# block 1

Block 1, gate families picked out:
Bar = 20 um.
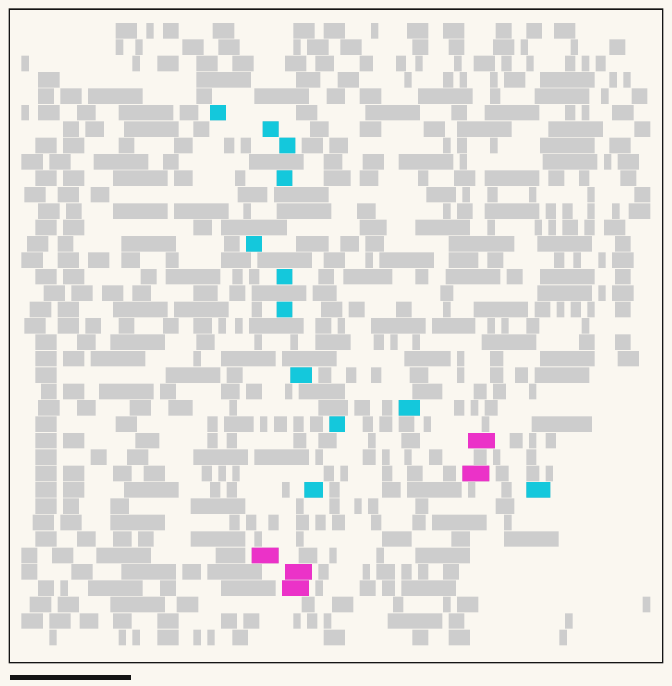

$ cat src/rtl/ac97_cmd_sched_pkg.sv
// Shared definitions for the AC97 slot-1/slot-2 command scheduler:
// slot layout, codec register indices, scheduler states and the init table.
package ac97_cmd_sched_pkg;

  localparam int SLOT_W = 20;
  localparam int ADDR_W = 7;
  localparam int DATA_W = 16;

  localparam logic [6:0] REG_RESET      = 7'h00;
  localparam logic [6:0] REG_MASTER_VOL = 7'h02;
  localparam logic [6:0] REG_PCM_VOL    = 7'h18;
  localparam logic [6:0] REG_PWR        = 7'h26;

  localparam logic CMD_RD = 1'b1;
  localparam logic CMD_WR = 1'b0;

  // init_idx value reached once the last init entry has been issued
  localparam logic [1:0] INIT_END = 2'd3;

  typedef enum logic [1:0] {
    ST_WAIT_RDY = 2'd0,
    ST_INIT     = 2'd1,
    ST_IDLE     = 2'd2,
    ST_RD_WAIT  = 2'd3
  } state_t;

  typedef struct packed {
    logic                rd;
    logic [ADDR_W-1:0]   addr;
    logic [DATA_W-1:0]   data;
  } cmd_t;

  function automatic cmd_t init_entry(input logic [1:0] idx);
    cmd_t c;
    case (idx)
      2'd0:    c = '{rd: CMD_WR, addr: REG_RESET,      data: 16'h0000};
      2'd1:    c = '{rd: CMD_WR, addr: REG_MASTER_VOL, data: 16'h0000};
      2'd2:    c = '{rd: CMD_WR, addr: REG_PCM_VOL,    data: 16'h0808};
      default: c = '{rd: CMD_WR, addr: REG_RESET,      data: 16'h0000};
    endcase
    return c;
  endfunction

  function automatic logic [SLOT_W-1:0] slot1_of(input cmd_t c);
    return {c.rd, c.addr, 12'h000};
  endfunction

  // reads carry no data word, so slot 2 stays zero for them
  function automatic logic [SLOT_W-1:0] slot2_of(input cmd_t c);
    logic [SLOT_W-1:0] s;
    if (c.rd) begin
      s = 20'h00000;
    end else begin
      s = {c.data, 4'h0};
    end
    return s;
  endfunction

endpackage

$ cat src/rtl/ac97_rr_arb.sv
// Round-robin requester picker: first asserted request at or after ptr,
// wrapping modulo NREQ; returns a one-hot grant and its index.
module ac97_rr_arb
  import ac97_cmd_sched_pkg::*;
#(
  parameter int NREQ  = 2,
  parameter int IDX_W = 1
) (
  input  logic [NREQ-1:0]  req,
  input  logic [IDX_W-1:0] ptr,
  output logic [NREQ-1:0]  grant,
  output logic [IDX_W-1:0] grant_idx,
  output logic             grant_any
);

  int               cand_s;
  logic [IDX_W-1:0] cand_idx_s;

  // scan requesters in rotated order and keep the first hit
  always_comb begin
    grant      = '0;
    grant_idx  = '0;
    grant_any  = 1'b0;
    cand_s     = 0;
    cand_idx_s = '0;
    for (int off = 0; off < NREQ; off++) begin
      if (int'(ptr) + off >= NREQ) begin
        cand_s = int'(ptr) + off - NREQ;
      end else begin
        cand_s = int'(ptr) + off;
      end
      cand_idx_s = IDX_W'(cand_s);
      if (!grant_any && req[cand_idx_s]) begin
        grant_any         = 1'b1;
        grant[cand_idx_s] = 1'b1;
        grant_idx         = cand_idx_s;
      end else begin
        grant_any = grant_any;
      end
    end
  end

endmodule

$ cat src/rtl/ac97_cmd_sched.sv
// AC97 command scheduler: replays the codec init list after codec ready, then
// arbitrates requesters for one register access per frame and routes read status back.
module ac97_cmd_sched
  import ac97_cmd_sched_pkg::*;
#(
  parameter int NREQ           = 2,
  parameter int TIMEOUT_FRAMES = 16
) (
  input  logic                 ac97_bitclk,
  input  logic                 rst,
  input  logic                 ac97_strobe,
  input  logic                 codec_ready,
  input  logic [19:0]          in_slot1,
  input  logic                 in_slot1_valid,
  input  logic [19:0]          in_slot2,
  input  logic                 in_slot2_valid,
  input  logic [NREQ-1:0]      req_valid,
  input  logic [NREQ-1:0]      req_rd,
  input  logic [7*NREQ-1:0]    req_addr,
  input  logic [16*NREQ-1:0]   req_wdata,
  output logic [NREQ-1:0]      req_ack,
  output logic [NREQ-1:0]      rsp_valid,
  output logic [15:0]          rsp_data,
  output logic                 rsp_timeout,
  output logic                 init_done,
  output logic [19:0]          ac97_out_slot1,
  output logic                 ac97_out_slot1_valid,
  output logic [19:0]          ac97_out_slot2,
  output logic                 ac97_out_slot2_valid
);

  localparam int IDX_W = (NREQ > 1) ? $clog2(NREQ) : 1;
  localparam int CNT_W = $clog2(TIMEOUT_FRAMES + 1);

  state_t            state_r, state_s;
  logic [IDX_W-1:0]  ptr_r, ptr_s;
  logic [1:0]        init_idx_r, init_idx_s;
  logic [IDX_W-1:0]  rd_idx_r, rd_idx_s;
  logic [6:0]        rd_addr_r, rd_addr_s;
  logic [CNT_W-1:0]  cnt_r, cnt_s;
  logic [19:0]       slot1_r, slot1_s, slot2_r, slot2_s;
  logic              slot1_v_r, slot1_v_s, slot2_v_r, slot2_v_s;
  logic [NREQ-1:0]   ack_r, ack_s, rsp_v_r, rsp_v_s;
  logic [15:0]       rsp_data_r, rsp_data_s;
  logic              rsp_to_r, rsp_to_s;
  logic              init_done_r, init_done_s;

  logic              issue_en_s, grant_en_s, match_s;
  cmd_t              issue_cmd_s;
  logic [NREQ-1:0]   grant_s;
  logic [IDX_W-1:0]  gidx_s;
  logic              grant_any_s;
  logic [6:0]        addr_arr_s  [NREQ];
  logic [15:0]       wdata_arr_s [NREQ];
  logic              unused_bits_s;

  for (genvar i = 0; i < NREQ; i++) begin : g_unpack
    assign addr_arr_s[i]  = req_addr[7*i +: 7];
    assign wdata_arr_s[i] = req_wdata[16*i +: 16];
  end

  assign unused_bits_s = ^{in_slot1[19], in_slot1[11:0], in_slot2[3:0]};
  assign match_s = in_slot1_valid & in_slot2_valid & (in_slot1[18:12] == rd_addr_r);

  ac97_rr_arb #(.NREQ(NREQ), .IDX_W(IDX_W)) u_arb (
    .req       (req_valid),
    .ptr       (ptr_r),
    .grant     (grant_s),
    .grant_idx (gidx_s),
    .grant_any (grant_any_s)
  );

  // next-state, slot and pulse decisions, evaluated only on the frame strobe
  always_comb begin
    state_s     = state_r;
    ptr_s       = ptr_r;
    init_idx_s  = init_idx_r;
    rd_idx_s    = rd_idx_r;
    rd_addr_s   = rd_addr_r;
    cnt_s       = cnt_r;
    slot1_s     = slot1_r;
    slot1_v_s   = slot1_v_r;
    slot2_s     = slot2_r;
    slot2_v_s   = slot2_v_r;
    rsp_data_s  = rsp_data_r;
    init_done_s = init_done_r;
    ack_s       = '0;
    rsp_v_s     = '0;
    rsp_to_s    = 1'b0;
    issue_en_s  = 1'b0;
    grant_en_s  = 1'b0;
    issue_cmd_s = '0;
    if (ac97_strobe) begin
      slot1_s   = 20'h00000;
      slot1_v_s = 1'b0;
      slot2_s   = 20'h00000;
      slot2_v_s = 1'b0;
      if ((state_r != ST_WAIT_RDY) && !codec_ready) begin
        // codec dropped out: close any open read and rerun init on next ready
        if (state_r == ST_RD_WAIT) begin
          rsp_v_s[rd_idx_r] = 1'b1;
          rsp_data_s        = 16'hFFFF;
          rsp_to_s          = 1'b1;
        end else begin
          rsp_to_s = 1'b0;
        end
        state_s     = ST_WAIT_RDY;
        init_done_s = 1'b0;
        init_idx_s  = 2'd0;
        cnt_s       = '0;
      end else begin
        case (state_r)
          ST_WAIT_RDY: begin
            if (codec_ready) begin
              state_s     = ST_INIT;
              issue_en_s  = 1'b1;
              issue_cmd_s = init_entry(2'd0);
              init_idx_s  = 2'd1;
            end else begin
              init_idx_s = 2'd0;
            end
          end
          ST_INIT: begin
            if (init_idx_r == INIT_END) begin
              state_s     = ST_IDLE;
              init_done_s = 1'b1;
              init_idx_s  = 2'd0;
            end else begin
              issue_en_s  = 1'b1;
              issue_cmd_s = init_entry(init_idx_r);
              init_idx_s  = init_idx_r + 2'd1;
            end
          end
          ST_IDLE: begin
            grant_en_s = 1'b1;
          end
          ST_RD_WAIT: begin
            if (match_s) begin
              rsp_v_s[rd_idx_r] = 1'b1;
              rsp_data_s        = in_slot2[19:4];
              state_s           = ST_IDLE;
              grant_en_s        = 1'b1;
            end else if (cnt_r + CNT_W'(1) == CNT_W'(TIMEOUT_FRAMES)) begin
              rsp_v_s[rd_idx_r] = 1'b1;
              rsp_data_s        = 16'hFFFF;
              rsp_to_s          = 1'b1;
              state_s           = ST_IDLE;
              grant_en_s        = 1'b1;
            end else begin
              cnt_s = cnt_r + CNT_W'(1);
            end
          end
          default: begin
            state_s = ST_WAIT_RDY;
          end
        endcase
        // grant may follow a read completion in the same strobe
        if (grant_en_s && grant_any_s) begin
          ack_s            = grant_s;
          issue_en_s       = 1'b1;
          issue_cmd_s.rd   = req_rd[gidx_s];
          issue_cmd_s.addr = addr_arr_s[gidx_s];
          issue_cmd_s.data = wdata_arr_s[gidx_s];
          if (gidx_s == IDX_W'(NREQ - 1)) begin
            ptr_s = '0;
          end else begin
            ptr_s = gidx_s + IDX_W'(1);
          end
          if (req_rd[gidx_s]) begin
            state_s   = ST_RD_WAIT;
            rd_idx_s  = gidx_s;
            rd_addr_s = addr_arr_s[gidx_s];
            cnt_s     = '0;
          end else begin
            state_s = ST_IDLE;
          end
        end else begin
          ptr_s = ptr_r;
        end
      end
      if (issue_en_s) begin
        slot1_s   = slot1_of(issue_cmd_s);
        slot1_v_s = 1'b1;
        slot2_s   = slot2_of(issue_cmd_s);
        slot2_v_s = ~issue_cmd_s.rd;
      end else begin
        slot1_v_s = 1'b0;
      end
    end else begin
      state_s = state_r;
    end
  end

  // state and registered outputs
  always_ff @(posedge ac97_bitclk or posedge rst) begin
    if (rst) begin
      state_r     <= ST_WAIT_RDY;
      ptr_r       <= '0;
      init_idx_r  <= 2'd0;
      rd_idx_r    <= '0;
      rd_addr_r   <= 7'h00;
      cnt_r       <= '0;
      slot1_r     <= 20'h00000;
      slot1_v_r   <= 1'b0;
      slot2_r     <= 20'h00000;
      slot2_v_r   <= 1'b0;
      ack_r       <= '0;
      rsp_v_r     <= '0;
      rsp_data_r  <= 16'h0000;
      rsp_to_r    <= 1'b0;
      init_done_r <= 1'b0;
    end else begin
      state_r     <= state_s;
      ptr_r       <= ptr_s;
      init_idx_r  <= init_idx_s;
      rd_idx_r    <= rd_idx_s;
      rd_addr_r   <= rd_addr_s;
      cnt_r       <= cnt_s;
      slot1_r     <= slot1_s;
      slot1_v_r   <= slot1_v_s;
      slot2_r     <= slot2_s;
      slot2_v_r   <= slot2_v_s;
      ack_r       <= ack_s;
      rsp_v_r     <= rsp_v_s;
      rsp_data_r  <= rsp_data_s;
      rsp_to_r    <= rsp_to_s;
      init_done_r <= init_done_s;
    end
  end

  assign req_ack              = ack_r;
  assign rsp_valid            = rsp_v_r;
  assign rsp_data             = rsp_data_r;
  assign rsp_timeout          = rsp_to_r;
  assign init_done            = init_done_r;
  assign ac97_out_slot1       = slot1_r;
  assign ac97_out_slot1_valid = slot1_v_r;
  assign ac97_out_slot2       = slot2_r;
  assign ac97_out_slot2_valid = slot2_v_r;

endmodule
$ cat config.mk
export PLATFORM = sky130hd
export DESIGN_NAME = ac97_cmd_sched
export DESIGN_NICKNAME = d
export VERILOG_FILES = /design/src/rtl/ac97_cmd_sched_pkg.sv /design/src/rtl/ac97_rr_arb.sv /design/src/rtl/ac97_cmd_sched.sv
export SDC_FILE = /design/constraint.sdc
export NUM_CORES = 1
export LEC_CHECK = 0
export CAP_MARGIN = 20
export CELL_PAD_IN_SITES_DETAIL_PLACEMENT = 1
export CELL_PAD_IN_SITES_GLOBAL_PLACEMENT = 1
export CORE_UTILIZATION = 31
export CTS_BUF_LIST = sky130_fd_sc_hd__clkbuf_8
export DETAILED_ROUTE_END_ITERATION = 8
export PLACE_DENSITY_LB_ADDON = 0.1
export SLEW_MARGIN = 30
export SYNTH_ARGS = -nofsm -noshare
export SYNTH_HDL_FRONTEND = slang
export SYNTH_SLANG_ARGS = --single-unit
$ cat constraint.sdc
create_clock -name ac97_bitclk -period 3.05 [get_ports ac97_bitclk]
set_input_delay 0.61 -clock ac97_bitclk [delete_from_list [all_inputs] [get_ports ac97_bitclk]]
set_output_delay 0.61 -clock ac97_bitclk [all_outputs]
set_load 0.1 [all_outputs]
# block 2

## src/rtl/dac_enc_pkg.sv

```systemverilog
// Shared constants, cell-field types and the rotated thermometer mask helper
// for the segmented DAC encoder.
package dac_enc_pkg;

   localparam int N_THERM  = 17;
   localparam int N_BIN    = 6;
   localparam int CODE_W   = 11;
   localparam int CODE_MAX = N_THERM * 64 + 63;

   typedef logic [N_THERM-1:0] therm_t;
   typedef logic [N_BIN:0]     bin_t;
   typedef logic [4:0]         ptr_t;
   typedef logic [4:0]         n_t;

   // n consecutive cells starting at ptr, wrapping modulo N_THERM
   function automatic therm_t therm_rot(input n_t n, input ptr_t ptr);
      logic [N_THERM:0]     ramp;
      therm_t               fill;
      logic [2*N_THERM-1:0] dbl;
      ramp = ({{N_THERM{1'b0}}, 1'b1} << n) - 1'b1;
      fill = (n >= 5'(N_THERM)) ? '1 : ramp[N_THERM-1:0];
      dbl  = {fill, fill} << ptr;
      return dbl[2*N_THERM-1:N_THERM];
   endfunction

endpackage

```

## src/rtl/dac_dwa_ptr.sv

```systemverilog
// Data-weighted-averaging rotation pointer: advances by n modulo N_THERM when adv is high.
// Registered, one cycle update; holds when adv is low. Compiled only with DAC_DWA_EN.
// No backpressure; adv is a qualified strobe from the encoder.
`ifdef DAC_DWA_EN
module dac_dwa_ptr
   import dac_enc_pkg::*;
(
   input  logic clkin,
   input  logic rst,
   input  logic adv,
   input  n_t   n,
   output ptr_t ptr
);

   logic [5:0] sum;
   logic [5:0] wrapped;

   // ptr <= 16 and n <= 17, so a single subtraction brings the sum back in range
   always_comb begin
      sum     = {1'b0, ptr} + {1'b0, n};
      wrapped = sum - 6'(N_THERM);
   end

   always_ff @(posedge clkin) begin
      if (rst) begin
         ptr <= '0;
      end else if (adv) begin
         ptr <= (sum >= 6'(N_THERM)) ? wrapped[4:0] : sum[4:0];
      end
   end

endmodule
`endif

```

## src/rtl/dac_segment_encoder.sv

```systemverilog
// Saturating thermometer/binary split feeding DAC sync latches, DWA rotation under DAC_DWA_EN.
// Latency 2 cycles in_valid -> out_valid, one sample per cycle.
// No backpressure: outputs hold when idle, mute to 0/complement 1 while pdb is low.
module dac_segment_encoder
   import dac_enc_pkg::*;
(
   input  logic                clkin,
   input  logic                rst,
   input  logic                pdb,
   input  logic                in_valid,
   input  logic [CODE_W-1:0]   in_code,
   input  logic                red_lsb,
   output logic [N_THERM-1:0]  dataouttherm,
   output logic [N_THERM-1:0]  dataoutthermb,
   output logic [N_BIN:0]      dataoutbin,
   output logic [N_BIN:0]      dataoutbinb,
   output logic                out_valid,
   output logic                sat
);

   logic              s1_valid;
   logic              s1_sat;
   n_t                s1_n;
   logic [N_BIN-1:0]  s1_b;
   logic [CODE_W-1:0] clip;

   logic   muted;
   logic   load;
   ptr_t   ptr;
   therm_t therm_nxt;
   bin_t   bin_nxt;

   always_comb begin
      clip = (in_code > CODE_W'(CODE_MAX)) ? CODE_W'(CODE_MAX) : in_code;
   end

   always_ff @(posedge clkin) begin
      if (rst) begin
         s1_valid <= 1'b0;
         s1_sat   <= 1'b0;
         s1_n     <= '0;
         s1_b     <= '0;
      end else begin
         s1_valid <= in_valid;
         if (in_valid) begin
            s1_sat <= (in_code > CODE_W'(CODE_MAX));
            s1_n   <= clip[CODE_W-1:N_BIN];
            s1_b   <= clip[N_BIN-1:0];
         end
      end
   end

`ifdef DAC_DWA_EN
   dac_dwa_ptr u_ptr (
      .clkin (clkin),
      .rst   (rst),
      .adv   (s1_valid & pdb),
      .n     (s1_n),
      .ptr   (ptr)
   );
`else
   assign ptr = '0;
`endif

   // After a mute, reload from stage 1 even without a fresh sample
   always_comb begin
      therm_nxt = dataouttherm;
      bin_nxt   = dataoutbin;
      load      = pdb & (s1_valid | muted);
      if (!pdb) begin
         therm_nxt = '0;
         bin_nxt   = '0;
      end else if (load) begin
         therm_nxt = therm_rot(s1_n, ptr);
         bin_nxt   = {red_lsb, s1_b};
      end
   end

   // Complements come from the next-state value so both rails switch on the same edge
   always_ff @(posedge clkin) begin
      if (rst) begin
         dataouttherm  <= '0;
         dataoutthermb <= '1;
         dataoutbin    <= '0;
         dataoutbinb   <= '1;
         out_valid     <= 1'b0;
         sat           <= 1'b0;
         muted         <= 1'b0;
      end else begin
         dataouttherm  <= therm_nxt;
         dataoutthermb <= ~therm_nxt;
         dataoutbin    <= bin_nxt;
         dataoutbinb   <= ~bin_nxt;
         out_valid     <= s1_valid;
         sat           <= s1_valid & s1_sat & pdb;
         muted         <= ~pdb;
      end
   end

endmodule
```

## config.mk

```make
export PLATFORM = sky130hd
export DESIGN_NAME = dac_segment_encoder
export DESIGN_NICKNAME = d
export VERILOG_FILES = /design/src/rtl/dac_enc_pkg.sv /design/src/rtl/dac_dwa_ptr.sv /design/src/rtl/dac_segment_encoder.sv
export SDC_FILE = /design/constraint.sdc
export NUM_CORES = 1
export LEC_CHECK = 0
export CORE_MARGIN = 2
export CORE_UTILIZATION = 30
export DETAILED_ROUTE_END_ITERATION = 6
export DONT_BUFFER_PORTS = 1
export MAX_ROUTING_LAYER = met4
export PLACE_DENSITY = 0.55
export SLEW_MARGIN = 10
export SYNTH_ARGS = -nofsm -noshare
export SYNTH_HDL_FRONTEND = slang
export SYNTH_HIERARCHICAL = 1
export SYNTH_SLANG_ARGS = --single-unit
```

## constraint.sdc

```tcl
create_clock -name clkin -period 2.35 [get_ports clkin]
set_input_delay 0.705 -clock clkin [delete_from_list [all_inputs] [get_ports clkin]]
set_output_delay 0.705 -clock clkin [all_outputs]
set_load 0.005 [all_outputs]
```

# block 3

$ cat config.mk
export PLATFORM = sky130hd
export DESIGN_NAME = rat_intr_ctrl
export DESIGN_NICKNAME = d
export VERILOG_FILES = /design/src/rtl/rat_pkg.sv /design/src/rtl/intr_sync.sv /design/src/rtl/rat_intr_ctrl.sv
export SDC_FILE = /design/constraint.sdc
export NUM_CORES = 1
export LEC_CHECK = 0
export ABC_CLOCK_PERIOD_IN_PS = 1900
export CORE_MARGIN = 2
export CORE_UTILIZATION = 46
export DETAILED_ROUTE_END_ITERATION = 10
export GPL_ROUTABILITY_DRIVEN = 0
export PLACE_DENSITY = 0.74
export RECOVER_POWER = 50
export SLEW_MARGIN = 20
export SYNTH_ARGS = -nofsm -noshare
export SYNTH_HDL_FRONTEND = slang
export SYNTH_SLANG_ARGS = --single-unit
$ cat constraint.sdc
create_clock -name CLK -period 1.9 [get_ports CLK]
set_input_delay 0.57 -clock CLK [delete_from_list [all_inputs] [get_ports CLK]]
set_output_delay 0.57 -clock CLK [all_outputs]
set_load 0.01 [all_outputs]
$ cat src/rtl/rat_pkg.sv
`default_nettype none
// +----------------------------------------------------------------------------+
// | Module   : rat_pkg                                                         |
// | Purpose  : Shared types and constants for the RAT interrupt controller.    |
// | Revision : 1.0                                                             |
// +----------------------------------------------------------------------------+
package rat_pkg;

   typedef enum logic [1:0] {
      IDLE    = 2'd0,
      ENTER   = 2'd1,
      ISR     = 2'd2,
      RESTORE = 2'd3
   } intr_state_t;

   localparam logic [9:0] INTR_VECTOR = 10'h3FF;

endpackage
`default_nettype wire

$ cat src/rtl/intr_sync.sv
`default_nettype none
// +----------------------------------------------------------------------------+
// | Module   : intr_sync                                                       |
// | Purpose  : INTR synchroniser chain plus registered rising-edge event pulse.|
// | Revision : 1.0                                                             |
// +----------------------------------------------------------------------------+
module intr_sync #(
   parameter int SYNC_STAGES = 2
) (
   input  logic CLK,
   input  logic RST_N,
   input  logic INTR,
   output logic EVT
);

   logic [SYNC_STAGES-1:0] r_sync;
   logic                   r_prev;
   logic                   r_evt;

   // Event is registered so it lands one edge after the synchronised level rises.
   always_ff @(posedge CLK or negedge RST_N) begin
      if (!RST_N) begin
         r_sync <= '0;
         r_prev <= 1'b0;
         r_evt  <= 1'b0;
      end else begin
         r_sync <= {r_sync[SYNC_STAGES-2:0], INTR};
         r_prev <= r_sync[SYNC_STAGES-1];
         r_evt  <= r_sync[SYNC_STAGES-1] & ~r_prev;
      end
   end

   assign EVT = r_evt;

endmodule
`default_nettype wire

$ cat src/rtl/rat_intr_ctrl.sv
`default_nettype none
// +----------------------------------------------------------------------------+
// | Module   : rat_intr_ctrl                                                   |
// | Purpose  : RAT interrupt entry/return sequencing and C/Z flag save/restore.|
// | Revision : 1.0                                                             |
// +----------------------------------------------------------------------------+
module rat_intr_ctrl
   import rat_pkg::*;
#(
   parameter int SYNC_STAGES = 2,
   parameter int CNT_W       = 8
) (
   input  logic             CLK,
   input  logic             RST_N,
   input  logic             INTR,
   input  logic             EXEC_DONE,
   input  logic             SEI,
   input  logic             CLI,
   input  logic             RETIE,
   input  logic             RETID,
   output logic             I_FLAG,
   output logic             INTR_TAKE,
   output logic             FLG_SHAD_LD,
   output logic             FLG_LD_SEL,
   output logic             FLG_C_LD,
   output logic             FLG_Z_LD,
   output logic             IN_ISR,
   output logic [CNT_W-1:0] INTR_CNT
);

   intr_state_t      r_state;
   intr_state_t      w_state_nxt;
   logic             w_evt;
   logic             w_ret;
   logic             w_take_ok;
   logic             r_pend;
   logic             r_i_flag;
   logic             w_i_flag_nxt;
   logic             r_ret_ie;
   logic [CNT_W-1:0] r_cnt;

   intr_sync #(
      .SYNC_STAGES (SYNC_STAGES)
   ) u_intr_sync (
      .CLK  (CLK),
      .RST_N(RST_N),
      .INTR (INTR),
      .EVT  (w_evt)
   );

   assign w_ret     = EXEC_DONE & (RETIE | RETID);
   assign w_take_ok = EXEC_DONE & r_pend & r_i_flag & ~RETIE & ~RETID;

   always_ff @(posedge CLK or negedge RST_N) begin
      if (!RST_N) r_state <= IDLE;
      else        r_state <= w_state_nxt;
   end

   // Outputs decode from the state register only, so reset kills them at once.
   always_comb begin
      w_state_nxt = r_state;
      INTR_TAKE   = 1'b0;
      FLG_SHAD_LD = 1'b0;
      FLG_LD_SEL  = 1'b0;
      FLG_C_LD    = 1'b0;
      FLG_Z_LD    = 1'b0;
      IN_ISR      = 1'b0;
      case (r_state)
         IDLE: begin
            if (w_ret)          w_state_nxt = RESTORE;
            else if (w_take_ok) w_state_nxt = ENTER;
         end
         ENTER: begin
            INTR_TAKE   = 1'b1;
            FLG_SHAD_LD = 1'b1;
            w_state_nxt = ISR;
         end
         ISR: begin
            IN_ISR = 1'b1;
            if (w_ret) w_state_nxt = RESTORE;
         end
         RESTORE: begin
            FLG_LD_SEL  = 1'b1;
            FLG_C_LD    = 1'b1;
            FLG_Z_LD    = 1'b1;
            w_state_nxt = IDLE;
         end
         default: w_state_nxt = IDLE;
      endcase
   end

   always_comb begin
      w_i_flag_nxt = r_i_flag;
      if (r_state == ENTER)
         w_i_flag_nxt = 1'b0;
      else if (r_state == RESTORE)
         w_i_flag_nxt = r_ret_ie;
      else if (EXEC_DONE) begin
         if (CLI)      w_i_flag_nxt = 1'b0;
         else if (SEI) w_i_flag_nxt = 1'b1;
      end
   end

   // A new edge during ENTER must survive ENTER's clear of the pending latch.
   always_ff @(posedge CLK or negedge RST_N) begin
      if (!RST_N) begin
         r_pend   <= 1'b0;
         r_i_flag <= 1'b0;
         r_ret_ie <= 1'b0;
         r_cnt    <= '0;
      end else begin
         if (w_evt)                 r_pend <= 1'b1;
         else if (r_state == ENTER) r_pend <= 1'b0;
         r_i_flag <= w_i_flag_nxt;
         if (w_ret) r_ret_ie <= RETIE;
         if ((r_state == ENTER) && !(&r_cnt)) r_cnt <= r_cnt + 1'b1;
      end
   end

   assign I_FLAG   = r_i_flag;
   assign INTR_CNT = r_cnt;

endmodule
`default_nettype wire

Block 1, cells coloured by class:
Bar = 20 um.
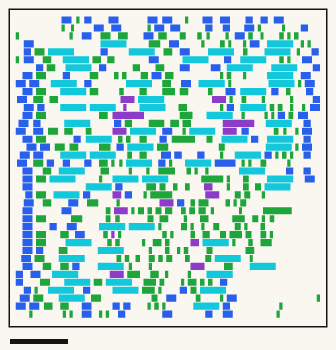
- blue: remaining buffers and delay cells (cells 138; share of their area 26%)
- purple: clock drivers and dummy loads (cells 16; share of their area 4.5%)
- cyan: registers (cells 66; share of their area 34%)
- green: remaining logic cells (cells 262; share of their area 35%)

Notes on 'gate families picked out' of block 1 above:
- magenta: fa/ha/maj cells (cells 5; most used ha_1; where bottom middle)
- cyan: non-inverting ao/oa cells (cells 12; most used o21a_1)

==> impl_metrics.yaml, block 1 <==
# yosys + openroad results
run_status:
  outcome: "complete, no violations"
route:
  routed_wl_um: 9755
  dr_wl_met3_um: 744
  drc: 0
finish:
  sh_comb_area_pct: 32.75
  area_growth_pct: 42.37
  clkCellAreaFrac_pct: 4.377
  final_layout_top_logic_cells: "clkdlybuf4s50_1, dfrtp_1, buf_4"
  n_all_buffers: 138
synthesis:
  synthTopCellsByArea: "dfrtp_1, mux2i_1, o2bb2ai_1"
  mux_share_pct: 7.772
  yosys.area_share.aoi_pct: 19.59
  yosysCellCount: 348
grt:
  track_usage_pct: 17.86
  gr-total-overflow: 0
  grt_use_met3_pct: 6.028
place:
  gp_congestion: 0.7585
  hpwl_um: 7494
final_timing:
  whs_ns: 0.4877
  rsz0062_at_grt: "false"
  finalCritPeriodShare_pct: 79.18
floorplan:
  core_area_um2: 10890
  nWellTaps: 140
flow_run:
  cap_viol_max_count: 0
power_and_ir_drop:
  power_mw: 3.435
  p_int_mw: 1.878
  pwr-share-clk_pct: 23.5
  combPwrFrac_pct: 43.0
clock_network:
  htree_levels: 3
  clock-root-buffer: "clkbuf_8"
  clk_pin_slew_worst_paths_ns: 0.07
  clk-insertion-delay-late_ns: 0.34
worst_setup_path:
  regToRegStartpoint: "cnt_r[0]$_DFFE_PP0P_"
  crit_end: "rd_addr_r[1]$_DFFE_PP0P_"
  cp_data_required_time_ns: 3.28
min_path:
  timing.hold.worst.class: "flop to flop"
-- block 1: power by group through the flow --
stage | logic [mW] | clock network [mW] | registers, mW
3_5_place_dp | 1.49 | 0 | 1.17
2_1_floorplan | 0.482 | 0 | 1.80
5_1_grt | 1.56 | 0.869 | 1.18
6_report | 1.48 | 0.807 | 1.15
4_1_cts | 1.49 | 0.832 | 1.15
3_3_place_gp | 1.47 | 0 | 1.17
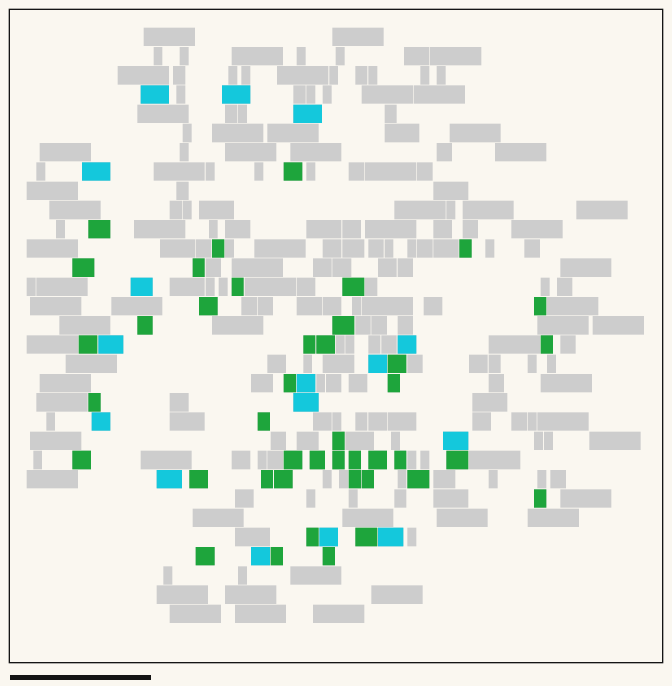
Block 2: gate families picked out
Bar = 20 um.
- green: aoi and oai cells (cells 42; most used a21oi_1)
- cyan: non-inverting ao/oa cells (cells 16; most used a21o_1)

==> impl_metrics.yaml, block 2 <==
# yosys + openroad results
place:
  dp_cells: 343
  pre_cts_ws_ns: 0.2390
  hpwl_um: 3895
  gp_congestion: 0.8852
grt:
  gr-total-overflow: 0
  use_met2_pct: 19.30
  antenna_found_initial: 0
  grt_use_met3_pct: 5.177
  track_usage_pct: 13.84
finish:
  nNetsFinal: 269
  layout.nonclk_buf_share_pct: 3.406
  final_cells: 359
  logic_gates: 151
  antennaDiodeCount: 0
  fin_area_um2: 2645
  sh_comb_area_pct: 34.48
  largest_class: "sequential cells"
worst_setup_path:
  r2r_cells: 7
  rrSetupSlack_ns: 0.20
  crit_end: "dataoutthermb[4]$_SDFF_PP1_"
  start_kind: "flop"
  crit_start: "s1_n[1]$_SDFFE_PP0P_"
power_and_ir_drop:
  pg_comb_mw: 0.220
  power_switching_mw: 0.6081
  p_int_mw: 1.639
  pwr-share-clk_pct: 38.0
  p_clk_mw: 0.855
  vdd_drop_max_mv: 0.2825
  sequentialPowerShare_pct: 52.2
clock_network:
  cts_hold_buf: 0
  cts_resized: 0
final_timing:
  max_freq_mhz: 464.7
  tns_ns: 0
  rsz0062_at_grt: "false"
  relSlewSlack_pct: 63.93
  postLayoutSetupSlackWorst_ns: 0.1981
  tightest_slew_ns: 0.5390
  period_needed_ns: 2.152
  finalCritPeriodShare_pct: 91.57
min_path:
  timing.hold.worst.class: "primary input to flop"
synthesis:
  synth_warnings: 6
  yosysCellCount: 249
  ys_seq_share_pct: 54.91
  synth_cell_types: 45
  largest_area_cell: "dfxtp_1"
  top_area_share_pct: 54.91
  synthTopCellsByArea: "dfxtp_1, nor2_1, a21oi_1"
  synth_flops: 64
  postSynthAreaPerCell_um2: 9.371
  synth.most_common_cell: "dfxtp_1"
route:
  drc: 0
  wl_met2_um: 2420
run_status:
  outcome: "complete, no violations"
==> block 2: kinds of logic (layout without fill, tap and decap cells) <==
family / Yosys count / after routing / share of synthesized area (%)
AOI/OAI and AO/OA: 58 / 58 / 17.80
adders and majority gates: 1 / 1 / 0.5361
buffers and inverters: 34 / 42 / 6.112
DFF: 64 / 64 / 54.91
muxes: 4 / 4 / 1.769
and+or+nand+nor: 88 / 88 / 18.87
==> block 2: worst max-delay path: stages (launching register included) <==
cell	delay [ns]
dfxtp_1	0.32
nor3_2	0.33
nand3b_1	0.13
ha_1	0.31
or4_4	0.45
o21ai_2	0.12
nand2_1	0.07
a311o_1	0.31
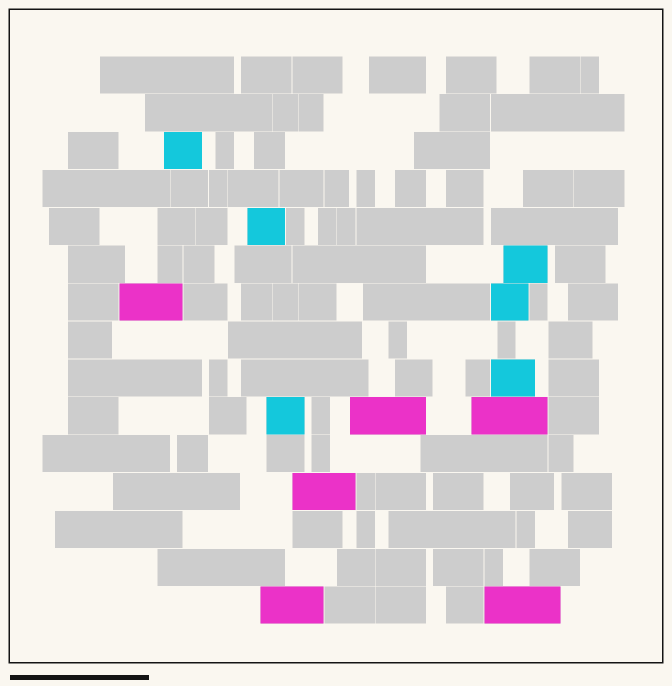
Block 3: gate families picked out
Bar = 10 um.
- cyan: non-inverting ao/oa cells (cells 6; most used o21a_1)
- magenta: fa/ha/maj cells (cells 6)

==> impl_metrics.yaml, block 3 <==
# yosys + openroad results
grt:
  use_met2_pct: 27.40
  grt.busiest_layer: "met2"
  gr-total-overflow: 0
  antenna_found_initial: 0
final_timing:
  whs_ns: 0.3693
  drv_slew: 0
  max_freq_mhz: 546.4
  setup_viol: 0
route:
  top_layer_used: "met4"
  met1_length_um: 737
  drt_iter0_drc: 5
  vias: 657
  dr_wl_met3_um: 81
  wl_met2_um: 834
  wl_per_cell_um: 13.09
floorplan:
  die_w_um: 46.82
  nWellTaps: 25
  die_y_um: 46.82
  num_io_pins: 23
  rows: 15
  initial_core_util_pct: 48.84
  die-area_um2: 2192
run_status:
  outcome: "complete, no violations"
place:
  pre_cts_ws_ns: 0.02419
  io_buffers: 22
  hpwl_um: 1236
clock_network:
  clock-root-buffer: "clkbuf_4"
  cts_resized: 8
  cts_setup_buffers: 0
  cts_buffers: 3
  numClockSinks: 17
  clk_pin_slew_worst_paths_ns: 0.10
finish:
  combGateArea_um2: 382.9
  fin_area_um2: 1149
  final_layout_top_logic_cells: "clkdlybuf4s50_1, dfrtp_1, nand2_1"
  clkbuf_count: 4
  logic_gates: 49
  seq_share_pct: 37.58
  seq_area_um2: 431.7
  final_layout_size_suffix_gt1_share_pct: 19.42
  nNetsFinal: 118
  n_all_buffers: 29
  final_util_pct: 66.52
synthesis:
  edf_count: 0
  async_reset_ff_share_pct: 100.0
  ff_type: "dfrtp_1"
  synthCells: 74
  synth_flops: 17
  yosysCellCount: 74
  postSynthAreaPerCell_um2: 11.40
  synth_warnings: 0
  syn_area_um2: 843.3
power_and_ir_drop:
  power_mw: 1.620
  p_leak_nw: 0.4957
  p_clk_mw: 0.187
  pwr-share-clk_pct: 11.5
min_path:
  hold_end: "u_intr_sync.r_sync[1]$_DFF_PN0_"
  timing.hold.worst.class: "flop to flop"
  min_path_cells: 0
worst_setup_path:
  crit_end: "INTR_CNT[2]"
  rr_endpoint: "INTR_CNT[7]$_DFFE_PN0P_"
  r2r_cells: 6
  worst-setup-path-type: "flop to primary output"
  arrival_ns: 1.26
  rrSetupSlack_ns: 0.27
  path_buffers: 1
  cp_max_fo: 7
  max_stage_delay_ns: 0.55
  cp_cell_sequence: "clkdlybuf4s50_1"
flow_run:
  warnings: 30
## block 3: kinds of logic after synthesis
group           Yosys count  synth area share [%]
mux                       7                 9.198
simple gates             20                 13.35
flops                    17                 50.45
xor+xnor                  1                 1.039
compound gates           15                 12.02
fa+ha+maj                 6                 8.902
buf+inv                   8                 5.043
## block 3: state kept, by name, summed over array words and instances (netlist names)
signal	count
r_pend	1
u_intr_sync.r_prev	1
INTR_CNT	8
r_ret_ie	1
u_intr_sync.r_sync	2
r_state	2
I_FLAG	1
u_intr_sync.EVT	1

# block 4

Block 4, track usage over the die:
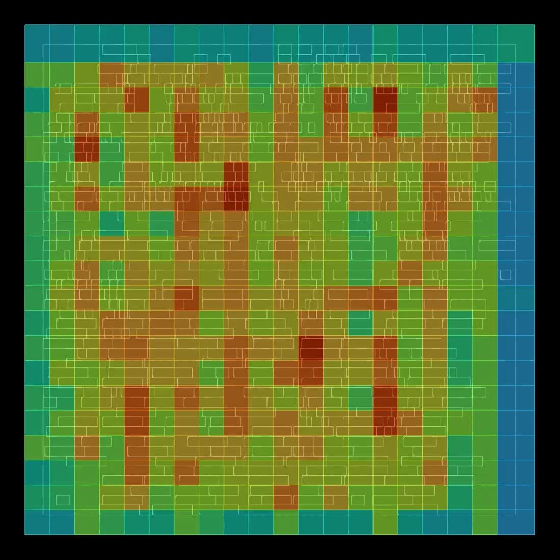

$ cat src/rtl/buffered_uart_tx_if.sv
// Producer-side write handshake into the buffered UART transmitter.
// A word moves on any rising edge where s_valid and s_ready are both high.
interface buffered_uart_tx_if #(
  parameter int DATA_WIDTH = 8
);
  logic                  s_valid;
  logic [DATA_WIDTH-1:0] s_data;
  logic                  s_ready;

  modport master (output s_valid, output s_data, input s_ready);
  modport slave  (input s_valid, input s_data, output s_ready);
endinterface

$ cat src/rtl/buffered_uart_tx.sv
// Buffered UART transmitter: FIFO-fed framer, tx low one clock after a push to an idle empty block; s_ready drops when the FIFO is full.
// Define UART_TX_BREAK_EN to add the break_req input for line-break generation.
module buffered_uart_tx #(
  parameter int DATA_WIDTH = 8,
  parameter int FIFO_DEPTH = 16,
  parameter int DIV_WIDTH  = 16
) (
  input  logic                        clk,
  input  logic                        rst_n,
  buffered_uart_tx_if.slave           s_if,
  input  logic [DIV_WIDTH-1:0]        baud_div,
  input  logic                        cfg_parity_en,
  input  logic                        cfg_parity_odd,
  input  logic                        cfg_two_stop,
`ifdef UART_TX_BREAK_EN
  input  logic                        break_req,
`endif
  output logic                        tx,
  output logic                        tx_busy,
  output logic [$clog2(FIFO_DEPTH):0] fifo_count
);

  localparam int AW = $clog2(FIFO_DEPTH);
  localparam int CW = AW + 1;
  localparam int BW = $clog2(DATA_WIDTH);

  typedef enum logic [2:0] {IDLE, START, DATA, PARITY, STOP} state_t;

  logic [DATA_WIDTH-1:0] mem_q [FIFO_DEPTH];
  logic [AW-1:0]         wr_ptr_q, rd_ptr_q;
  logic [CW-1:0]         count_q;
  logic                  push, pop, brk;
  logic [DATA_WIDTH-1:0] head;

  state_t                state_q;
  logic                  tx_q, busy_q;
  logic [DIV_WIDTH-1:0]  cnt_q, div_m1_q, div_m1_d;
  logic [DATA_WIDTH-1:0] shift_q;
  logic [BW-1:0]         bit_q;
  logic                  par_en_q, par_bit_q, stop_more_q;
  logic                  bit_end, last_bit;

`ifdef UART_TX_BREAK_EN
  assign brk = break_req;
`else
  assign brk = 1'b0;
`endif

  assign s_if.s_ready = (count_q < CW'(FIFO_DEPTH));
  assign push         = s_if.s_valid && s_if.s_ready;
  assign head         = mem_q[rd_ptr_q];
  assign fifo_count   = count_q;
  assign tx           = tx_q;
  assign tx_busy      = busy_q;

  // Divisors below 2 collapse to 2 clocks per bit; the counter runs 0..div-1.
  assign div_m1_d = (baud_div < DIV_WIDTH'(2)) ? DIV_WIDTH'(1) : baud_div - DIV_WIDTH'(1);
  assign bit_end  = (cnt_q == div_m1_q);
  assign last_bit = (bit_q == BW'(DATA_WIDTH - 1));

  // Pop from idle, or on the final clock of the last stop bit so frames chain without a gap.
  assign pop = (count_q != '0) && !brk &&
               ((state_q == IDLE) || (state_q == STOP && bit_end && !stop_more_q));

  always_ff @(posedge clk) begin
    if (push) mem_q[wr_ptr_q] <= s_if.s_data;
  end

  always_ff @(posedge clk or negedge rst_n) begin
    if (!rst_n) begin
      wr_ptr_q <= '0;
      rd_ptr_q <= '0;
      count_q  <= '0;
    end else begin
      if (push) wr_ptr_q <= wr_ptr_q + 1'b1;
      if (pop)  rd_ptr_q <= rd_ptr_q + 1'b1;
      if (push && !pop)      count_q <= count_q + 1'b1;
      else if (pop && !push) count_q <= count_q - 1'b1;
    end
  end

  always_ff @(posedge clk or negedge rst_n) begin
    if (!rst_n) begin
      state_q     <= IDLE;
      tx_q        <= 1'b1;
      busy_q      <= 1'b0;
      cnt_q       <= '0;
      div_m1_q    <= '0;
      shift_q     <= '0;
      bit_q       <= '0;
      par_en_q    <= 1'b0;
      par_bit_q   <= 1'b0;
      stop_more_q <= 1'b0;
    end else if (pop) begin
      state_q     <= START;
      tx_q        <= 1'b0;
      busy_q      <= 1'b1;
      cnt_q       <= '0;
      div_m1_q    <= div_m1_d;
      shift_q     <= head;
      bit_q       <= '0;
      par_en_q    <= cfg_parity_en;
      par_bit_q   <= (^head) ^ cfg_parity_odd;
      stop_more_q <= cfg_two_stop;
    end else begin
      cnt_q <= bit_end ? '0 : cnt_q + 1'b1;
      case (state_q)
        IDLE: begin
          cnt_q  <= '0;
          tx_q   <= !brk;
          busy_q <= brk;
        end
        START: if (bit_end) begin
          state_q <= DATA;
          tx_q    <= shift_q[0];
          shift_q <= shift_q >> 1;
        end
        DATA: if (bit_end) begin
          if (last_bit) begin
            state_q <= par_en_q ? PARITY : STOP;
            tx_q    <= par_en_q ? par_bit_q : 1'b1;
          end else begin
            bit_q   <= bit_q + 1'b1;
            tx_q    <= shift_q[0];
            shift_q <= shift_q >> 1;
          end
        end
        PARITY: if (bit_end) begin
          state_q <= STOP;
          tx_q    <= 1'b1;
        end
        STOP: if (bit_end) begin
          if (stop_more_q) begin
            stop_more_q <= 1'b0;
          end else begin
            state_q <= IDLE;
            tx_q    <= !brk;
            busy_q  <= brk;
          end
        end
        default: begin
          state_q <= IDLE;
          tx_q    <= 1'b1;
          busy_q  <= 1'b0;
          cnt_q   <= '0;
        end
      endcase
    end
  end

endmodule

$ cat src/flat_wrapper.sv
// flat-port wrapper written by rule: the top's interface ports become plain ports
module buffered_uart_tx_flat 
#(
  parameter int DATA_WIDTH = 8,
  parameter int FIFO_DEPTH = 16,
  parameter int DIV_WIDTH  = 16
)
  (clk, rst_n, baud_div, cfg_parity_en, cfg_parity_odd, cfg_two_stop, tx, tx_busy, fifo_count, s_if_s_valid, s_if_s_data, s_if_s_ready);
  buffered_uart_tx_if #(.DATA_WIDTH(DATA_WIDTH)) s_if_i ();
  input  logic clk;
  input  logic rst_n;
  input  logic [DIV_WIDTH-1:0] baud_div;
  input  logic cfg_parity_en;
  input  logic cfg_parity_odd;
  input  logic cfg_two_stop;
  output logic tx;
  output logic tx_busy;
  output logic [$clog2(FIFO_DEPTH):0] fifo_count;
  input wire logic [$bits(s_if_i.s_valid)-1:0] s_if_s_valid;
  input wire logic [$bits(s_if_i.s_data)-1:0] s_if_s_data;
  output wire logic [$bits(s_if_i.s_ready)-1:0] s_if_s_ready;
  assign s_if_i.s_valid = s_if_s_valid;
  assign s_if_i.s_data = s_if_s_data;
  assign s_if_s_ready = s_if_i.s_ready;
  buffered_uart_tx #(.DATA_WIDTH(DATA_WIDTH), .FIFO_DEPTH(FIFO_DEPTH), .DIV_WIDTH(DIV_WIDTH)) u_core (.clk(clk), .rst_n(rst_n), .s_if(s_if_i), .baud_div(baud_div), .cfg_parity_en(cfg_parity_en), .cfg_parity_odd(cfg_parity_odd), .cfg_two_stop(cfg_two_stop), .tx(tx), .tx_busy(tx_busy), .fifo_count(fifo_count));
endmodule
$ cat config.mk
export PLATFORM = sky130hd
export DESIGN_NAME = buffered_uart_tx_flat
export DESIGN_NICKNAME = d
export VERILOG_FILES = /design/src/rtl/buffered_uart_tx_if.sv /design/src/rtl/buffered_uart_tx.sv /design/src/flat_wrapper.sv
export SDC_FILE = /design/constraint.sdc
export NUM_CORES = 1
export LEC_CHECK = 0
export CAP_MARGIN = 20
export CORE_MARGIN = 5
export CORE_UTILIZATION = 50
export DETAILED_ROUTE_END_ITERATION = 8
export GPL_TIMING_DRIVEN = 0
export PLACE_DENSITY_LB_ADDON = 0.08
export SETUP_SLACK_MARGIN = 0.4
export SLEW_MARGIN = 15
export SYNTH_ARGS = -nofsm -noshare
export SYNTH_HDL_FRONTEND = slang
export SYNTH_SLANG_ARGS = --single-unit
$ cat constraint.sdc
create_clock -name clk -period 7.3 [get_ports clk]
set_input_delay 1.46 -clock clk [delete_from_list [all_inputs] [get_ports clk]]
set_output_delay 1.46 -clock clk [all_outputs]
set_load 0.02 [all_outputs]
# block 5

==> src/rtl/ccip_c1_tx_arbiter.sv <==
// Round-robin, burst-locked arbiter sharing the CCI-P C1 write channel between N_PORTS requesters.
// Optional per-port statistics counters are built when CCIP_ARB_STATS_EN is defined.
package ccip_c1_arb_pkg;
    typedef logic [511:0] t_ccip_clData;

    localparam logic [3:0] eREQ_WRLINE_I = 4'h0;
    localparam logic [1:0] eCL_LEN_1     = 2'b00;
    localparam logic [1:0] eCL_LEN_2     = 2'b01;
    localparam logic [1:0] eCL_LEN_4     = 2'b11;

    typedef struct packed {
        logic [5:0]  rsvd2;
        logic [1:0]  vc_sel;
        logic        sop;
        logic        rsvd1;
        logic [1:0]  cl_len;
        logic [3:0]  req_type;
        logic [5:0]  rsvd0;
        logic [41:0] address;
        logic [15:0] mdata;
    } t_ccip_c1_ReqMemHdr;

    typedef struct packed {
        t_ccip_c1_ReqMemHdr hdr;
        logic               valid;
        t_ccip_clData       data;
    } t_if_ccip_c1_Tx;
endpackage

module ccip_c1_tx_arbiter
    import ccip_c1_arb_pkg::*;
#(
    parameter int N_PORTS  = 2,
    parameter int LN_PORTS = $clog2(N_PORTS)
) (
    input  logic                clk,
    input  logic                reset_n,
    input  logic                sRx_c1TxAlmFull,
    input  logic [N_PORTS-1:0]  req_valid,
    input  t_ccip_c1_ReqMemHdr  req_hdr  [N_PORTS],
    input  t_ccip_clData        req_data [N_PORTS],
    output logic [N_PORTS-1:0]  req_ready,
    output t_if_ccip_c1_Tx      sTx_c1,
    output logic [LN_PORTS-1:0] grant_idx,
    output logic                error
`ifdef CCIP_ARB_STATS_EN
    ,
    output logic [31:0]         stat_beats        [N_PORTS],
    output logic [31:0]         stat_stall_cycles [N_PORTS]
`endif
);

    typedef enum logic {ArbIdle, ArbBurst} t_arb_state;

    t_arb_state          state, state_next;
    logic [1:0]          beats_left, beats_left_next;
    logic [LN_PORTS-1:0] rr_ptr, rr_ptr_next, grant_next, sel;
    logic [LN_PORTS-1:0] first_idx, stray_idx;
    logic                first_hit, stray_hit;
    logic [N_PORTS-1:0]  first_cand, stray_cand;
    logic                fwd, error_set;

    // Returns {found, index} of the first candidate searching upward from ptr+1 with wrap.
    function automatic logic [LN_PORTS:0] rr_pick(input logic [N_PORTS-1:0] cand,
                                                  input logic [LN_PORTS-1:0] ptr);
        logic [LN_PORTS:0]   r;
        logic [LN_PORTS-1:0] i;
        int unsigned         idx;
        r = '0;
        for (int unsigned k = 32'(N_PORTS); k >= 1; k--) begin
            idx = (32'(ptr) + k) % 32'(N_PORTS);
            i   = LN_PORTS'(idx);
            if (cand[i]) r = {1'b1, i};
        end
        return r;
    endfunction

    // Non-sop beats only win in idle when no sop beat is eligible; they are then consumed as errors.
    always_comb begin
        first_cand = '0;
        stray_cand = '0;
        for (int unsigned i = 0; i < N_PORTS; i++) begin
            first_cand[i] = req_valid[i] & req_hdr[i].sop & ~sRx_c1TxAlmFull;
            stray_cand[i] = req_valid[i] & ~req_hdr[i].sop & ~sRx_c1TxAlmFull;
        end
        {first_hit, first_idx} = rr_pick(first_cand, rr_ptr);
        {stray_hit, stray_idx} = rr_pick(stray_cand, rr_ptr);
    end

    always_comb begin
        state_next      = state;
        beats_left_next = beats_left;
        rr_ptr_next     = rr_ptr;
        grant_next      = grant_idx;
        sel             = grant_idx;
        req_ready       = '0;
        fwd             = 1'b0;
        error_set       = 1'b0;
        case (state)
            ArbIdle: begin
                if (first_hit) begin
                    sel            = first_idx;
                    req_ready[sel] = 1'b1;
                    if (req_hdr[sel].cl_len == 2'b10) begin
                        error_set = 1'b1;
                    end else begin
                        fwd             = 1'b1;
                        grant_next      = sel;
                        rr_ptr_next     = sel;
                        beats_left_next = req_hdr[sel].cl_len;
                        if (req_hdr[sel].cl_len != eCL_LEN_1) state_next = ArbBurst;
                    end
                end else if (stray_hit) begin
                    sel            = stray_idx;
                    req_ready[sel] = 1'b1;
                    error_set      = 1'b1;
                end
            end
            ArbBurst: begin
                req_ready[grant_idx] = 1'b1;
                if (req_valid[grant_idx]) begin
                    if (req_hdr[grant_idx].sop) begin
                        error_set = 1'b1;
                    end else begin
                        fwd             = 1'b1;
                        beats_left_next = beats_left - 2'd1;
                        if (beats_left == 2'd1) state_next = ArbIdle;
                    end
                end
            end
            default: state_next = ArbIdle;
        endcase
        if (!reset_n) begin
            req_ready = '0;
            fwd       = 1'b0;
            error_set = 1'b0;
        end
    end

    always_ff @(posedge clk or negedge reset_n) begin
        if (!reset_n) begin
            state      <= ArbIdle;
            beats_left <= '0;
            rr_ptr     <= LN_PORTS'(N_PORTS - 1);
            grant_idx  <= '0;
            error      <= 1'b0;
            sTx_c1     <= '0;
        end else begin
            state        <= state_next;
            beats_left   <= beats_left_next;
            rr_ptr       <= rr_ptr_next;
            grant_idx    <= grant_next;
            error        <= error | error_set;
            sTx_c1.valid <= fwd;
            if (fwd) begin
                sTx_c1.hdr  <= req_hdr[sel];
                sTx_c1.data <= req_data[sel];
            end
        end
    end

`ifdef CCIP_ARB_STATS_EN
    always_ff @(posedge clk or negedge reset_n) begin
        if (!reset_n) begin
            for (int unsigned i = 0; i < N_PORTS; i++) begin
                stat_beats[i]        <= '0;
                stat_stall_cycles[i] <= '0;
            end
        end else begin
            for (int unsigned i = 0; i < N_PORTS; i++) begin
                if (req_valid[i] && req_ready[i] && stat_beats[i] != '1)
                    stat_beats[i] <= stat_beats[i] + 32'd1;
                if (req_valid[i] && !req_ready[i] && stat_stall_cycles[i] != '1)
                    stat_stall_cycles[i] <= stat_stall_cycles[i] + 32'd1;
            end
        end
    end
`endif

endmodule

==> config.mk <==
export PLATFORM = sky130hd
export DESIGN_NAME = ccip_c1_tx_arbiter
export DESIGN_NICKNAME = d
export VERILOG_FILES = /design/src/rtl/ccip_c1_tx_arbiter.sv
export SDC_FILE = /design/constraint.sdc
export NUM_CORES = 1
export LEC_CHECK = 0
export CAP_MARGIN = 20
export CELL_PAD_IN_SITES_DETAIL_PLACEMENT = 1
export CELL_PAD_IN_SITES_GLOBAL_PLACEMENT = 1
export CORE_AREA = 2 2 693 695
export CTS_BUF_LIST = sky130_fd_sc_hd__clkbuf_4 sky130_fd_sc_hd__clkbuf_8
export DETAILED_ROUTE_END_ITERATION = 8
export DIE_AREA = 0 0 695 697
export GPL_ROUTABILITY_DRIVEN = 1
export GPL_TIMING_DRIVEN = 0
export PLACE_DENSITY_LB_ADDON = 0.12
export SLEW_MARGIN = 20
export SYNTH_ARGS = -nofsm -noshare
export SYNTH_HDL_FRONTEND = slang
export SYNTH_SLANG_ARGS = --single-unit
==> constraint.sdc <==
create_clock -name clk -period 2.62 [get_ports clk]
set_input_delay 0.524 -clock clk [delete_from_list [all_inputs] [get_ports clk]]
set_output_delay 0.524 -clock clk [all_outputs]
set_load 0.02 [all_outputs]
# block 6

File: config.mk
export PLATFORM = sky130hd
export DESIGN_NAME = timed_event_dispatcher
export DESIGN_NICKNAME = d
export VERILOG_FILES = /design/src/rtl/timed_event_pkg.sv /design/src/rtl/timed_event_fifo.sv /design/src/rtl/timed_event_dispatcher.sv
export SDC_FILE = /design/constraint.sdc
export NUM_CORES = 2
export LEC_CHECK = 0
export CAP_MARGIN = 25
export CORE_ASPECT_RATIO = 0.8
export CORE_MARGIN = 4
export CORE_UTILIZATION = 55
export DETAILED_ROUTE_END_ITERATION = 7
export PLACE_DENSITY = 0.76
export SYNTH_ARGS = -nofsm -noshare
export SYNTH_HDL_FRONTEND = slang
export SYNTH_HIERARCHICAL = 1
export SYNTH_SLANG_ARGS = --single-unit
File: constraint.sdc
create_clock -name CLK100MHZ -period 23.4 [get_ports CLK100MHZ]
set_input_delay 4.68 -clock CLK100MHZ [delete_from_list [all_inputs] [get_ports CLK100MHZ]]
set_output_delay 4.68 -clock CLK100MHZ [all_outputs]
set_load 0.05 [all_outputs]
File: src/rtl/timed_event_pkg.sv
// timed_event_pkg: shared widths, dispatcher state encoding and field-slice
// helpers for the timed-output initiator path.
//   Event word layout: [127:64] timestamp, [63:0] payload.
package timed_event_pkg;

  localparam int unsigned TS_W      = 64;
  localparam int unsigned PAYLOAD_W = 64;
  localparam int unsigned EVENT_W   = 128;

  typedef enum logic [1:0] {
    ST_STOPPED,
    ST_RUNNING,
    ST_HALTED
  } state_t;

  function automatic logic [TS_W-1:0] ts_of(input logic [EVENT_W-1:0] ev);
    return ev[EVENT_W-1 -: TS_W];
  endfunction

  function automatic logic [PAYLOAD_W-1:0] payload_of(input logic [EVENT_W-1:0] ev);
    return ev[PAYLOAD_W-1:0];
  endfunction

endpackage

File: src/rtl/timed_event_fifo.sv
// timed_event_fifo: synchronous FIFO with a combinational head view.
//   clk, reset (sync, active-high)
//   push/wdata : write; ignored when full
//   pop        : remove head; ignored when empty
//   head       : current head entry (valid when !empty)
//   count      : occupancy 0..DEPTH; full / empty flags
// DEPTH must be a power of two (>= 2) so the pointers wrap naturally.
module timed_event_fifo #(
  parameter int unsigned DEPTH = 16,
  parameter int unsigned WIDTH = 128
) (
  input  logic                     clk,
  input  logic                     reset,
  input  logic                     push,
  input  logic [WIDTH-1:0]         wdata,
  input  logic                     pop,
  output logic [WIDTH-1:0]         head,
  output logic [$clog2(DEPTH):0]   count,
  output logic                     full,
  output logic                     empty
);

  localparam int unsigned AW = $clog2(DEPTH);
  localparam logic [AW:0] FULL_CNT = (AW+1)'(DEPTH);

  logic [WIDTH-1:0] mem [DEPTH];
  logic [AW-1:0]    wr_ptr;
  logic [AW-1:0]    rd_ptr;
  logic             do_push;
  logic             do_pop;

  assign full    = (count == FULL_CNT);
  assign empty   = (count == '0);
  assign do_push = push & ~full;
  assign do_pop  = pop & ~empty;
  assign head    = mem[rd_ptr];

  always_ff @(posedge clk) begin
    if (reset) begin
      wr_ptr <= '0;
      rd_ptr <= '0;
      count  <= '0;
    end else begin
      if (do_push) wr_ptr <= wr_ptr + AW'(1);
      if (do_pop)  rd_ptr <= rd_ptr + AW'(1);
      case ({do_push, do_pop})
        2'b10:   count <= count + (AW+1)'(1);
        2'b01:   count <= count - (AW+1)'(1);
        default: ;
      endcase
    end
  end

  always_ff @(posedge clk) begin
    if (do_push) mem[wr_ptr] <= wdata;
  end

endmodule

File: src/rtl/timed_event_dispatcher.sv
// timed_event_dispatcher: buffers timed instructions, runs a 64-bit timestamp
// and strobes each instruction to the GPO core when its timestamp is reached.
//   CLK100MHZ, reset (sync, active-high)
//   wr_valid/wr_ready/wr_data : instruction write ([127:64] ts, [63:0] payload)
//   start/stop/clear_ts       : control pulses; ts_now current timestamp
//   counter_matched/event_data: one-cycle dispatch strobe + held event word
//   busy_error/overrided      : core feedback, counted in error_count
//   running/halted, fifo_count, late_count, error_count : status
// Optional build macro TIMED_EVENT_DISPATCHER_LATE_DISPATCH_EN: late entries
// are dispatched (and still counted) instead of silently discarded.
module timed_event_dispatcher
  import timed_event_pkg::*;
#(
  parameter int unsigned DEPTH         = 16,
  parameter bit          HALT_ON_ERROR = 1'b1,
  parameter int unsigned CNT_W         = 16
) (
  input  logic                   CLK100MHZ,
  input  logic                   reset,
  input  logic                   wr_valid,
  output logic                   wr_ready,
  input  logic [EVENT_W-1:0]     wr_data,
  input  logic                   start,
  input  logic                   stop,
  input  logic                   clear_ts,
  output logic [TS_W-1:0]        ts_now,
  output logic                   counter_matched,
  output logic [EVENT_W-1:0]     event_data,
  input  logic                   busy_error,
  input  logic                   overrided,
  output logic                   running,
  output logic                   halted,
  output logic [$clog2(DEPTH):0] fifo_count,
  output logic [CNT_W-1:0]       late_count,
  output logic [CNT_W-1:0]       error_count
);

`ifdef TIMED_EVENT_DISPATCHER_LATE_DISPATCH_EN
  localparam bit LATE_DISPATCH = 1'b1;
`else
  localparam bit LATE_DISPATCH = 1'b0;
`endif

  state_t               state_q;
  state_t               state_d;
  logic [EVENT_W-1:0]   head;
  logic [TS_W-1:0]      head_ts;
  logic                 fifo_full;
  logic                 fifo_empty;
  logic                 err;
  logic                 on_time;
  logic                 late;
  logic                 pop;
  logic                 fire;

  assign wr_ready = ~fifo_full;
  assign running  = (state_q == ST_RUNNING);
  assign halted   = (state_q == ST_HALTED);
  assign err      = busy_error | overrided;
  assign head_ts  = ts_of(head);

  timed_event_fifo #(
    .DEPTH (DEPTH),
    .WIDTH (EVENT_W)
  ) u_fifo (
    .clk   (CLK100MHZ),
    .reset (reset),
    .push  (wr_valid),
    .wdata (wr_data),
    .pop   (pop),
    .head  (head),
    .count (fifo_count),
    .full  (fifo_full),
    .empty (fifo_empty)
  );

  always_comb begin
    state_d = state_q;
    case (state_q)
      ST_STOPPED: if (start && !stop) state_d = ST_RUNNING;
      ST_RUNNING: begin
        if (stop)                     state_d = ST_STOPPED;
        else if (err && HALT_ON_ERROR) state_d = ST_HALTED;
      end
      ST_HALTED:  if (stop) state_d = ST_STOPPED;
      default:    state_d = ST_STOPPED;
    endcase
  end

  // Head compare against the pre-increment timestamp; one pop per cycle.
  always_comb begin
    on_time = 1'b0;
    late    = 1'b0;
    if (running && !fifo_empty) begin
      on_time = (head_ts == ts_now);
      late    = (head_ts <  ts_now);
    end
    pop  = on_time | late;
    fire = on_time | (late & LATE_DISPATCH);
  end

  always_ff @(posedge CLK100MHZ) begin
    if (reset) begin
      state_q         <= ST_STOPPED;
      ts_now          <= '0;
      counter_matched <= 1'b0;
      event_data      <= '0;
      late_count      <= '0;
      error_count     <= '0;
    end else begin
      state_q         <= state_d;
      counter_matched <= fire;
      if (fire) event_data <= head;
      if (clear_ts)     ts_now <= '0;
      else if (running) ts_now <= ts_now + TS_W'(1);
      if (late && late_count != '1)  late_count  <= late_count + CNT_W'(1);
      if (err && error_count != '1)  error_count <= error_count + CNT_W'(1);
    end
  end

endmodule
# block 7

### config.mk
export PLATFORM = sky130hd
export DESIGN_NAME = iq_demod
export DESIGN_NICKNAME = d
export VERILOG_FILES = /design/src/rtl/iq_demod.sv
export SDC_FILE = /design/constraint.sdc
export NUM_CORES = 1
export LEC_CHECK = 0
export CORE_ASPECT_RATIO = 0.9
export CORE_MARGIN = 2
export CORE_UTILIZATION = 35
export CTS_CLUSTER_DIAMETER = 120
export DETAILED_ROUTE_END_ITERATION = 10
export GPL_TIMING_DRIVEN = 0
export PLACE_DENSITY_LB_ADDON = 0.15
export SLEW_MARGIN = 5
export SYNTH_ARGS = -nofsm -noshare
export SYNTH_HDL_FRONTEND = slang
export SYNTH_SLANG_ARGS = --single-unit
### constraint.sdc
create_clock -name clk -period 8.9 [get_ports clk]
set_input_delay 1.78 -clock clk [delete_from_list [all_inputs] [get_ports clk]]
set_output_delay 1.78 -clock clk [all_outputs]
set_load 0.01 [all_outputs]
### src/rtl/iq_demod.sv
// iq_demod: mixes offset-binary ADC samples with an NCO cos/sin pair and
// dumps the average of every 2^LOG2_N products as signed I/Q words.
module iq_demod #(
   parameter int LOG2_N = 4
) (
   input  logic        clk,
   input  logic        rst_n,
   input  logic        clr,
   input  logic [7:0]  adc_in,
   input  logic        sample_valid,
   input  logic [7:0]  phase_inc,
   output logic [15:0] i_out,
   output logic [15:0] q_out,
   output logic        out_valid,
   input  logic        out_ready,
   output logic        overrun
);
   // quarter-wave of round(127*sin(2*pi*k/256)), k = 0..64
   localparam logic [6:0] QLUT [65] = '{
      0, 3, 6, 9, 12, 16, 19, 22, 25, 28, 31, 34, 37, 40, 43, 46,
      49, 51, 54, 57, 60, 63, 65, 68, 71, 73, 76, 78, 81, 83, 85, 88,
      90, 92, 94, 96, 98, 100, 102, 104, 106, 107, 109, 111, 112, 113, 115, 116,
      117, 118, 120, 121, 122, 122, 123, 124, 125, 125, 126, 126, 126, 127, 127, 127,
      127};

   function automatic logic signed [7:0] sin_lut(input logic [7:0] p);
      logic [6:0] m;
      m = p[6] ? 7'(8'd128 - {1'b0, p[6:0]}) : p[6:0];
      return p[7] ? -$signed({1'b0, QLUT[m]}) : $signed({1'b0, QLUT[m]});
   endfunction

   logic [7:0] phase, ph1;
   logic signed [8:0] x1, x2;
   logic signed [7:0] c2, s2;
   logic signed [16:0] pi3, pq3;
   logic signed [23:0] acc_i, acc_q, sum_i, sum_q;
   logic [LOG2_N-1:0] cnt;
   logic v1, v2, v3, dump, load;

   always_comb begin
      sum_i = acc_i + 24'(pi3);
      sum_q = acc_q + 24'(pq3);
      dump = v3 && (cnt == '1);
      load = dump && (!out_valid || out_ready);
   end

   // datapath: qualified only by the valid chain, so no clr needed
   always_ff @(posedge clk or negedge rst_n) begin
      if (!rst_n) begin
         x1 <= '0;
         ph1 <= '0;
         x2 <= '0;
         c2 <= '0;
         s2 <= '0;
         pi3 <= '0;
         pq3 <= '0;
         i_out <= '0;
         q_out <= '0;
      end else begin
         x1 <= $signed({1'b0, adc_in}) - 9'sd127;
         ph1 <= phase;
         x2 <= x1;
         c2 <= sin_lut(ph1 + 8'd64);
         s2 <= sin_lut(ph1);
         pi3 <= 17'(x2) * 17'(c2);
         pq3 <= 17'(x2) * 17'(s2);
         if (load) begin
            i_out <= 16'(sum_i >>> LOG2_N);
            q_out <= 16'(sum_q >>> LOG2_N);
         end
      end
   end

   always_ff @(posedge clk or negedge rst_n) begin
      if (!rst_n) begin
         phase <= '0;
         {v1, v2, v3} <= '0;
         acc_i <= '0;
         acc_q <= '0;
         cnt <= '0;
         out_valid <= 1'b0;
         overrun <= 1'b0;
      end else if (clr) begin
         phase <= '0;
         {v1, v2, v3} <= '0;
         acc_i <= '0;
         acc_q <= '0;
         cnt <= '0;
         out_valid <= 1'b0;
         overrun <= 1'b0;
      end else begin
         v1 <= sample_valid;
         v2 <= v1;
         v3 <= v2;
         if (sample_valid) phase <= phase + phase_inc;
         // cnt wraps to 0 on its own at the N-th sample
         if (v3) begin
            acc_i <= dump ? '0 : sum_i;
            acc_q <= dump ? '0 : sum_q;
            cnt <= cnt + 1'b1;
         end
         if (dump && out_valid && !out_ready) overrun <= 1'b1;
         out_valid <= dump || (out_valid && !out_ready);
      end
   end
endmodule

Block 5, cells coloured by class:
Bar = 200 um.
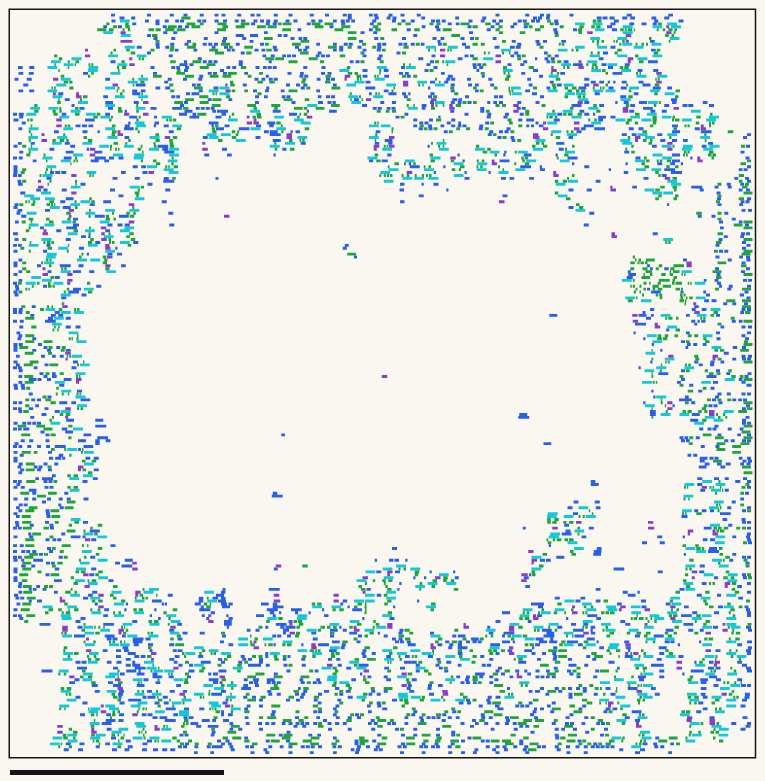
- green: remaining logic cells (cells 1839; share of their area 29%)
- cyan: registers (cells 599; share of their area 24%)
- purple: clock drivers and dummy loads (cells 273; share of their area 5.3%)
- blue: remaining buffers and delay cells (cells 2189; share of their area 41%)

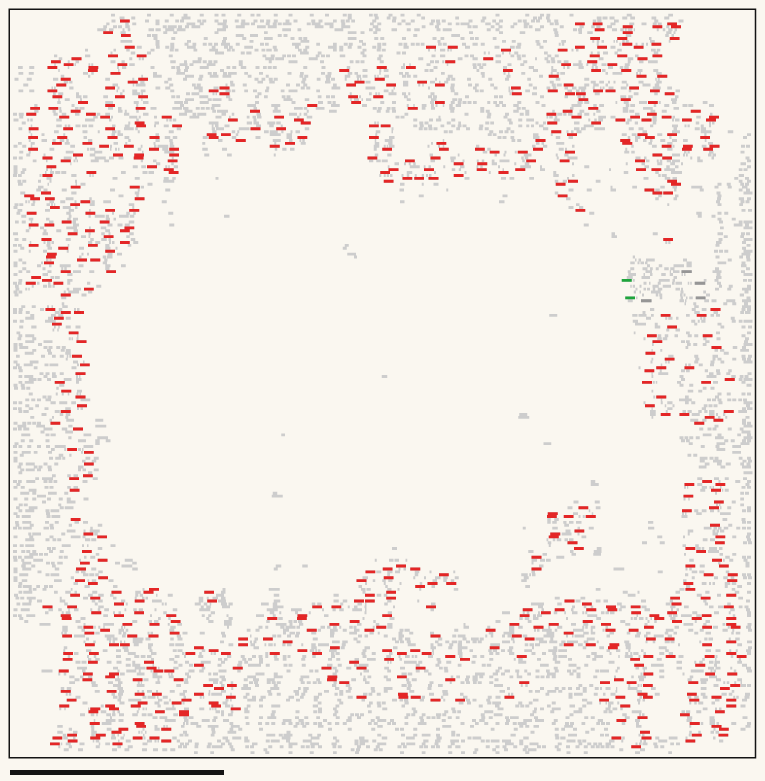
Block 5: where the registers sit
Bar = 200 um. Other sequential cells in the stronger grey, the rest of the logic in the fainter grey.
- green: `beats_left` (placed flops 2)
- red: `sTx_c1` (placed flops 593; where widely spread)
- not coloured: 4

==> impl_metrics.yaml, block 5 <==
# yosys + openroad results
flow_run:
  warnings: 29
route:
  drt_iter0_drc: 1121
  drc: 0
  wl_per_cell_um: 30.70
worst_setup_path:
  cp_max_fo: 6
  rrSetupSlack_ns: -0.21
  start_kind: "primary input"
  arrival_ns: 3.78
finish:
  final_util_pct: 14.67
  fin_area_um2: 69970
  logic_gates: 1832
clock_network:
  numClockSinks: 599
synthesis:
  ys_seq_share_pct: 54.30
  syn_area_um2: 27610
  synth-area-yosys_um2: 27610
final_timing:
  whs_ns: 0.1603
  max_freq_mhz: 343.7
  postLayoutSetupSlackWorst_ns: -0.2897
  setup_viol: 585
min_path:
  timing.hold.worst.class: "primary input to asynchronous set/reset pin"
floorplan:
  rows: 254
run_status:
  outcome: "finished with violations"
  violations: "negative setup slack"
[block 5: metal layers]
| layer | vias up | share of wire, % | global-route usage, % |
|---|---|---|---|
| met4 | 8 | 2.1 | 2.013 |
| met3 | 265 | 10 | 6.361 |
| met2 | 1135 | 47 | 23.04 |
| met5 | - | 0.014 | 0 |
| li1 | 13651 | - | - |
| met1 | 15704 | 40 | 15.83 |
[block 5: sequential cells by signal, summed over array words and instances, names as in the netlist]
| name | flops |
|---|---|
| sTx_c1 | 593 |
| beats_left | 2 |
| error | 1 |
| grant_idx | 1 |
| rr_ptr | 1 |
| state | 1 |
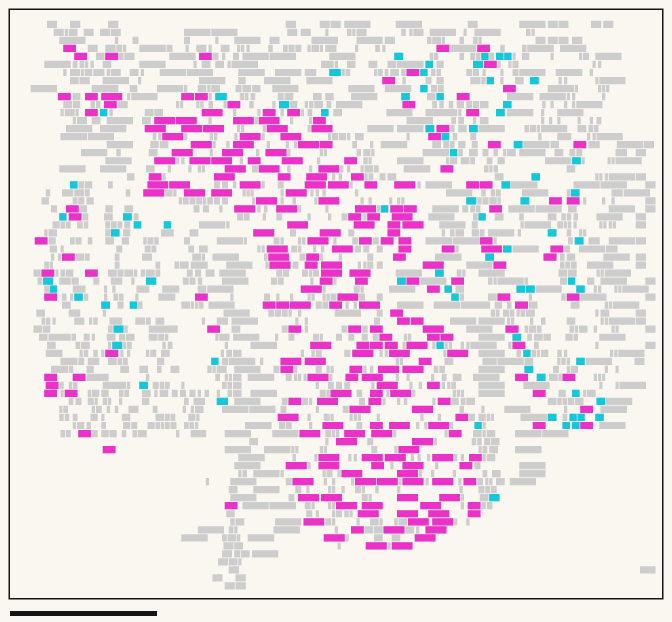
Block 7: gate families picked out
Bar = 50 um.
- magenta: fa/ha/maj cells (cells 251; most used ha_1)
- cyan: non-inverting ao/oa cells (cells 77; most used a22o_1)

==> impl_metrics.yaml, block 7 <==
# yosys + openroad results
run_status:
  outcome: "complete, no violations"
place:
  gp_congestion: 0.8624
worst_setup_path:
  regToRegStartpoint: "x2[7]$_DFF_PN0_"
  cp_data_required_time_ns: 9.22
  start_kind: "flop"
finish:
  final_cells: 2204
  area_growth_pct: 12.39
  antennaDiodeCount: 0
  final_util_pct: 39.86
  fillers: 4158
final_timing:
  final-hold-violation-count: 0
  relSlewSlack_pct: 30.08
  tightest_slew_ns: 1.045
min_path:
  min_path_cells: 0
  worst_hold_startpoint: "x1[6]$_DFF_PN0_"
synthesis:
  fp_nets: 1842
  synthSimpleGateAreaFrac_pct: 15.20
  edf_count: 0
  synth.most_common_cell: "inv_1"
  synth_cell_types: 86
route:
  routed_wl_um: 34600
grt:
  first_global_vias: 11270
  grt_max_degree: 100
clock_network:
  cts_setup_buffers: 0
  clk_path_buf_depth: 2
block 7: metal layers:
metal | part of all wire [%] | GRT usage [%]
met2 | 46 | 27.47
met4 | 1.4 | 4.773
met5 | 0 | 0
met3 | 3.4 | 2.367
met1 | 49 | 22.78
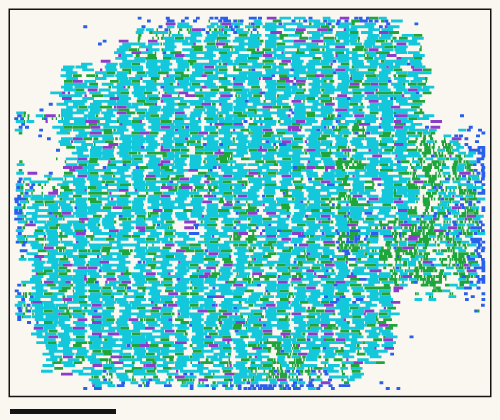
Block 6: cells coloured by class
Bar = 100 um.
- green: remaining logic cells (cells 2024; share of their area 21%)
- purple: clock drivers and dummy loads (cells 385; share of their area 6.8%)
- cyan: registers (cells 2292; share of their area 68%)
- blue: remaining buffers and delay cells (cells 449; share of their area 4.6%)

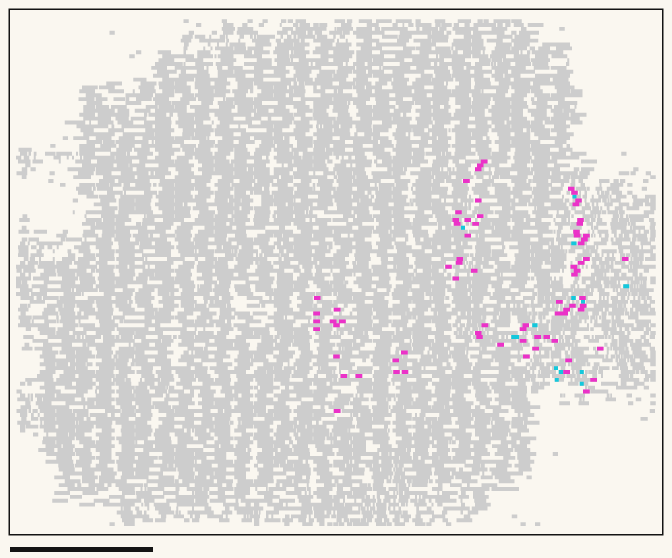
Block 6: gate families picked out
Bar = 100 um.
- magenta: fa/ha/maj cells (cells 75; most used ha_1; where right middle)
- cyan: non-inverting ao/oa cells (cells 13; most used a21o_1)

==> impl_metrics.yaml, block 6 <==
# yosys + openroad results
run_status:
  outcome: "complete, no violations"
worst_setup_path:
  crit_end: "u_fifo/count[2]$_SDFFE_PP0P_"
  path_depth: 20
  start_kind: "flop"
finish:
  final_util_pct: 63.75
  fin_area_um2: 100600
  final_layout_size_suffix_gt1_share_pct: 18.70
floorplan:
  die_y_um: 365.4
  nWellTaps: 2112
  rows: 130
final_timing:
  rsz0062_at_grt: "false"
synthesis:
  async_reset_ff_share_pct: 0
  yosys.area_share.aoi_pct: 3.440
route:
  drt_iter0_drc: 6476
  routed_wl_um: 225300
  top_layer_used: "met5"
  drc: 0
grt:
  antenna_found_initial: 28
clock_network:
  cts_buffers: 205
-- block 6: stage by stage --
step | worst slack, ns | std cells
finish | 15.40 | 7277
detailed placement | 14.99 | 6874
floorplan | 9.068 | 4556
CTS | 15.09 | 7259
global placement | 15.08 | 6873
global route | 14.62 | 7271
-- block 6: flip-flops by register name (all words and copies together), names as in the netlist, named ones only --
register	flops
counter_matched	1
error_count	16
event_data	128
late_count	16
state_q	2
ts_now	64
u_fifo/count	5
u_fifo/mem	2048
u_fifo/rd_ptr	4
u_fifo/wr_ptr	4
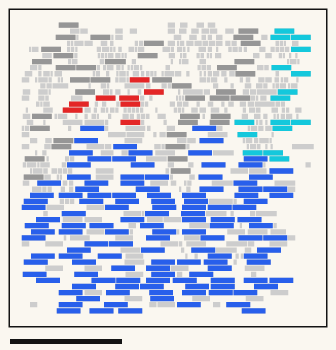
Block 4: where the registers sit
Bar = 50 um. Other sequential cells in the stronger grey, the rest of the logic in the fainter grey.
- cyan: `u_core.cnt_q` (placed flops 16)
- blue: `u_core.mem_q` (placed flops 128)
- red: `u_core.shift_q` (placed flops 8)
- not coloured: 40

About 'track usage over the die' of block 4:
GRT Util Overall: 19.29%
met1 usage: 28.09%
Avg WL per Cell: 20.82 um
met3 Usage GRT: 3.775%
met2 usage: 30.57%

==> impl_metrics.yaml, block 4 <==
# yosys + openroad results
finish:
  final_layout_top_logic_cells: "edfxtp_1, dfrtp_1, clkdlybuf4s50_1"
  logic_gates: 354
  n_all_buffers: 63
  ff_count: 192
  fillers: 1392
place:
  io_buffers: 37
clock_network:
  cts_resized: 0
  cts_buffers: 17
floorplan:
  rows: 48
final_timing:
  postLayoutSetupSlackWorst_ns: 3.422
  whs_ns: 0.5046
  setup_viol: 0
  max_freq_mhz: 257.9
worst_setup_path:
  worst-setup-path-type: "flop to flop"
  cp_max_fo: 10
  cp_cell_sequence: "xor2_1 -> nor4_1 -> and4_1 -> a21oi_2 -> nor2_4 -> inv_2 -> clkbuf_1 -> ha_1 -> inv_1 -> ha_1 -> a21o_1 -> a21oi_1 -> xnor2_1 -> nor2_1 -> xnor2_1"
route:
  vias: 5016
  vias_per_cell: 5.694
  ant_nets: 0
  drt_iter0_drc: 450
run_status:
  outcome: "complete, no violations"
synthesis:
  synth_warnings: 0
grt:
  grt_pass1_wl_um: 29010
==> block 4: cell families after synthesis <==
group                      share of synthesized area [%]
AOI/OAI and AO/OA                                  6.420
xor gates and xnor gates                           6.144
adders and majority gates                          2.261
buffers and inverters                              2.550
DFF                                                63.08
muxes                                              10.55
and+or+nand+nor                                    8.999
==> block 4: stage by stage <==
step / utilization (%) / cell area [um2]
floorplan: - / 8635
global placement: 54.25 / 9286
detailed placement: 54.40 / 9311
CTS: 57.57 / 9853
global route: 57.57 / 9853
finish: 57.57 / 9853

## Gallery

Track usage over the die.
image #1
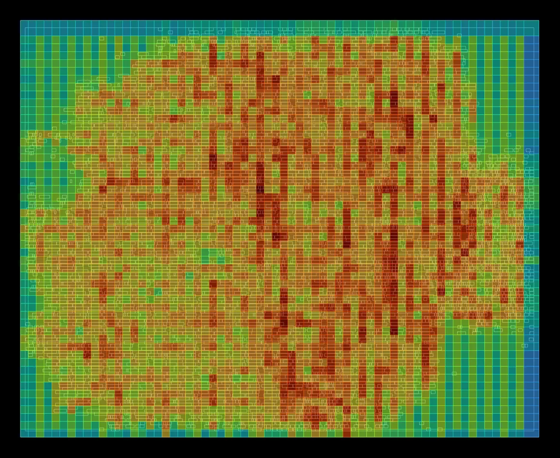
image #2
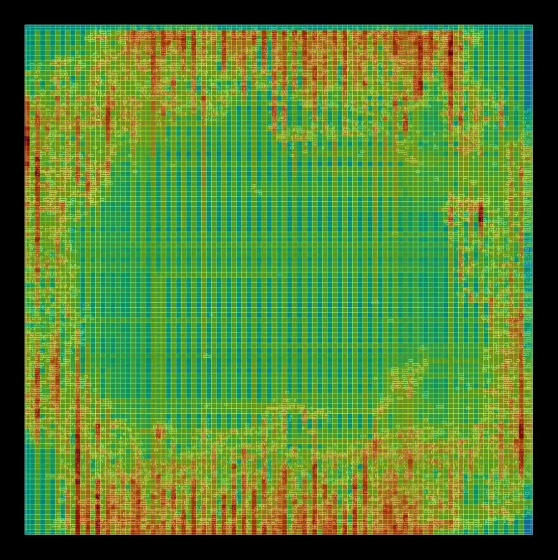
image #3
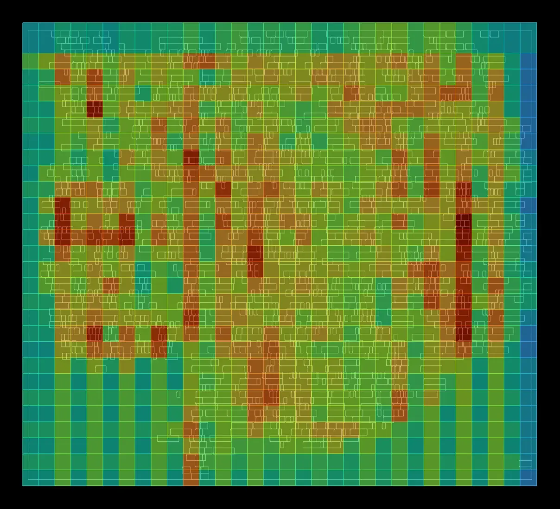
Of these, highest track usage: image #1
- block 6 = image #1
- block 7 = image #3
- block 5 = image #2


# block 8

Block 8, where the registers sit:
Bar = 20 um. Other sequential cells in the stronger grey, the rest of the logic in the fainter grey.
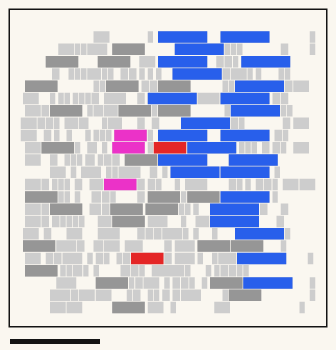

`src/rtl/fast_corner_reader.sv`:
```
// fast_corner_reader
// Raster-scans the FAST corner SRAM and streams every set flag out as an (x, y)
// coordinate record through a small FIFO.
//
// Handshake: a record transfers on a rising edge where corner_valid && corner_ready.
// corner_valid depends only on FIFO occupancy, never on corner_ready, and the head
// stays stable until it is popped.
//
// Optional feature: define FAST_CORNER_COUNT_EN to build the corner_count counter.
// Without it, corner_count is tied to 0.
//
// n_rst is active-high and synchronous despite its name.
module fast_corner_reader #(
    parameter int X_MAX      = 5,
    parameter int Y_MAX      = 5,
    parameter int FIFO_DEPTH = 4
) (
    input  logic                                clk,
    input  logic                                n_rst,
    input  logic                                start,
    input  logic [$clog2(X_MAX)-1:0]            max_x,
    input  logic [$clog2(X_MAX)-1:0]            max_y,
    output logic                                read_SRAM_fast,
    output logic signed [$clog2(X_MAX):0]       x_addr_fast,
    output logic signed [$clog2(X_MAX):0]       y_addr_fast,
    input  logic                                SRAM_in_fast,
    output logic                                corner_valid,
    input  logic                                corner_ready,
    output logic [$clog2(X_MAX)-1:0]            corner_x,
    output logic [$clog2(X_MAX)-1:0]            corner_y,
    output logic [$clog2(X_MAX*Y_MAX):0]        corner_count,
    output logic                                busy,
    output logic                                done,
    output logic [1:0]                          state_dbg_o
);

    localparam int XW = $clog2(X_MAX);
    localparam int PW = $clog2(FIFO_DEPTH);
    localparam int CW = $clog2(X_MAX * Y_MAX) + 1;
    localparam logic [PW+1:0] DEPTH_L = (PW + 2)'(FIFO_DEPTH);

    typedef enum logic [1:0] {
        S_IDLE  = 2'd0,
        S_SCAN  = 2'd1,
        S_DRAIN = 2'd2,
        S_DONE  = 2'd3
    } state_t;

    state_t state_q, state_d;

    // Scan bookkeeping
    logic [XW-1:0] x_q, y_q;          // address of the next read to issue
    logic [XW-1:0] mx_q, my_q;        // frame limits latched on start
    logic [XW-1:0] rd_x_q, rd_y_q;    // address of the read whose data arrives now
    logic          in_flight_q;       // a read was issued last cycle
    logic          rd_done_q;         // the final pixel's read has been issued

    // Coordinate FIFO
    logic [2*XW-1:0] mem_q [FIFO_DEPTH];
    logic [PW-1:0]   wr_ptr_q, rd_ptr_q;
    logic [PW:0]     count_q, count_d;
    logic [2*XW-1:0] head;

    logic            start_acc;
    logic            rd_en;
    logic            last_pix;
    logic            push, pop;
    logic [PW+1:0]   occupancy;

    assign start_acc = (state_q == S_IDLE) && start;
    assign last_pix  = (x_q == mx_q) && (y_q == my_q);
    assign push      = in_flight_q && SRAM_in_fast;
    assign pop       = corner_valid && corner_ready;
    // In-flight reads count as occupied slots so their flags always have room.
    assign occupancy = {1'b0, count_q} + {{(PW + 1){1'b0}}, in_flight_q};

    // State register
    always_ff @(posedge clk) begin
        if (n_rst) begin
            state_q <= S_IDLE;
        end else begin
            state_q <= state_d;
        end
    end

    // Next-state logic
    always_comb begin
        state_d = state_q;
        case (state_q)
            S_IDLE:  if (start) state_d = S_SCAN;
            // Leave at the edge that consumes the last read's data.
            S_SCAN:  if (rd_done_q && in_flight_q) state_d = S_DRAIN;
            S_DRAIN: if (count_q == '0) state_d = S_DONE;
            S_DONE:  state_d = S_IDLE;
            default: state_d = S_IDLE;
        endcase
    end

    // FSM outputs: read strobe with back-pressure, busy and done
    always_comb begin
        rd_en = 1'b0;
        busy  = 1'b0;
        done  = 1'b0;
        case (state_q)
            S_SCAN: begin
                busy  = 1'b1;
                rd_en = !rd_done_q && (occupancy < DEPTH_L);
            end
            S_DRAIN: busy = 1'b1;
            S_DONE:  done = 1'b1;
            default: ;
        endcase
    end

    assign read_SRAM_fast = rd_en;
    assign x_addr_fast    = {1'b0, x_q};
    assign y_addr_fast    = {1'b0, y_q};
    assign state_dbg_o    = state_q;

    // Raster address generator and in-flight tracking
    always_ff @(posedge clk) begin
        if (n_rst) begin
            x_q         <= '0;
            y_q         <= '0;
            mx_q        <= '0;
            my_q        <= '0;
            rd_x_q      <= '0;
            rd_y_q      <= '0;
            in_flight_q <= 1'b0;
            rd_done_q   <= 1'b0;
        end else begin
            in_flight_q <= rd_en;
            if (start_acc) begin
                mx_q      <= max_x;
                my_q      <= max_y;
                x_q       <= '0;
                y_q       <= '0;
                rd_done_q <= 1'b0;
            end else if (rd_en) begin
                rd_x_q <= x_q;
                rd_y_q <= y_q;
                if (last_pix) begin
                    rd_done_q <= 1'b1;
                    x_q       <= '0;
                    y_q       <= '0;
                end else if (x_q == mx_q) begin
                    x_q <= '0;
                    y_q <= y_q + XW'(1);
                end else begin
                    x_q <= x_q + XW'(1);
                end
            end
        end
    end

    // FIFO occupancy; simultaneous push and pop leave it unchanged
    always_comb begin
        count_d = count_q;
        case ({push, pop})
            2'b10:   count_d = count_q + (PW + 1)'(1);
            2'b01:   count_d = count_q - (PW + 1)'(1);
            default: count_d = count_q;
        endcase
    end

    // FIFO pointers and count
    always_ff @(posedge clk) begin
        if (n_rst) begin
            wr_ptr_q <= '0;
            rd_ptr_q <= '0;
            count_q  <= '0;
        end else begin
            if (push) wr_ptr_q <= wr_ptr_q + PW'(1);
            if (pop)  rd_ptr_q <= rd_ptr_q + PW'(1);
            count_q <= count_d;
        end
    end

    // FIFO storage; contents are don't-care until the pointers say otherwise
    always_ff @(posedge clk) begin
        if (push) mem_q[wr_ptr_q] <= {rd_x_q, rd_y_q};
    end

    assign head         = mem_q[rd_ptr_q];
    assign corner_valid = (count_q != '0);
    assign corner_x     = corner_valid ? head[2*XW-1:XW] : '0;
    assign corner_y     = corner_valid ? head[XW-1:0]    : '0;

`ifdef FAST_CORNER_COUNT_EN
    logic [CW-1:0] cnt_q;

    // Corners found this scan; clears on accepted start, saturates at all-ones
    always_ff @(posedge clk) begin
        if (n_rst) begin
            cnt_q <= '0;
        end else if (start_acc) begin
            cnt_q <= '0;
        end else if (push && (cnt_q != '1)) begin
            cnt_q <= cnt_q + CW'(1);
        end
    end

    assign corner_count = cnt_q;
`else
    assign corner_count = '0;
`endif

endmodule

```
`config.mk`:
```
export PLATFORM = sky130hd
export DESIGN_NAME = fast_corner_reader
export DESIGN_NICKNAME = d
export VERILOG_FILES = /design/src/rtl/fast_corner_reader.sv
export SDC_FILE = /design/constraint.sdc
export NUM_CORES = 1
export LEC_CHECK = 0
export ABC_AREA = 1
export CAP_MARGIN = 20
export CORE_MARGIN = 2
export CORE_UTILIZATION = 57
export CTS_CLUSTER_DIAMETER = 60
export DETAILED_ROUTE_END_ITERATION = 6
export GPL_ROUTABILITY_DRIVEN = 0
export PLACE_DENSITY = 0.83
export SETUP_SLACK_MARGIN = 0.3
export SLEW_MARGIN = 20
export SYNTH_ARGS = -nofsm -noshare
export SYNTH_HDL_FRONTEND = slang
export SYNTH_SLANG_ARGS = --single-unit
```
`constraint.sdc`:
```
create_clock -name clk -period 3.89 [get_ports clk]
set_input_delay 0.389 -clock clk [delete_from_list [all_inputs] [get_ports clk]]
set_output_delay 0.389 -clock clk [all_outputs]
set_load 0.03 [all_outputs]
```
# block 9

[config.mk]
export PLATFORM = sky130hd
export DESIGN_NAME = seq_div
export DESIGN_NICKNAME = d
export VERILOG_FILES = /design/src/rtl/div_pkg.sv /design/src/rtl/abs_val.sv /design/src/rtl/seq_div.sv
export SDC_FILE = /design/constraint.sdc
export NUM_CORES = 1
export LEC_CHECK = 0
export CORE_UTILIZATION = 57
export CTS_BUF_LIST = sky130_fd_sc_hd__clkbuf_4 sky130_fd_sc_hd__clkbuf_8
export DETAILED_ROUTE_END_ITERATION = 12
export GPL_ROUTABILITY_DRIVEN = 0
export PLACE_DENSITY = 0.82
export SLEW_MARGIN = 20
export SYNTH_ARGS = -nofsm -noshare
export SYNTH_HDL_FRONTEND = slang
export SYNTH_HIERARCHICAL = 1
export SYNTH_SLANG_ARGS = --single-unit
[constraint.sdc]
create_clock -name clk -period 2.39 [get_ports clk]
set_input_delay 0.239 -clock clk [delete_from_list [all_inputs] [get_ports clk]]
set_output_delay 0.239 -clock clk [all_outputs]
set_load 0.01 [all_outputs]
[src/rtl/div_pkg.sv]
// Shared definitions for the sequential signed divider: FSM encoding,
// default operand widths and the iteration-counter width helper.
package div_pkg;

    typedef enum logic [1:0] {
        ST_IDLE,
        ST_RUN,
        ST_FIX,
        ST_DONE
    } div_state_t;

    localparam int DEF_DIVIDEND_W = 16;
    localparam int DEF_DIVISOR_W  = 8;

    function automatic int cnt_width(input int w);
        return (w > 1) ? $clog2(w) : 1;
    endfunction

    localparam int DEF_CNT_W = cnt_width(DEF_DIVIDEND_W);

endpackage

[src/rtl/abs_val.sv]
// Conditional two's-complement negate. Driven by the operand sign bit it
// yields an unsigned magnitude; driven by a result sign it re-applies the sign.
module abs_val #(
    parameter int W = 8
) (
    input  logic [W-1:0] value,
    input  logic         negate,
    output logic [W-1:0] result
);

    assign result = negate ? (~value + W'(1)) : value;

endmodule

[src/rtl/seq_div.sv]
// Sequential signed divider: restoring shift-subtract, one quotient bit per
// clock, C-style truncating semantics, start/done handshake.
module seq_div
    import div_pkg::*;
#(
    parameter int DIVIDEND_W = DEF_DIVIDEND_W,
    parameter int DIVISOR_W  = DEF_DIVISOR_W
) (
    input  logic                  clk,
    input  logic                  rst,
    input  logic                  start,
    input  logic [DIVIDEND_W-1:0] dividend_in,
    input  logic [DIVISOR_W-1:0]  divisor_in,
    output logic                  busy,
    output logic                  done,
    output logic [DIVIDEND_W-1:0] quotient,
    output logic [DIVISOR_W-1:0]  remainder,
    output logic                  div_by_zero,
    output logic                  overflow
);

    localparam int CNT_W = cnt_width(DIVIDEND_W);

    div_state_t state, next_state;

    logic [DIVIDEND_W-1:0] dq;
    logic [DIVISOR_W-1:0]  dvs;
    logic [DIVISOR_W-1:0]  pr;
    logic [CNT_W-1:0]      count;
    logic                  sign_q;
    logic                  sign_r;
    logic                  zero_div;

    logic [DIVIDEND_W-1:0] dvd_mag_in;
    logic [DIVISOR_W-1:0]  dvs_mag_in;
    logic [DIVIDEND_W-1:0] q_signed;
    logic [DIVISOR_W-1:0]  r_signed;

    logic [DIVISOR_W:0]    shifted;
    logic [DIVISOR_W-1:0]  diff;
    logic                  no_borrow;

    abs_val #(.W(DIVIDEND_W)) u_abs_dividend (
        .value  (dividend_in),
        .negate (dividend_in[DIVIDEND_W-1]),
        .result (dvd_mag_in)
    );

    abs_val #(.W(DIVISOR_W)) u_abs_divisor (
        .value  (divisor_in),
        .negate (divisor_in[DIVISOR_W-1]),
        .result (dvs_mag_in)
    );

    abs_val #(.W(DIVIDEND_W)) u_fix_quotient (
        .value  (dq),
        .negate (sign_q),
        .result (q_signed)
    );

    abs_val #(.W(DIVISOR_W)) u_fix_remainder (
        .value  (pr),
        .negate (sign_r),
        .result (r_signed)
    );

    // The partial remainder stays below |divisor| <= 2^(DIVISOR_W-1), so a
    // successful trial subtraction always fits back into DIVISOR_W bits.
    assign shifted   = {pr, dq[DIVIDEND_W-1]};
    assign no_borrow = (shifted >= {1'b0, dvs});
    assign diff      = shifted[DIVISOR_W-1:0] - dvs;

    assign busy = (state != ST_IDLE);
    assign done = (state == ST_DONE);

    always_comb begin
        next_state = state;
        case (state)
            ST_IDLE: begin
                // A zero divisor skips the iteration loop entirely.
                if (start) begin
                    next_state = (divisor_in == '0) ? ST_FIX : ST_RUN;
                end
            end
            ST_RUN: begin
                if (count == '0) begin
                    next_state = ST_FIX;
                end
            end
            ST_FIX:  next_state = ST_DONE;
            ST_DONE: next_state = ST_IDLE;
            default: next_state = ST_IDLE;
        endcase
    end

    always_ff @(posedge clk) begin
        if (rst) begin
            state       <= ST_IDLE;
            dq          <= '0;
            dvs         <= '0;
            pr          <= '0;
            count       <= '0;
            sign_q      <= 1'b0;
            sign_r      <= 1'b0;
            zero_div    <= 1'b0;
            quotient    <= '0;
            remainder   <= '0;
            div_by_zero <= 1'b0;
            overflow    <= 1'b0;
        end else begin
            state <= next_state;
            case (state)
                ST_IDLE: begin
                    if (start) begin
                        dq          <= dvd_mag_in;
                        dvs         <= dvs_mag_in;
                        pr          <= '0;
                        count       <= CNT_W'(DIVIDEND_W - 1);
                        sign_q      <= dividend_in[DIVIDEND_W-1] ^ divisor_in[DIVISOR_W-1];
                        sign_r      <= dividend_in[DIVIDEND_W-1];
                        zero_div    <= (divisor_in == '0);
                        div_by_zero <= 1'b0;
                        overflow    <= 1'b0;
                    end
                end
                ST_RUN: begin
                    pr    <= no_borrow ? diff : shifted[DIVISOR_W-1:0];
                    dq    <= {dq[DIVIDEND_W-2:0], no_borrow};
                    count <= count - CNT_W'(1);
                end
                ST_FIX: begin
                    // Only -2^(N-1) / -1 yields a positive |q| of 2^(N-1).
                    if (zero_div) begin
                        quotient    <= '1;
                        remainder   <= '0;
                        div_by_zero <= 1'b1;
                    end else begin
                        quotient  <= q_signed;
                        remainder <= r_signed;
                        overflow  <= !sign_q && (dq == {1'b1, {(DIVIDEND_W-1){1'b0}}});
                    end
                end
                default: begin
                end
            endcase
        end
    end

endmodule

Block 9, cells by drive strength:
Bar = 20 um.
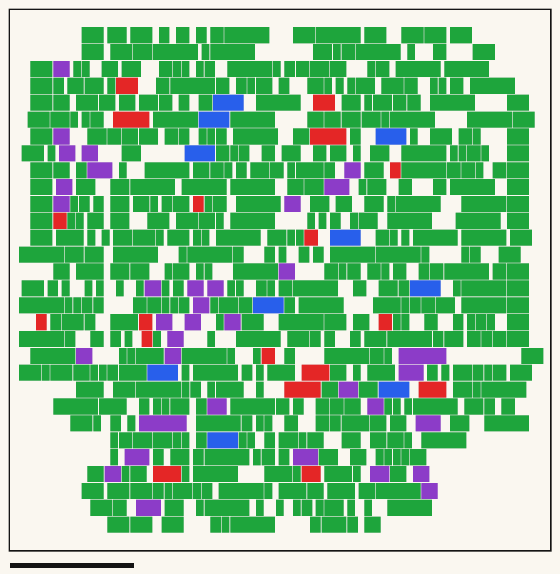
- purple: x3 and x4 (cells 35; most used buf_4)
- blue: x6 and larger (cells 10; most used clkbuf_8)
- green: x1 and smaller (cells 513; most used dfxtp_1)
- red: x2 (cells 18; most used or2_2)

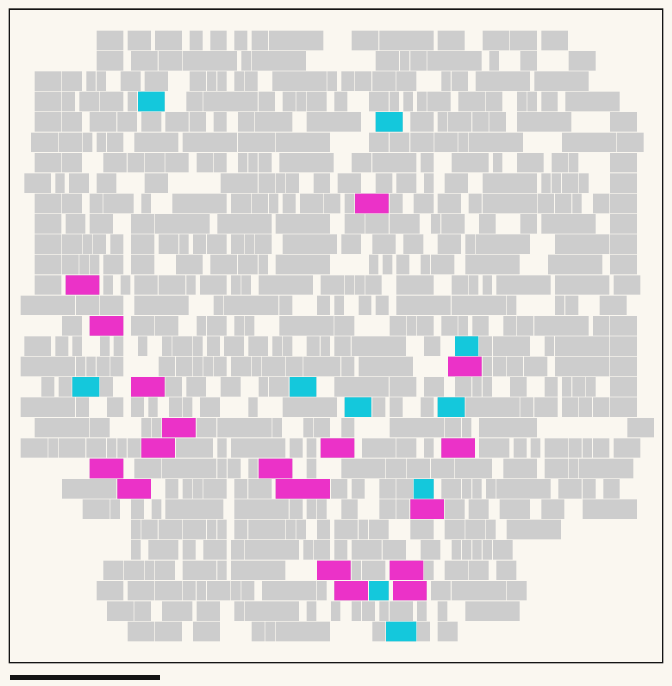
Block 9: gate families picked out
Bar = 20 um.
- cyan: non-inverting ao/oa cells (cells 10; most used a32o_1)
- magenta: fa/ha/maj cells (cells 18; most used ha_1)

==> impl_metrics.yaml, block 9 <==
# yosys + openroad results
final_timing:
  setup_viol: 0
  max_freq_mhz: 443.1
  tightest_slew_ns: 0.6180
worst_setup_path:
  rr_endpoint: "pr[1]$_SDFFE_PP0P_"
  start_kind: "flop"
power_and_ir_drop:
  vdd_drop_max_mv: 0.6326
  p_clk_mw: 0.842
  pg_comb_mw: 3.42
  power_mw: 6.167
synthesis:
  edf_count: 0
  fp_nets: 559
  yosysCellCount: 514
finish:
  sh_comb_area_pct: 50.79
clock_network:
  htree_levels: 3
  cts_tree: "done"
  clk-insertion-delay-late_ns: 0.35
floorplan:
  die-area_um2: 7572
run_status:
  outcome: "complete, no violations"
## block 9: cells by family after synthesis
family / Yosys count
buf+inv: 58
fa+ha+maj: 18
compound gates: 133
simple gates: 190
flops: 67
xor+xnor: 43
mux: 5
## block 9: worst max-delay path: stages (launching register included)
cell and delay [ns]:
dfxtp_1 0.48, ha_1 0.32, nor2b_1 0.14, o21ai_1 0.26, a31oi_2 0.32, or3_1 0.39, a32o_1 0.24
## block 9: layer usage
metal  GRT usage [%]  up-vias
met4           9.394        0
met5               0        -
met1           36.39     1795
li1                -     1930
met2           44.02       98
met3           5.972       14
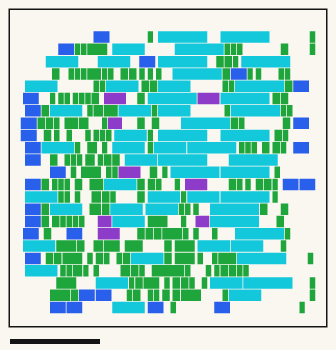
Block 8: cells coloured by class
Bar = 20 um.
- blue: remaining buffers and delay cells (cells 28; share of their area 10%)
- cyan: registers (cells 55; share of their area 48%)
- purple: clock drivers and dummy loads (cells 8; share of their area 3.4%)
- green: remaining logic cells (cells 213; share of their area 38%)

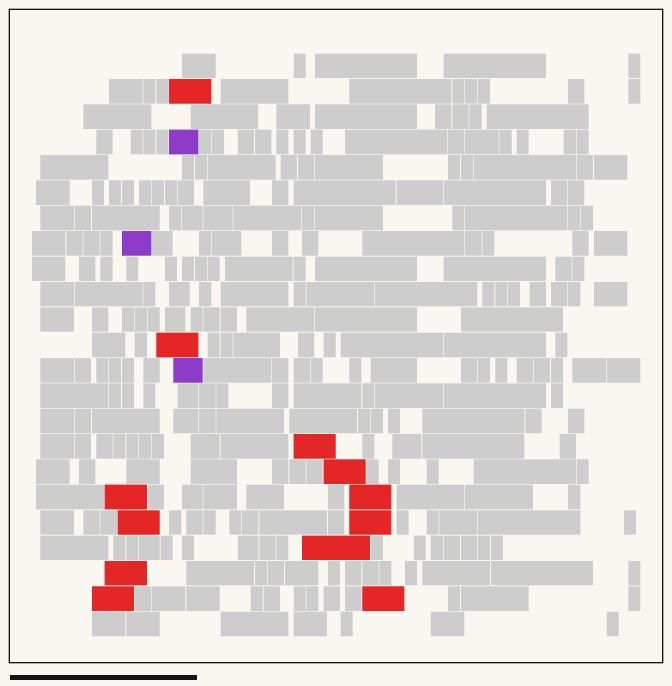
Block 8: gate families picked out
Bar = 20 um.
- purple: xor and xnor cells (cells 3; most used xor2_1)
- red: fa/ha/maj cells (cells 12; most used ha_1)

## Picture notes: 'where the registers sit' of block 8
- magenta: `y_q` (placed flops 3)
- red: `wr_ptr_q` (placed flops 2)
- blue: `mem_q` (placed flops 24)
- not coloured: 26

==> impl_metrics.yaml, block 8 <==
# yosys + openroad results
synthesis:
  logic_family: "simple AND/OR/NAND/NOR gates"
  async_reset_ff_share_pct: 0
  yosys.area_share.aoi_pct: 12.08
  synthCells: 275
  largest_area_cell: "edfxtp_1"
  yosysCellCount: 275
  synth_warnings: 0
  mux_share_pct: 0
  synth_flops: 55
  synth.most_common_cell: "nand2_1"
finish:
  logic_gates: 179
  sh_comb_area_pct: 32.98
  seq_share_pct: 47.14
  final_layout_size_suffix_gt1_share_pct: 6.908
  layout.nonclk_buf_share_pct: 9.850
  nNetsFinal: 326
  combGateArea_um2: 938.4
  antennaDiodeCount: 0
  clkCellAreaFrac_pct: 3.342
  top_register: "mem_q"
route:
  vias: 1775
  drc: 0
  drt_pass1_iterations: 4
  ant_nets: 0
  routed_wl_um: 4279
worst_setup_path:
  end_kind: "primary output"
  arrival_ns: 2.15
  regToRegStartpoint: "count_q[0]$_SDFFE_PP0P_"
  r2r_cells: 11
power_and_ir_drop:
  vdd_drop_max_mv: 0.4967
  combPwrFrac_pct: 43.5
  pwr-share-clk_pct: 17.0
  sequentialPowerShare_pct: 39.6
  p_leak_nw: 1.114
final_timing:
  final-hold-violation-count: 0
  finalCritPeriodShare_pct: 65.21
  tightest_slew_ns: 0.6208
  period_needed_ns: 2.537
  relSlewSlack_pct: 58.46
  setup_viol: 0
  rsz0062_at_grt: "false"
  postLayoutSetupSlackWorst_ns: 1.353
  whs_ns: 0.4748
  finalClockSkew_ns: 0.009519
flow_run:
  warnings: 32
min_path:
  hold_end: "my_q[0]$_SDFFE_PP0P_"
  min_path_cells: 2
  worst_hold_startpoint: "my_q[0]$_SDFFE_PP0P_"
place:
  io_buffers: 28
  hpwl_um: 3159
  pre_cts_ws_ns: 1.649
clock_network:
  cts_setup_buffers: 0
  cts_buffers: 5
  numClockSinks: 55
  cts_hold_buf: 0
  htree_levels: 2
  clock-root-buffer: "clkbuf_8"
  cts_resized: 0
floorplan:
  nWellTaps: 50
  num_io_pins: 37
  rows: 23
run_status:
  outcome: "complete, no violations"
grt:
  antenna_found_initial: 0
  first_global_vias: 1664
-- block 8: power groups by stage --
stage,Clock [mW],Combinational [mW],Sequential (mW)
after floorplan,0,0.568,0.768
after CTS,0.328,0.825,0.748
after detailed placement,0,0.819,0.761
after global routing,0.356,0.907,0.758
after global placement,0,0.801,0.755
final,0.321,0.821,0.748
-- block 8: per-layer routing --
metal  share of wire (%)  global-route usage, %  wire length (um)
met5                   0                      0                 0
met2                  50                  33.86              2136
met4                 1.7                  7.051                71
met1                  45                  21.85              1911
met3                 3.7                  4.185               160

# block 10

**src/rtl/ram_rmw_ctrl.sv**
```systemverilog
// ram_rmw_ctrl: command sequencer in front of a single-port RA1SH SRAM.
// It turns READ / WRITE / XOR-accumulate / read-and-clear commands into
// legal CEN/WEN strobe sequences and returns read or pre-modification data.
module ram_rmw_ctrl #(
    parameter int AddressWidth = 11,
    parameter int DataWidth    = 144,
    parameter int Deapth       = 2048
) (
    input  logic                    CLK,
    input  logic                    RST,
    input  logic                    req_valid,
    output logic                    req_ready,
    input  logic [1:0]              req_op,
    input  logic [AddressWidth-1:0] req_addr,
    input  logic [DataWidth-1:0]    req_data,
    output logic                    rsp_valid,
    output logic [DataWidth-1:0]    rsp_data,
    output logic                    busy,
    output logic [AddressWidth-1:0] sram_A,
    output logic [DataWidth-1:0]    sram_D,
    input  logic [DataWidth-1:0]    sram_Q,
    output logic                    sram_CEN,
    output logic                    sram_WEN,
    output logic                    sram_OEN
);

    typedef enum logic [1:0] {
        IDLE   = 2'b00,
        RD_RSP = 2'b01,
        RMW_WR = 2'b10
    } state_e;

    typedef enum logic [1:0] {
        OP_READ  = 2'b00,
        OP_WRITE = 2'b01,
        OP_XOR   = 2'b10,
        OP_RDCLR = 2'b11
    } op_e;

    // The address is used unmodified, so the depth must cover the full address space.
    if (Deapth != (1 << AddressWidth)) begin : g_depth_check
        $error("ram_rmw_ctrl: Deapth must equal 2**AddressWidth");
    end

    state_e                  state_q, state_d;
    op_e                     op_q, op_d;
    op_e                     req_op_e;
    logic [AddressWidth-1:0] addr_q, addr_d;
    logic [DataWidth-1:0]    data_q, data_d;

    assign req_op_e = op_e'(req_op);

    // State and RMW latch registers.
    always_ff @(posedge CLK) begin
        if (RST) begin
            state_q <= IDLE;
            op_q    <= OP_READ;
            addr_q  <= '0;
            data_q  <= '0;
        end else begin
            state_q <= state_d;
            op_q    <= op_d;
            addr_q  <= addr_d;
            data_q  <= data_d;
        end
    end

    // Next-state, SRAM strobes and response outputs.
    always_comb begin
        state_d   = state_q;
        op_d      = op_q;
        addr_d    = addr_q;
        data_d    = data_q;
        req_ready = 1'b0;
        rsp_valid = 1'b0;
        rsp_data  = '0;
        busy      = 1'b0;
        sram_CEN  = 1'b1;
        sram_WEN  = 1'b1;
        sram_A    = '0;
        sram_D    = '0;
        sram_OEN  = RST;

        if (RST) begin
            // Reset drops any pending RMW write: the strobes stay quiet.
            state_d = IDLE;
            op_d    = OP_READ;
            addr_d  = '0;
            data_d  = '0;
        end else begin
            case (state_q)
                RMW_WR: begin
                    // Write-back half of XOR / RDCLR; Q holds the old word read last cycle.
                    busy      = 1'b1;
                    rsp_valid = 1'b1;
                    rsp_data  = sram_Q;
                    sram_CEN  = 1'b0;
                    sram_WEN  = 1'b0;
                    sram_A    = addr_q;
                    sram_D    = (op_q == OP_XOR) ? (sram_Q ^ data_q) : '0;
                    state_d   = IDLE;
                end
                default: begin
                    // IDLE and RD_RSP both accept; RD_RSP also presents the read word.
                    req_ready = 1'b1;
                    if (state_q == RD_RSP) begin
                        rsp_valid = 1'b1;
                        rsp_data  = sram_Q;
                    end
                    state_d = IDLE;
                    if (req_valid) begin
                        sram_CEN = 1'b0;
                        sram_A   = req_addr;
                        case (req_op_e)
                            OP_READ: begin
                                state_d = RD_RSP;
                            end
                            OP_WRITE: begin
                                sram_WEN = 1'b0;
                                sram_D   = req_data;
                            end
                            default: begin
                                state_d = RMW_WR;
                                op_d    = req_op_e;
                                addr_d  = req_addr;
                                data_d  = req_data;
                            end
                        endcase
                    end
                end
            endcase
        end
    end

endmodule
```
**config.mk**
```make
export PLATFORM = sky130hd
export DESIGN_NAME = ram_rmw_ctrl
export DESIGN_NICKNAME = d
export VERILOG_FILES = /design/src/rtl/ram_rmw_ctrl.sv
export SDC_FILE = /design/constraint.sdc
export NUM_CORES = 1
export LEC_CHECK = 0
export ABC_AREA = 1
export CAP_MARGIN = 20
export CORE_AREA = 2 2 236 238
export CTS_BUF_LIST = sky130_fd_sc_hd__clkbuf_2
export DETAILED_ROUTE_END_ITERATION = 10
export DIE_AREA = 0 0 238 240
export PLACE_DENSITY = 0.59
export SLEW_MARGIN = 30
export SYNTH_ARGS = -nofsm -noshare
export SYNTH_HDL_FRONTEND = slang
export SYNTH_SLANG_ARGS = --single-unit
```
**constraint.sdc**
```tcl
create_clock -name CLK -period 1.58 [get_ports CLK]
set_clock_uncertainty 0.15 [all_clocks]
set_input_delay 0.237 -clock CLK [delete_from_list [all_inputs] [get_ports CLK]]
set_output_delay 0.237 -clock CLK [all_outputs]
set_load 0.02 [all_outputs]
```
# block 11

## src/rtl/base_initsink.sv

```systemverilog
// base_initsink: sink for the memory-init index stream.
// Writes INIT_VAL at each received index and flags order/overrun errors.
module base_initsink #(
    parameter int              LOG_COUNT = 1,
    parameter int              COUNT     = 2 ** LOG_COUNT,
    parameter int              WIDTH     = 8,
    parameter logic [WIDTH-1:0] INIT_VAL = {WIDTH{1'b0}}
) (
    input  logic                 clk,
    input  logic                 reset,
    input  logic                 din_v,
    input  logic [0:LOG_COUNT-1] din_d,
    output logic                 din_r,
    output logic                 wr_v,
    output logic [LOG_COUNT-1:0] wr_a,
    output logic [WIDTH-1:0]     wr_d,
    input  logic                 wr_r,
    output logic                 init_done,
    output logic                 init_err,
    output logic [LOG_COUNT-1:0] err_idx
);

    typedef enum logic [1:0] {
        FILL  = 2'd0,
        DRAIN = 2'd1,
        DONE  = 2'd2
    } state_t;

    localparam logic [LOG_COUNT-1:0] LAST_IDX = LOG_COUNT'(COUNT - 1);

    state_t               state_q, state_d;
    logic [LOG_COUNT-1:0] exp_q, exp_d;
    logic                 wr_v_q, wr_v_d;
    logic [LOG_COUNT-1:0] wr_a_q, wr_a_d;
    logic                 done_q, done_d;
    logic                 err_q, err_d;
    logic [LOG_COUNT-1:0] eidx_q, eidx_d;
    logic [LOG_COUNT-1:0] din_val;
    logic                 din_r_c;
    logic                 in_xfer;
    logic                 wr_xfer;
    logic                 bad;

    // Received index as a plain number (port is MSB-at-bit-0).
    assign din_val = din_d;

    // Ready depends on phase; held low while reset is asserted.
    always_comb begin
        din_r_c = 1'b0;
        unique case (state_q)
            FILL:    din_r_c = ~wr_v_q | wr_r;
            DRAIN:   din_r_c = 1'b0;
            DONE:    din_r_c = 1'b1;
            default: din_r_c = 1'b0;
        endcase
        din_r_c = din_r_c & reset;
    end

    assign in_xfer = din_v & din_r_c;
    assign wr_xfer = wr_v_q & wr_r;

    // Next state: buffer load/unload, ordering check, completion.
    always_comb begin
        state_d = state_q;
        exp_d   = exp_q;
        wr_v_d  = wr_v_q;
        wr_a_d  = wr_a_q;
        done_d  = done_q;
        bad     = 1'b0;

        if (wr_xfer) begin
            wr_v_d = 1'b0;
        end

        unique case (state_q)
            FILL: begin
                if (in_xfer) begin
                    wr_v_d = 1'b1;
                    wr_a_d = din_val;
                    bad    = (din_val != exp_q);
                    if (exp_q == '0) begin
                        state_d = DRAIN;
                    end else begin
                        exp_d = exp_q - 1'b1;
                    end
                end
            end
            DRAIN: begin
                if (wr_xfer) begin
                    state_d = DONE;
                    done_d  = 1'b1;
                end
            end
            DONE: begin
                bad = in_xfer;
            end
            default: begin
                state_d = FILL;
            end
        endcase
    end

    // Sticky error flag; the index of only the first bad beat is kept.
    always_comb begin
        err_d  = err_q;
        eidx_d = eidx_q;
        if (bad) begin
            err_d = 1'b1;
            if (!err_q) begin
                eidx_d = din_val;
            end
        end
    end

    // State registers with synchronous active-low reset.
    always_ff @(posedge clk) begin
        if (!reset) begin
            state_q <= FILL;
            exp_q   <= LAST_IDX;
            wr_v_q  <= 1'b0;
            wr_a_q  <= '0;
            done_q  <= 1'b0;
            err_q   <= 1'b0;
            eidx_q  <= '0;
        end else begin
            state_q <= state_d;
            exp_q   <= exp_d;
            wr_v_q  <= wr_v_d;
            wr_a_q  <= wr_a_d;
            done_q  <= done_d;
            err_q   <= err_d;
            eidx_q  <= eidx_d;
        end
    end

    assign din_r     = din_r_c;
    assign wr_v      = wr_v_q;
    assign wr_a      = wr_a_q;
    assign wr_d      = INIT_VAL;
    assign init_done = done_q;
    assign init_err  = err_q;
    assign err_idx   = eidx_q;

endmodule
```

## config.mk

```make
export PLATFORM = sky130hd
export DESIGN_NAME = base_initsink
export DESIGN_NICKNAME = d
export VERILOG_FILES = /design/src/rtl/base_initsink.sv
export SDC_FILE = /design/constraint.sdc
export NUM_CORES = 1
export LEC_CHECK = 0
export CAP_MARGIN = 10
export CORE_AREA = 2 2 39 41
export CTS_CLUSTER_SIZE = 25
export DETAILED_ROUTE_END_ITERATION = 7
export DIE_AREA = 0 0 41 43
export PLACE_DENSITY_LB_ADDON = 0.08
export REMOVE_ABC_BUFFERS = 1
export SLEW_MARGIN = 20
export SYNTH_ARGS = -nofsm -noshare
export SYNTH_HDL_FRONTEND = slang
export SYNTH_SLANG_ARGS = --single-unit
```

## constraint.sdc

```tcl
create_clock -name clk -period 1.5 [get_ports clk]
set_clock_uncertainty 0.15 [all_clocks]
set_input_delay 0.3 -clock clk [delete_from_list [all_inputs] [get_ports clk]]
set_output_delay 0.3 -clock clk [all_outputs]
set_load 0.005 [all_outputs]
```

Block 11, cells coloured by class:
Bar = 10 um.
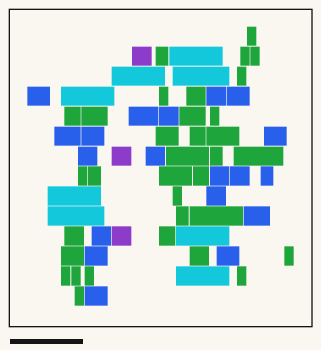
- blue: remaining buffers and delay cells (cells 19; share of their area 27%)
- cyan: registers (cells 8; share of their area 28%)
- green: remaining logic cells (cells 34; share of their area 41%)
- purple: clock-net drivers (cells 3; share of their area 3.9%)

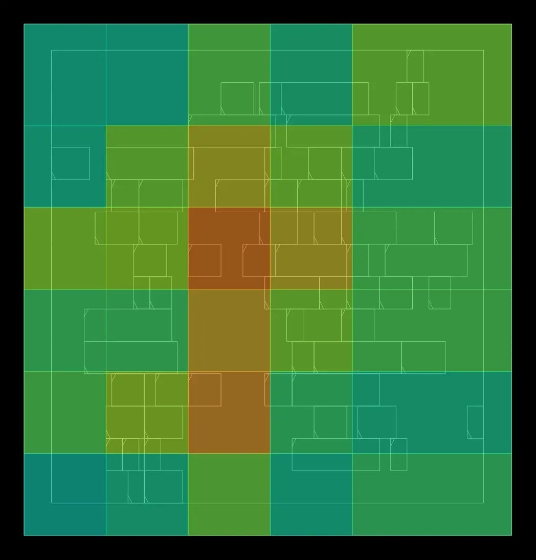
Block 11: track usage over the die
GRT Util Overall: 12.00%
met1 usage: 14.33%
met2 usage: 16.88%
Finished Core Util: 43.40%
Avg WL per Cell: 9.988 um

==> impl_metrics.yaml, block 11 <==
# yosys + openroad results
flow_run:
  warnings: 26
final_timing:
  period_needed_ns: 1.459
  tns_ns: 0
  final-hold-violation-count: 0
finish:
  largest_reg_flops: 2
  final_layout_size_suffix_gt1_share_pct: 31.25
  clkCellAreaFrac_pct: 3.750
  ff_count: 8
  clkbuf_count: 3
  non_clock_inverter_count: 4
power_and_ir_drop:
  pg_comb_mw: 0.0893
  power.group.top: "registers"
  pwr_density_cell_nw_per_um2: 791.0
grt:
  antenna_found_initial: 0
worst_setup_path:
  cp_data_required_time_ns: 1.05
  end_kind: "primary output"
  cp_max_fo: 5
  path_depth: 3
  r2r_cells: 5
  rr_endpoint: "err_idx$_SDFFE_PN0P_"
  start_kind: "flop"
route:
  drt_pass1_iterations: 2
synthesis:
  mux_share_pct: 2.367
  common_cells: "buf_4, dfxtp_1, inv_1"
  ff_type: "dfxtp_1"
  largest_area_cell: "dfxtp_1"
  postSynthAreaPerCell_um2: 9.612
  edf_count: 0
  synth_cell_types: 20
min_path:
  hold_end: "init_done$_SDFFE_PN0P_"
  min_path_cells: 2
run_status:
  outcome: "complete, no violations"
clock_network:
  cts_tree: "done"
  clk-insertion-delay-late_ns: 0.24
  clock-root-buffer: "clkbuf_4"
place:
  pre_cts_ws_ns: -0.5746
[block 11: worst register-to-register path: stages (launching register included)]
cell	delay, ns
dfxtp_2	0.33
nor3b_4	0.15
buf_4	0.14
a211oi_2	0.23
a21oi_1	0.11
a31o_1	0.19
[block 11: cell families (layout without fill, tap and decap cells)]
family,count (synthesis),in the layout
AND-OR/OR-AND,9,9
XOR/XNOR,1,1
buffers and inverters,13,26
flip-flops,8,8
multiplexers,1,1
other,1,8
AND/OR/NAND/NOR,11,11
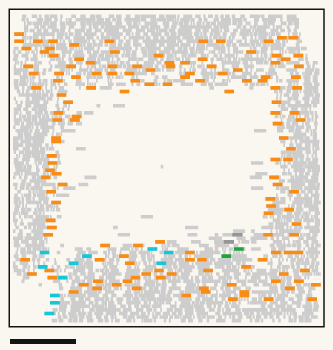
Block 10: where the registers sit
Bar = 50 um. Other sequential cells in the stronger grey, the rest of the logic in the fainter grey.
- green: `op_q` (placed flops 2)
- cyan: `addr_q` (placed flops 11; where bottom left)
- orange: `data_q` (placed flops 144; where widely spread)
- not coloured: 2

==> impl_metrics.yaml, block 10 <==
# yosys + openroad results
finish:
  layout.nonclk_buf_share_pct: 46.69
  clkCellAreaFrac_pct: 0.9040
place:
  hpwl_um: 37200
final_timing:
  whs_ns: 0.2185
  postLayoutSetupSlackWorst_ns: -1.477
  setup_viol: 461
worst_setup_path:
  end_kind: "primary output"
  cp_top_family: "buffers and inverters"
  crit_end: "rsp_data[51]"
  crit_top_cell: "buf_12"
clock_network:
  clk-insertion-delay-late_ns: 1.01
  cts_resized: 654
  htree_levels: 4
route:
  routed_wl_um: 57230
  vias_per_cell: 4.095
power_and_ir_drop:
  power.group.top: "combinational cells"
flow_run:
  cap_viol_max_count: 0
synthesis:
  synth.most_common_cell: "nand2_1"
run_status:
  violations: "negative setup slack"
  outcome: "finished with violations"
-- block 10: state kept, by name, indices dropped and copies added, names as in the netlist --
name,cells
state_q,2
addr_q,11
op_q,2
data_q,144
-- block 10: cell families (layout without fill, tap and decap cells) --
kind of cell,count (synthesis),after routing
simple gates,1223,1223
buf+inv,424,1452
flops,159,159
xor+xnor,144,144
compound gates,15,15
fa+ha+maj,2,2
other cells,0,4


==> gallery <==
Where the registers sit.
(a)
Bar = 100 um. Other sequential cells in the stronger grey, the rest of the logic in the fainter grey.
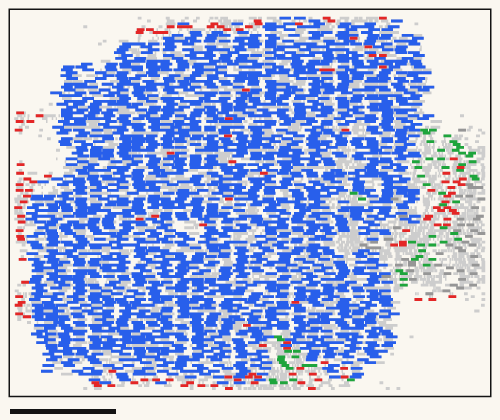
(b)
Bar = 20 um. Other sequential cells in the stronger grey, the rest of the logic in the fainter grey.
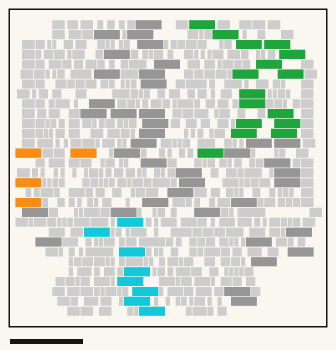
(c)
Bar = 10 um. Other sequential cells in the stronger grey, the rest of the logic in the fainter grey.
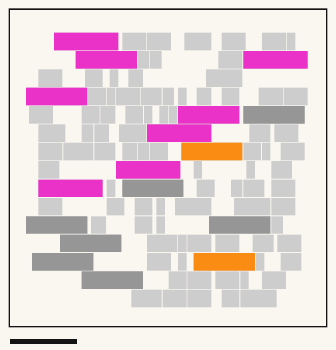
(d)
Bar = 20 um. Other sequential cells in the stronger grey, the rest of the logic in the fainter grey.
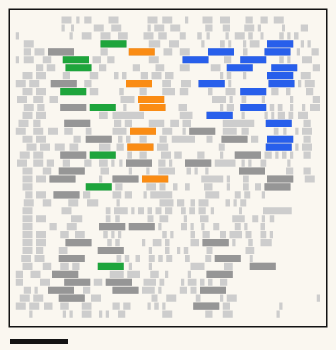
(e)
Bar = 20 um. Other sequential cells in the stronger grey, the rest of the logic in the fainter grey.
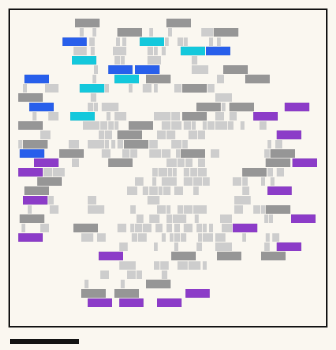
(f)
Bar = 50 um. Other sequential cells in the stronger grey, the rest of the logic in the fainter grey.
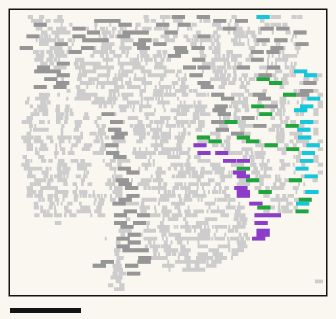
block 9: (b)
block 6: (a)
block 3: (c)
block 2: (e)
block 1: (d)
block 7: (f)

Key to (c):
- orange: `r_state` (placed flops 2)
- magenta: `INTR_CNT` (placed flops 8)
- not coloured: 7


==> layout pictures side by side <==
Cells by drive strength.
Plate I
Bar = 20 um.
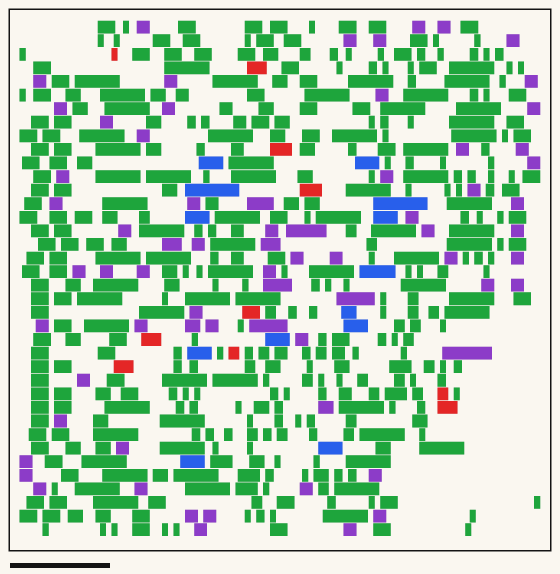
Plate II
Bar = 10 um.
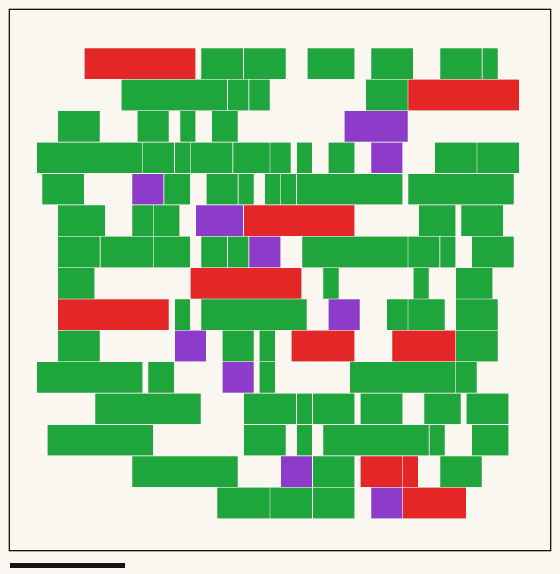
Plate III
Bar = 10 um.
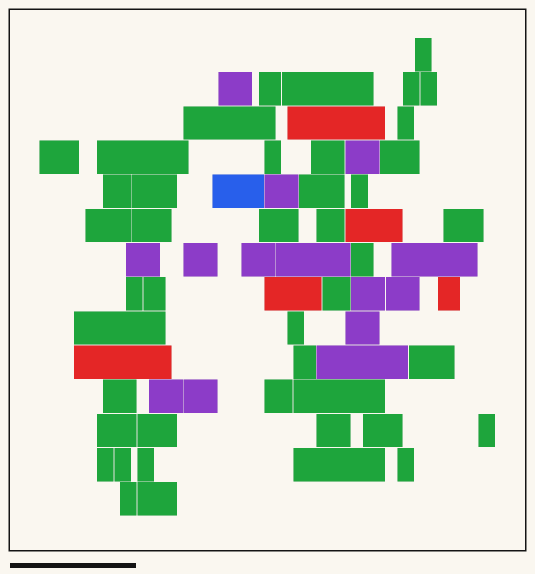
Plate IV
Bar = 50 um.
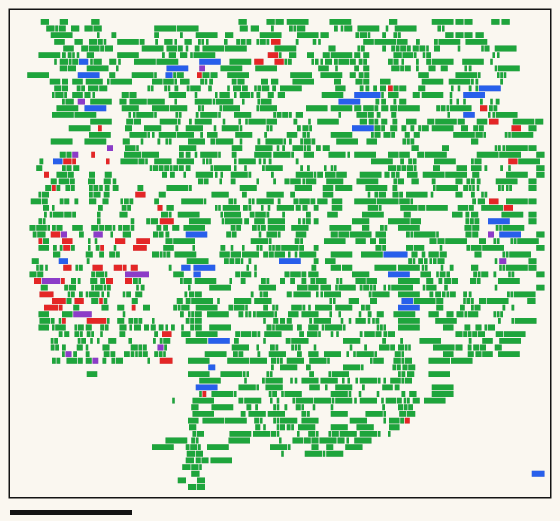
Plate V
Bar = 50 um.
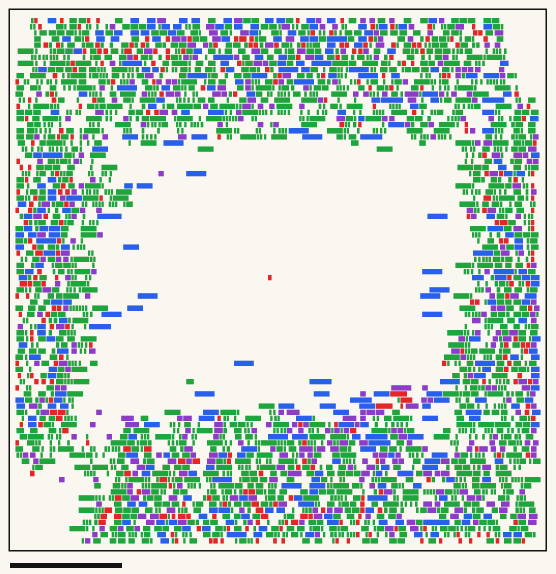
Plate VI
Bar = 20 um.
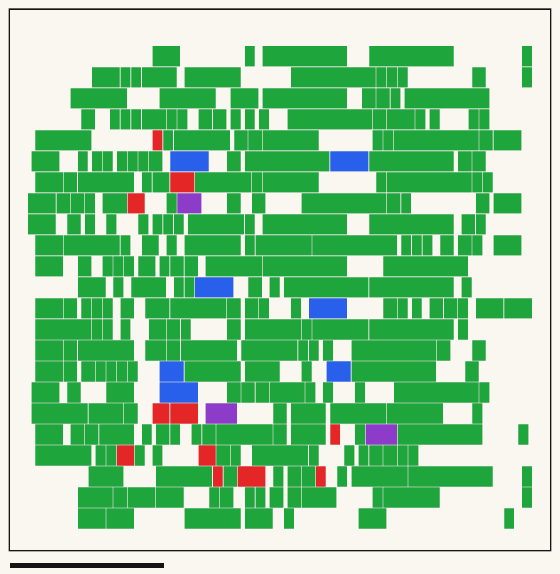
| picture | from |
|---|---|
| Plate I | block 1 |
| Plate III | block 11 |
| Plate IV | block 7 |
| Plate II | block 3 |
| Plate V | block 10 |
| Plate VI | block 8 |
- smallest die: Plate III
- largest die: Plate V

Key to Plate V:
- red: x2 (cells 308; most used nand2_2)
- green: x1 and smaller (cells 2027; most used nor2_1)
- purple: x3 and x4 (cells 364; most used buf_4)
- blue: x6 and larger (cells 296; most used buf_6)

No activity file was given, so power comes from the tool's default toggle rates.
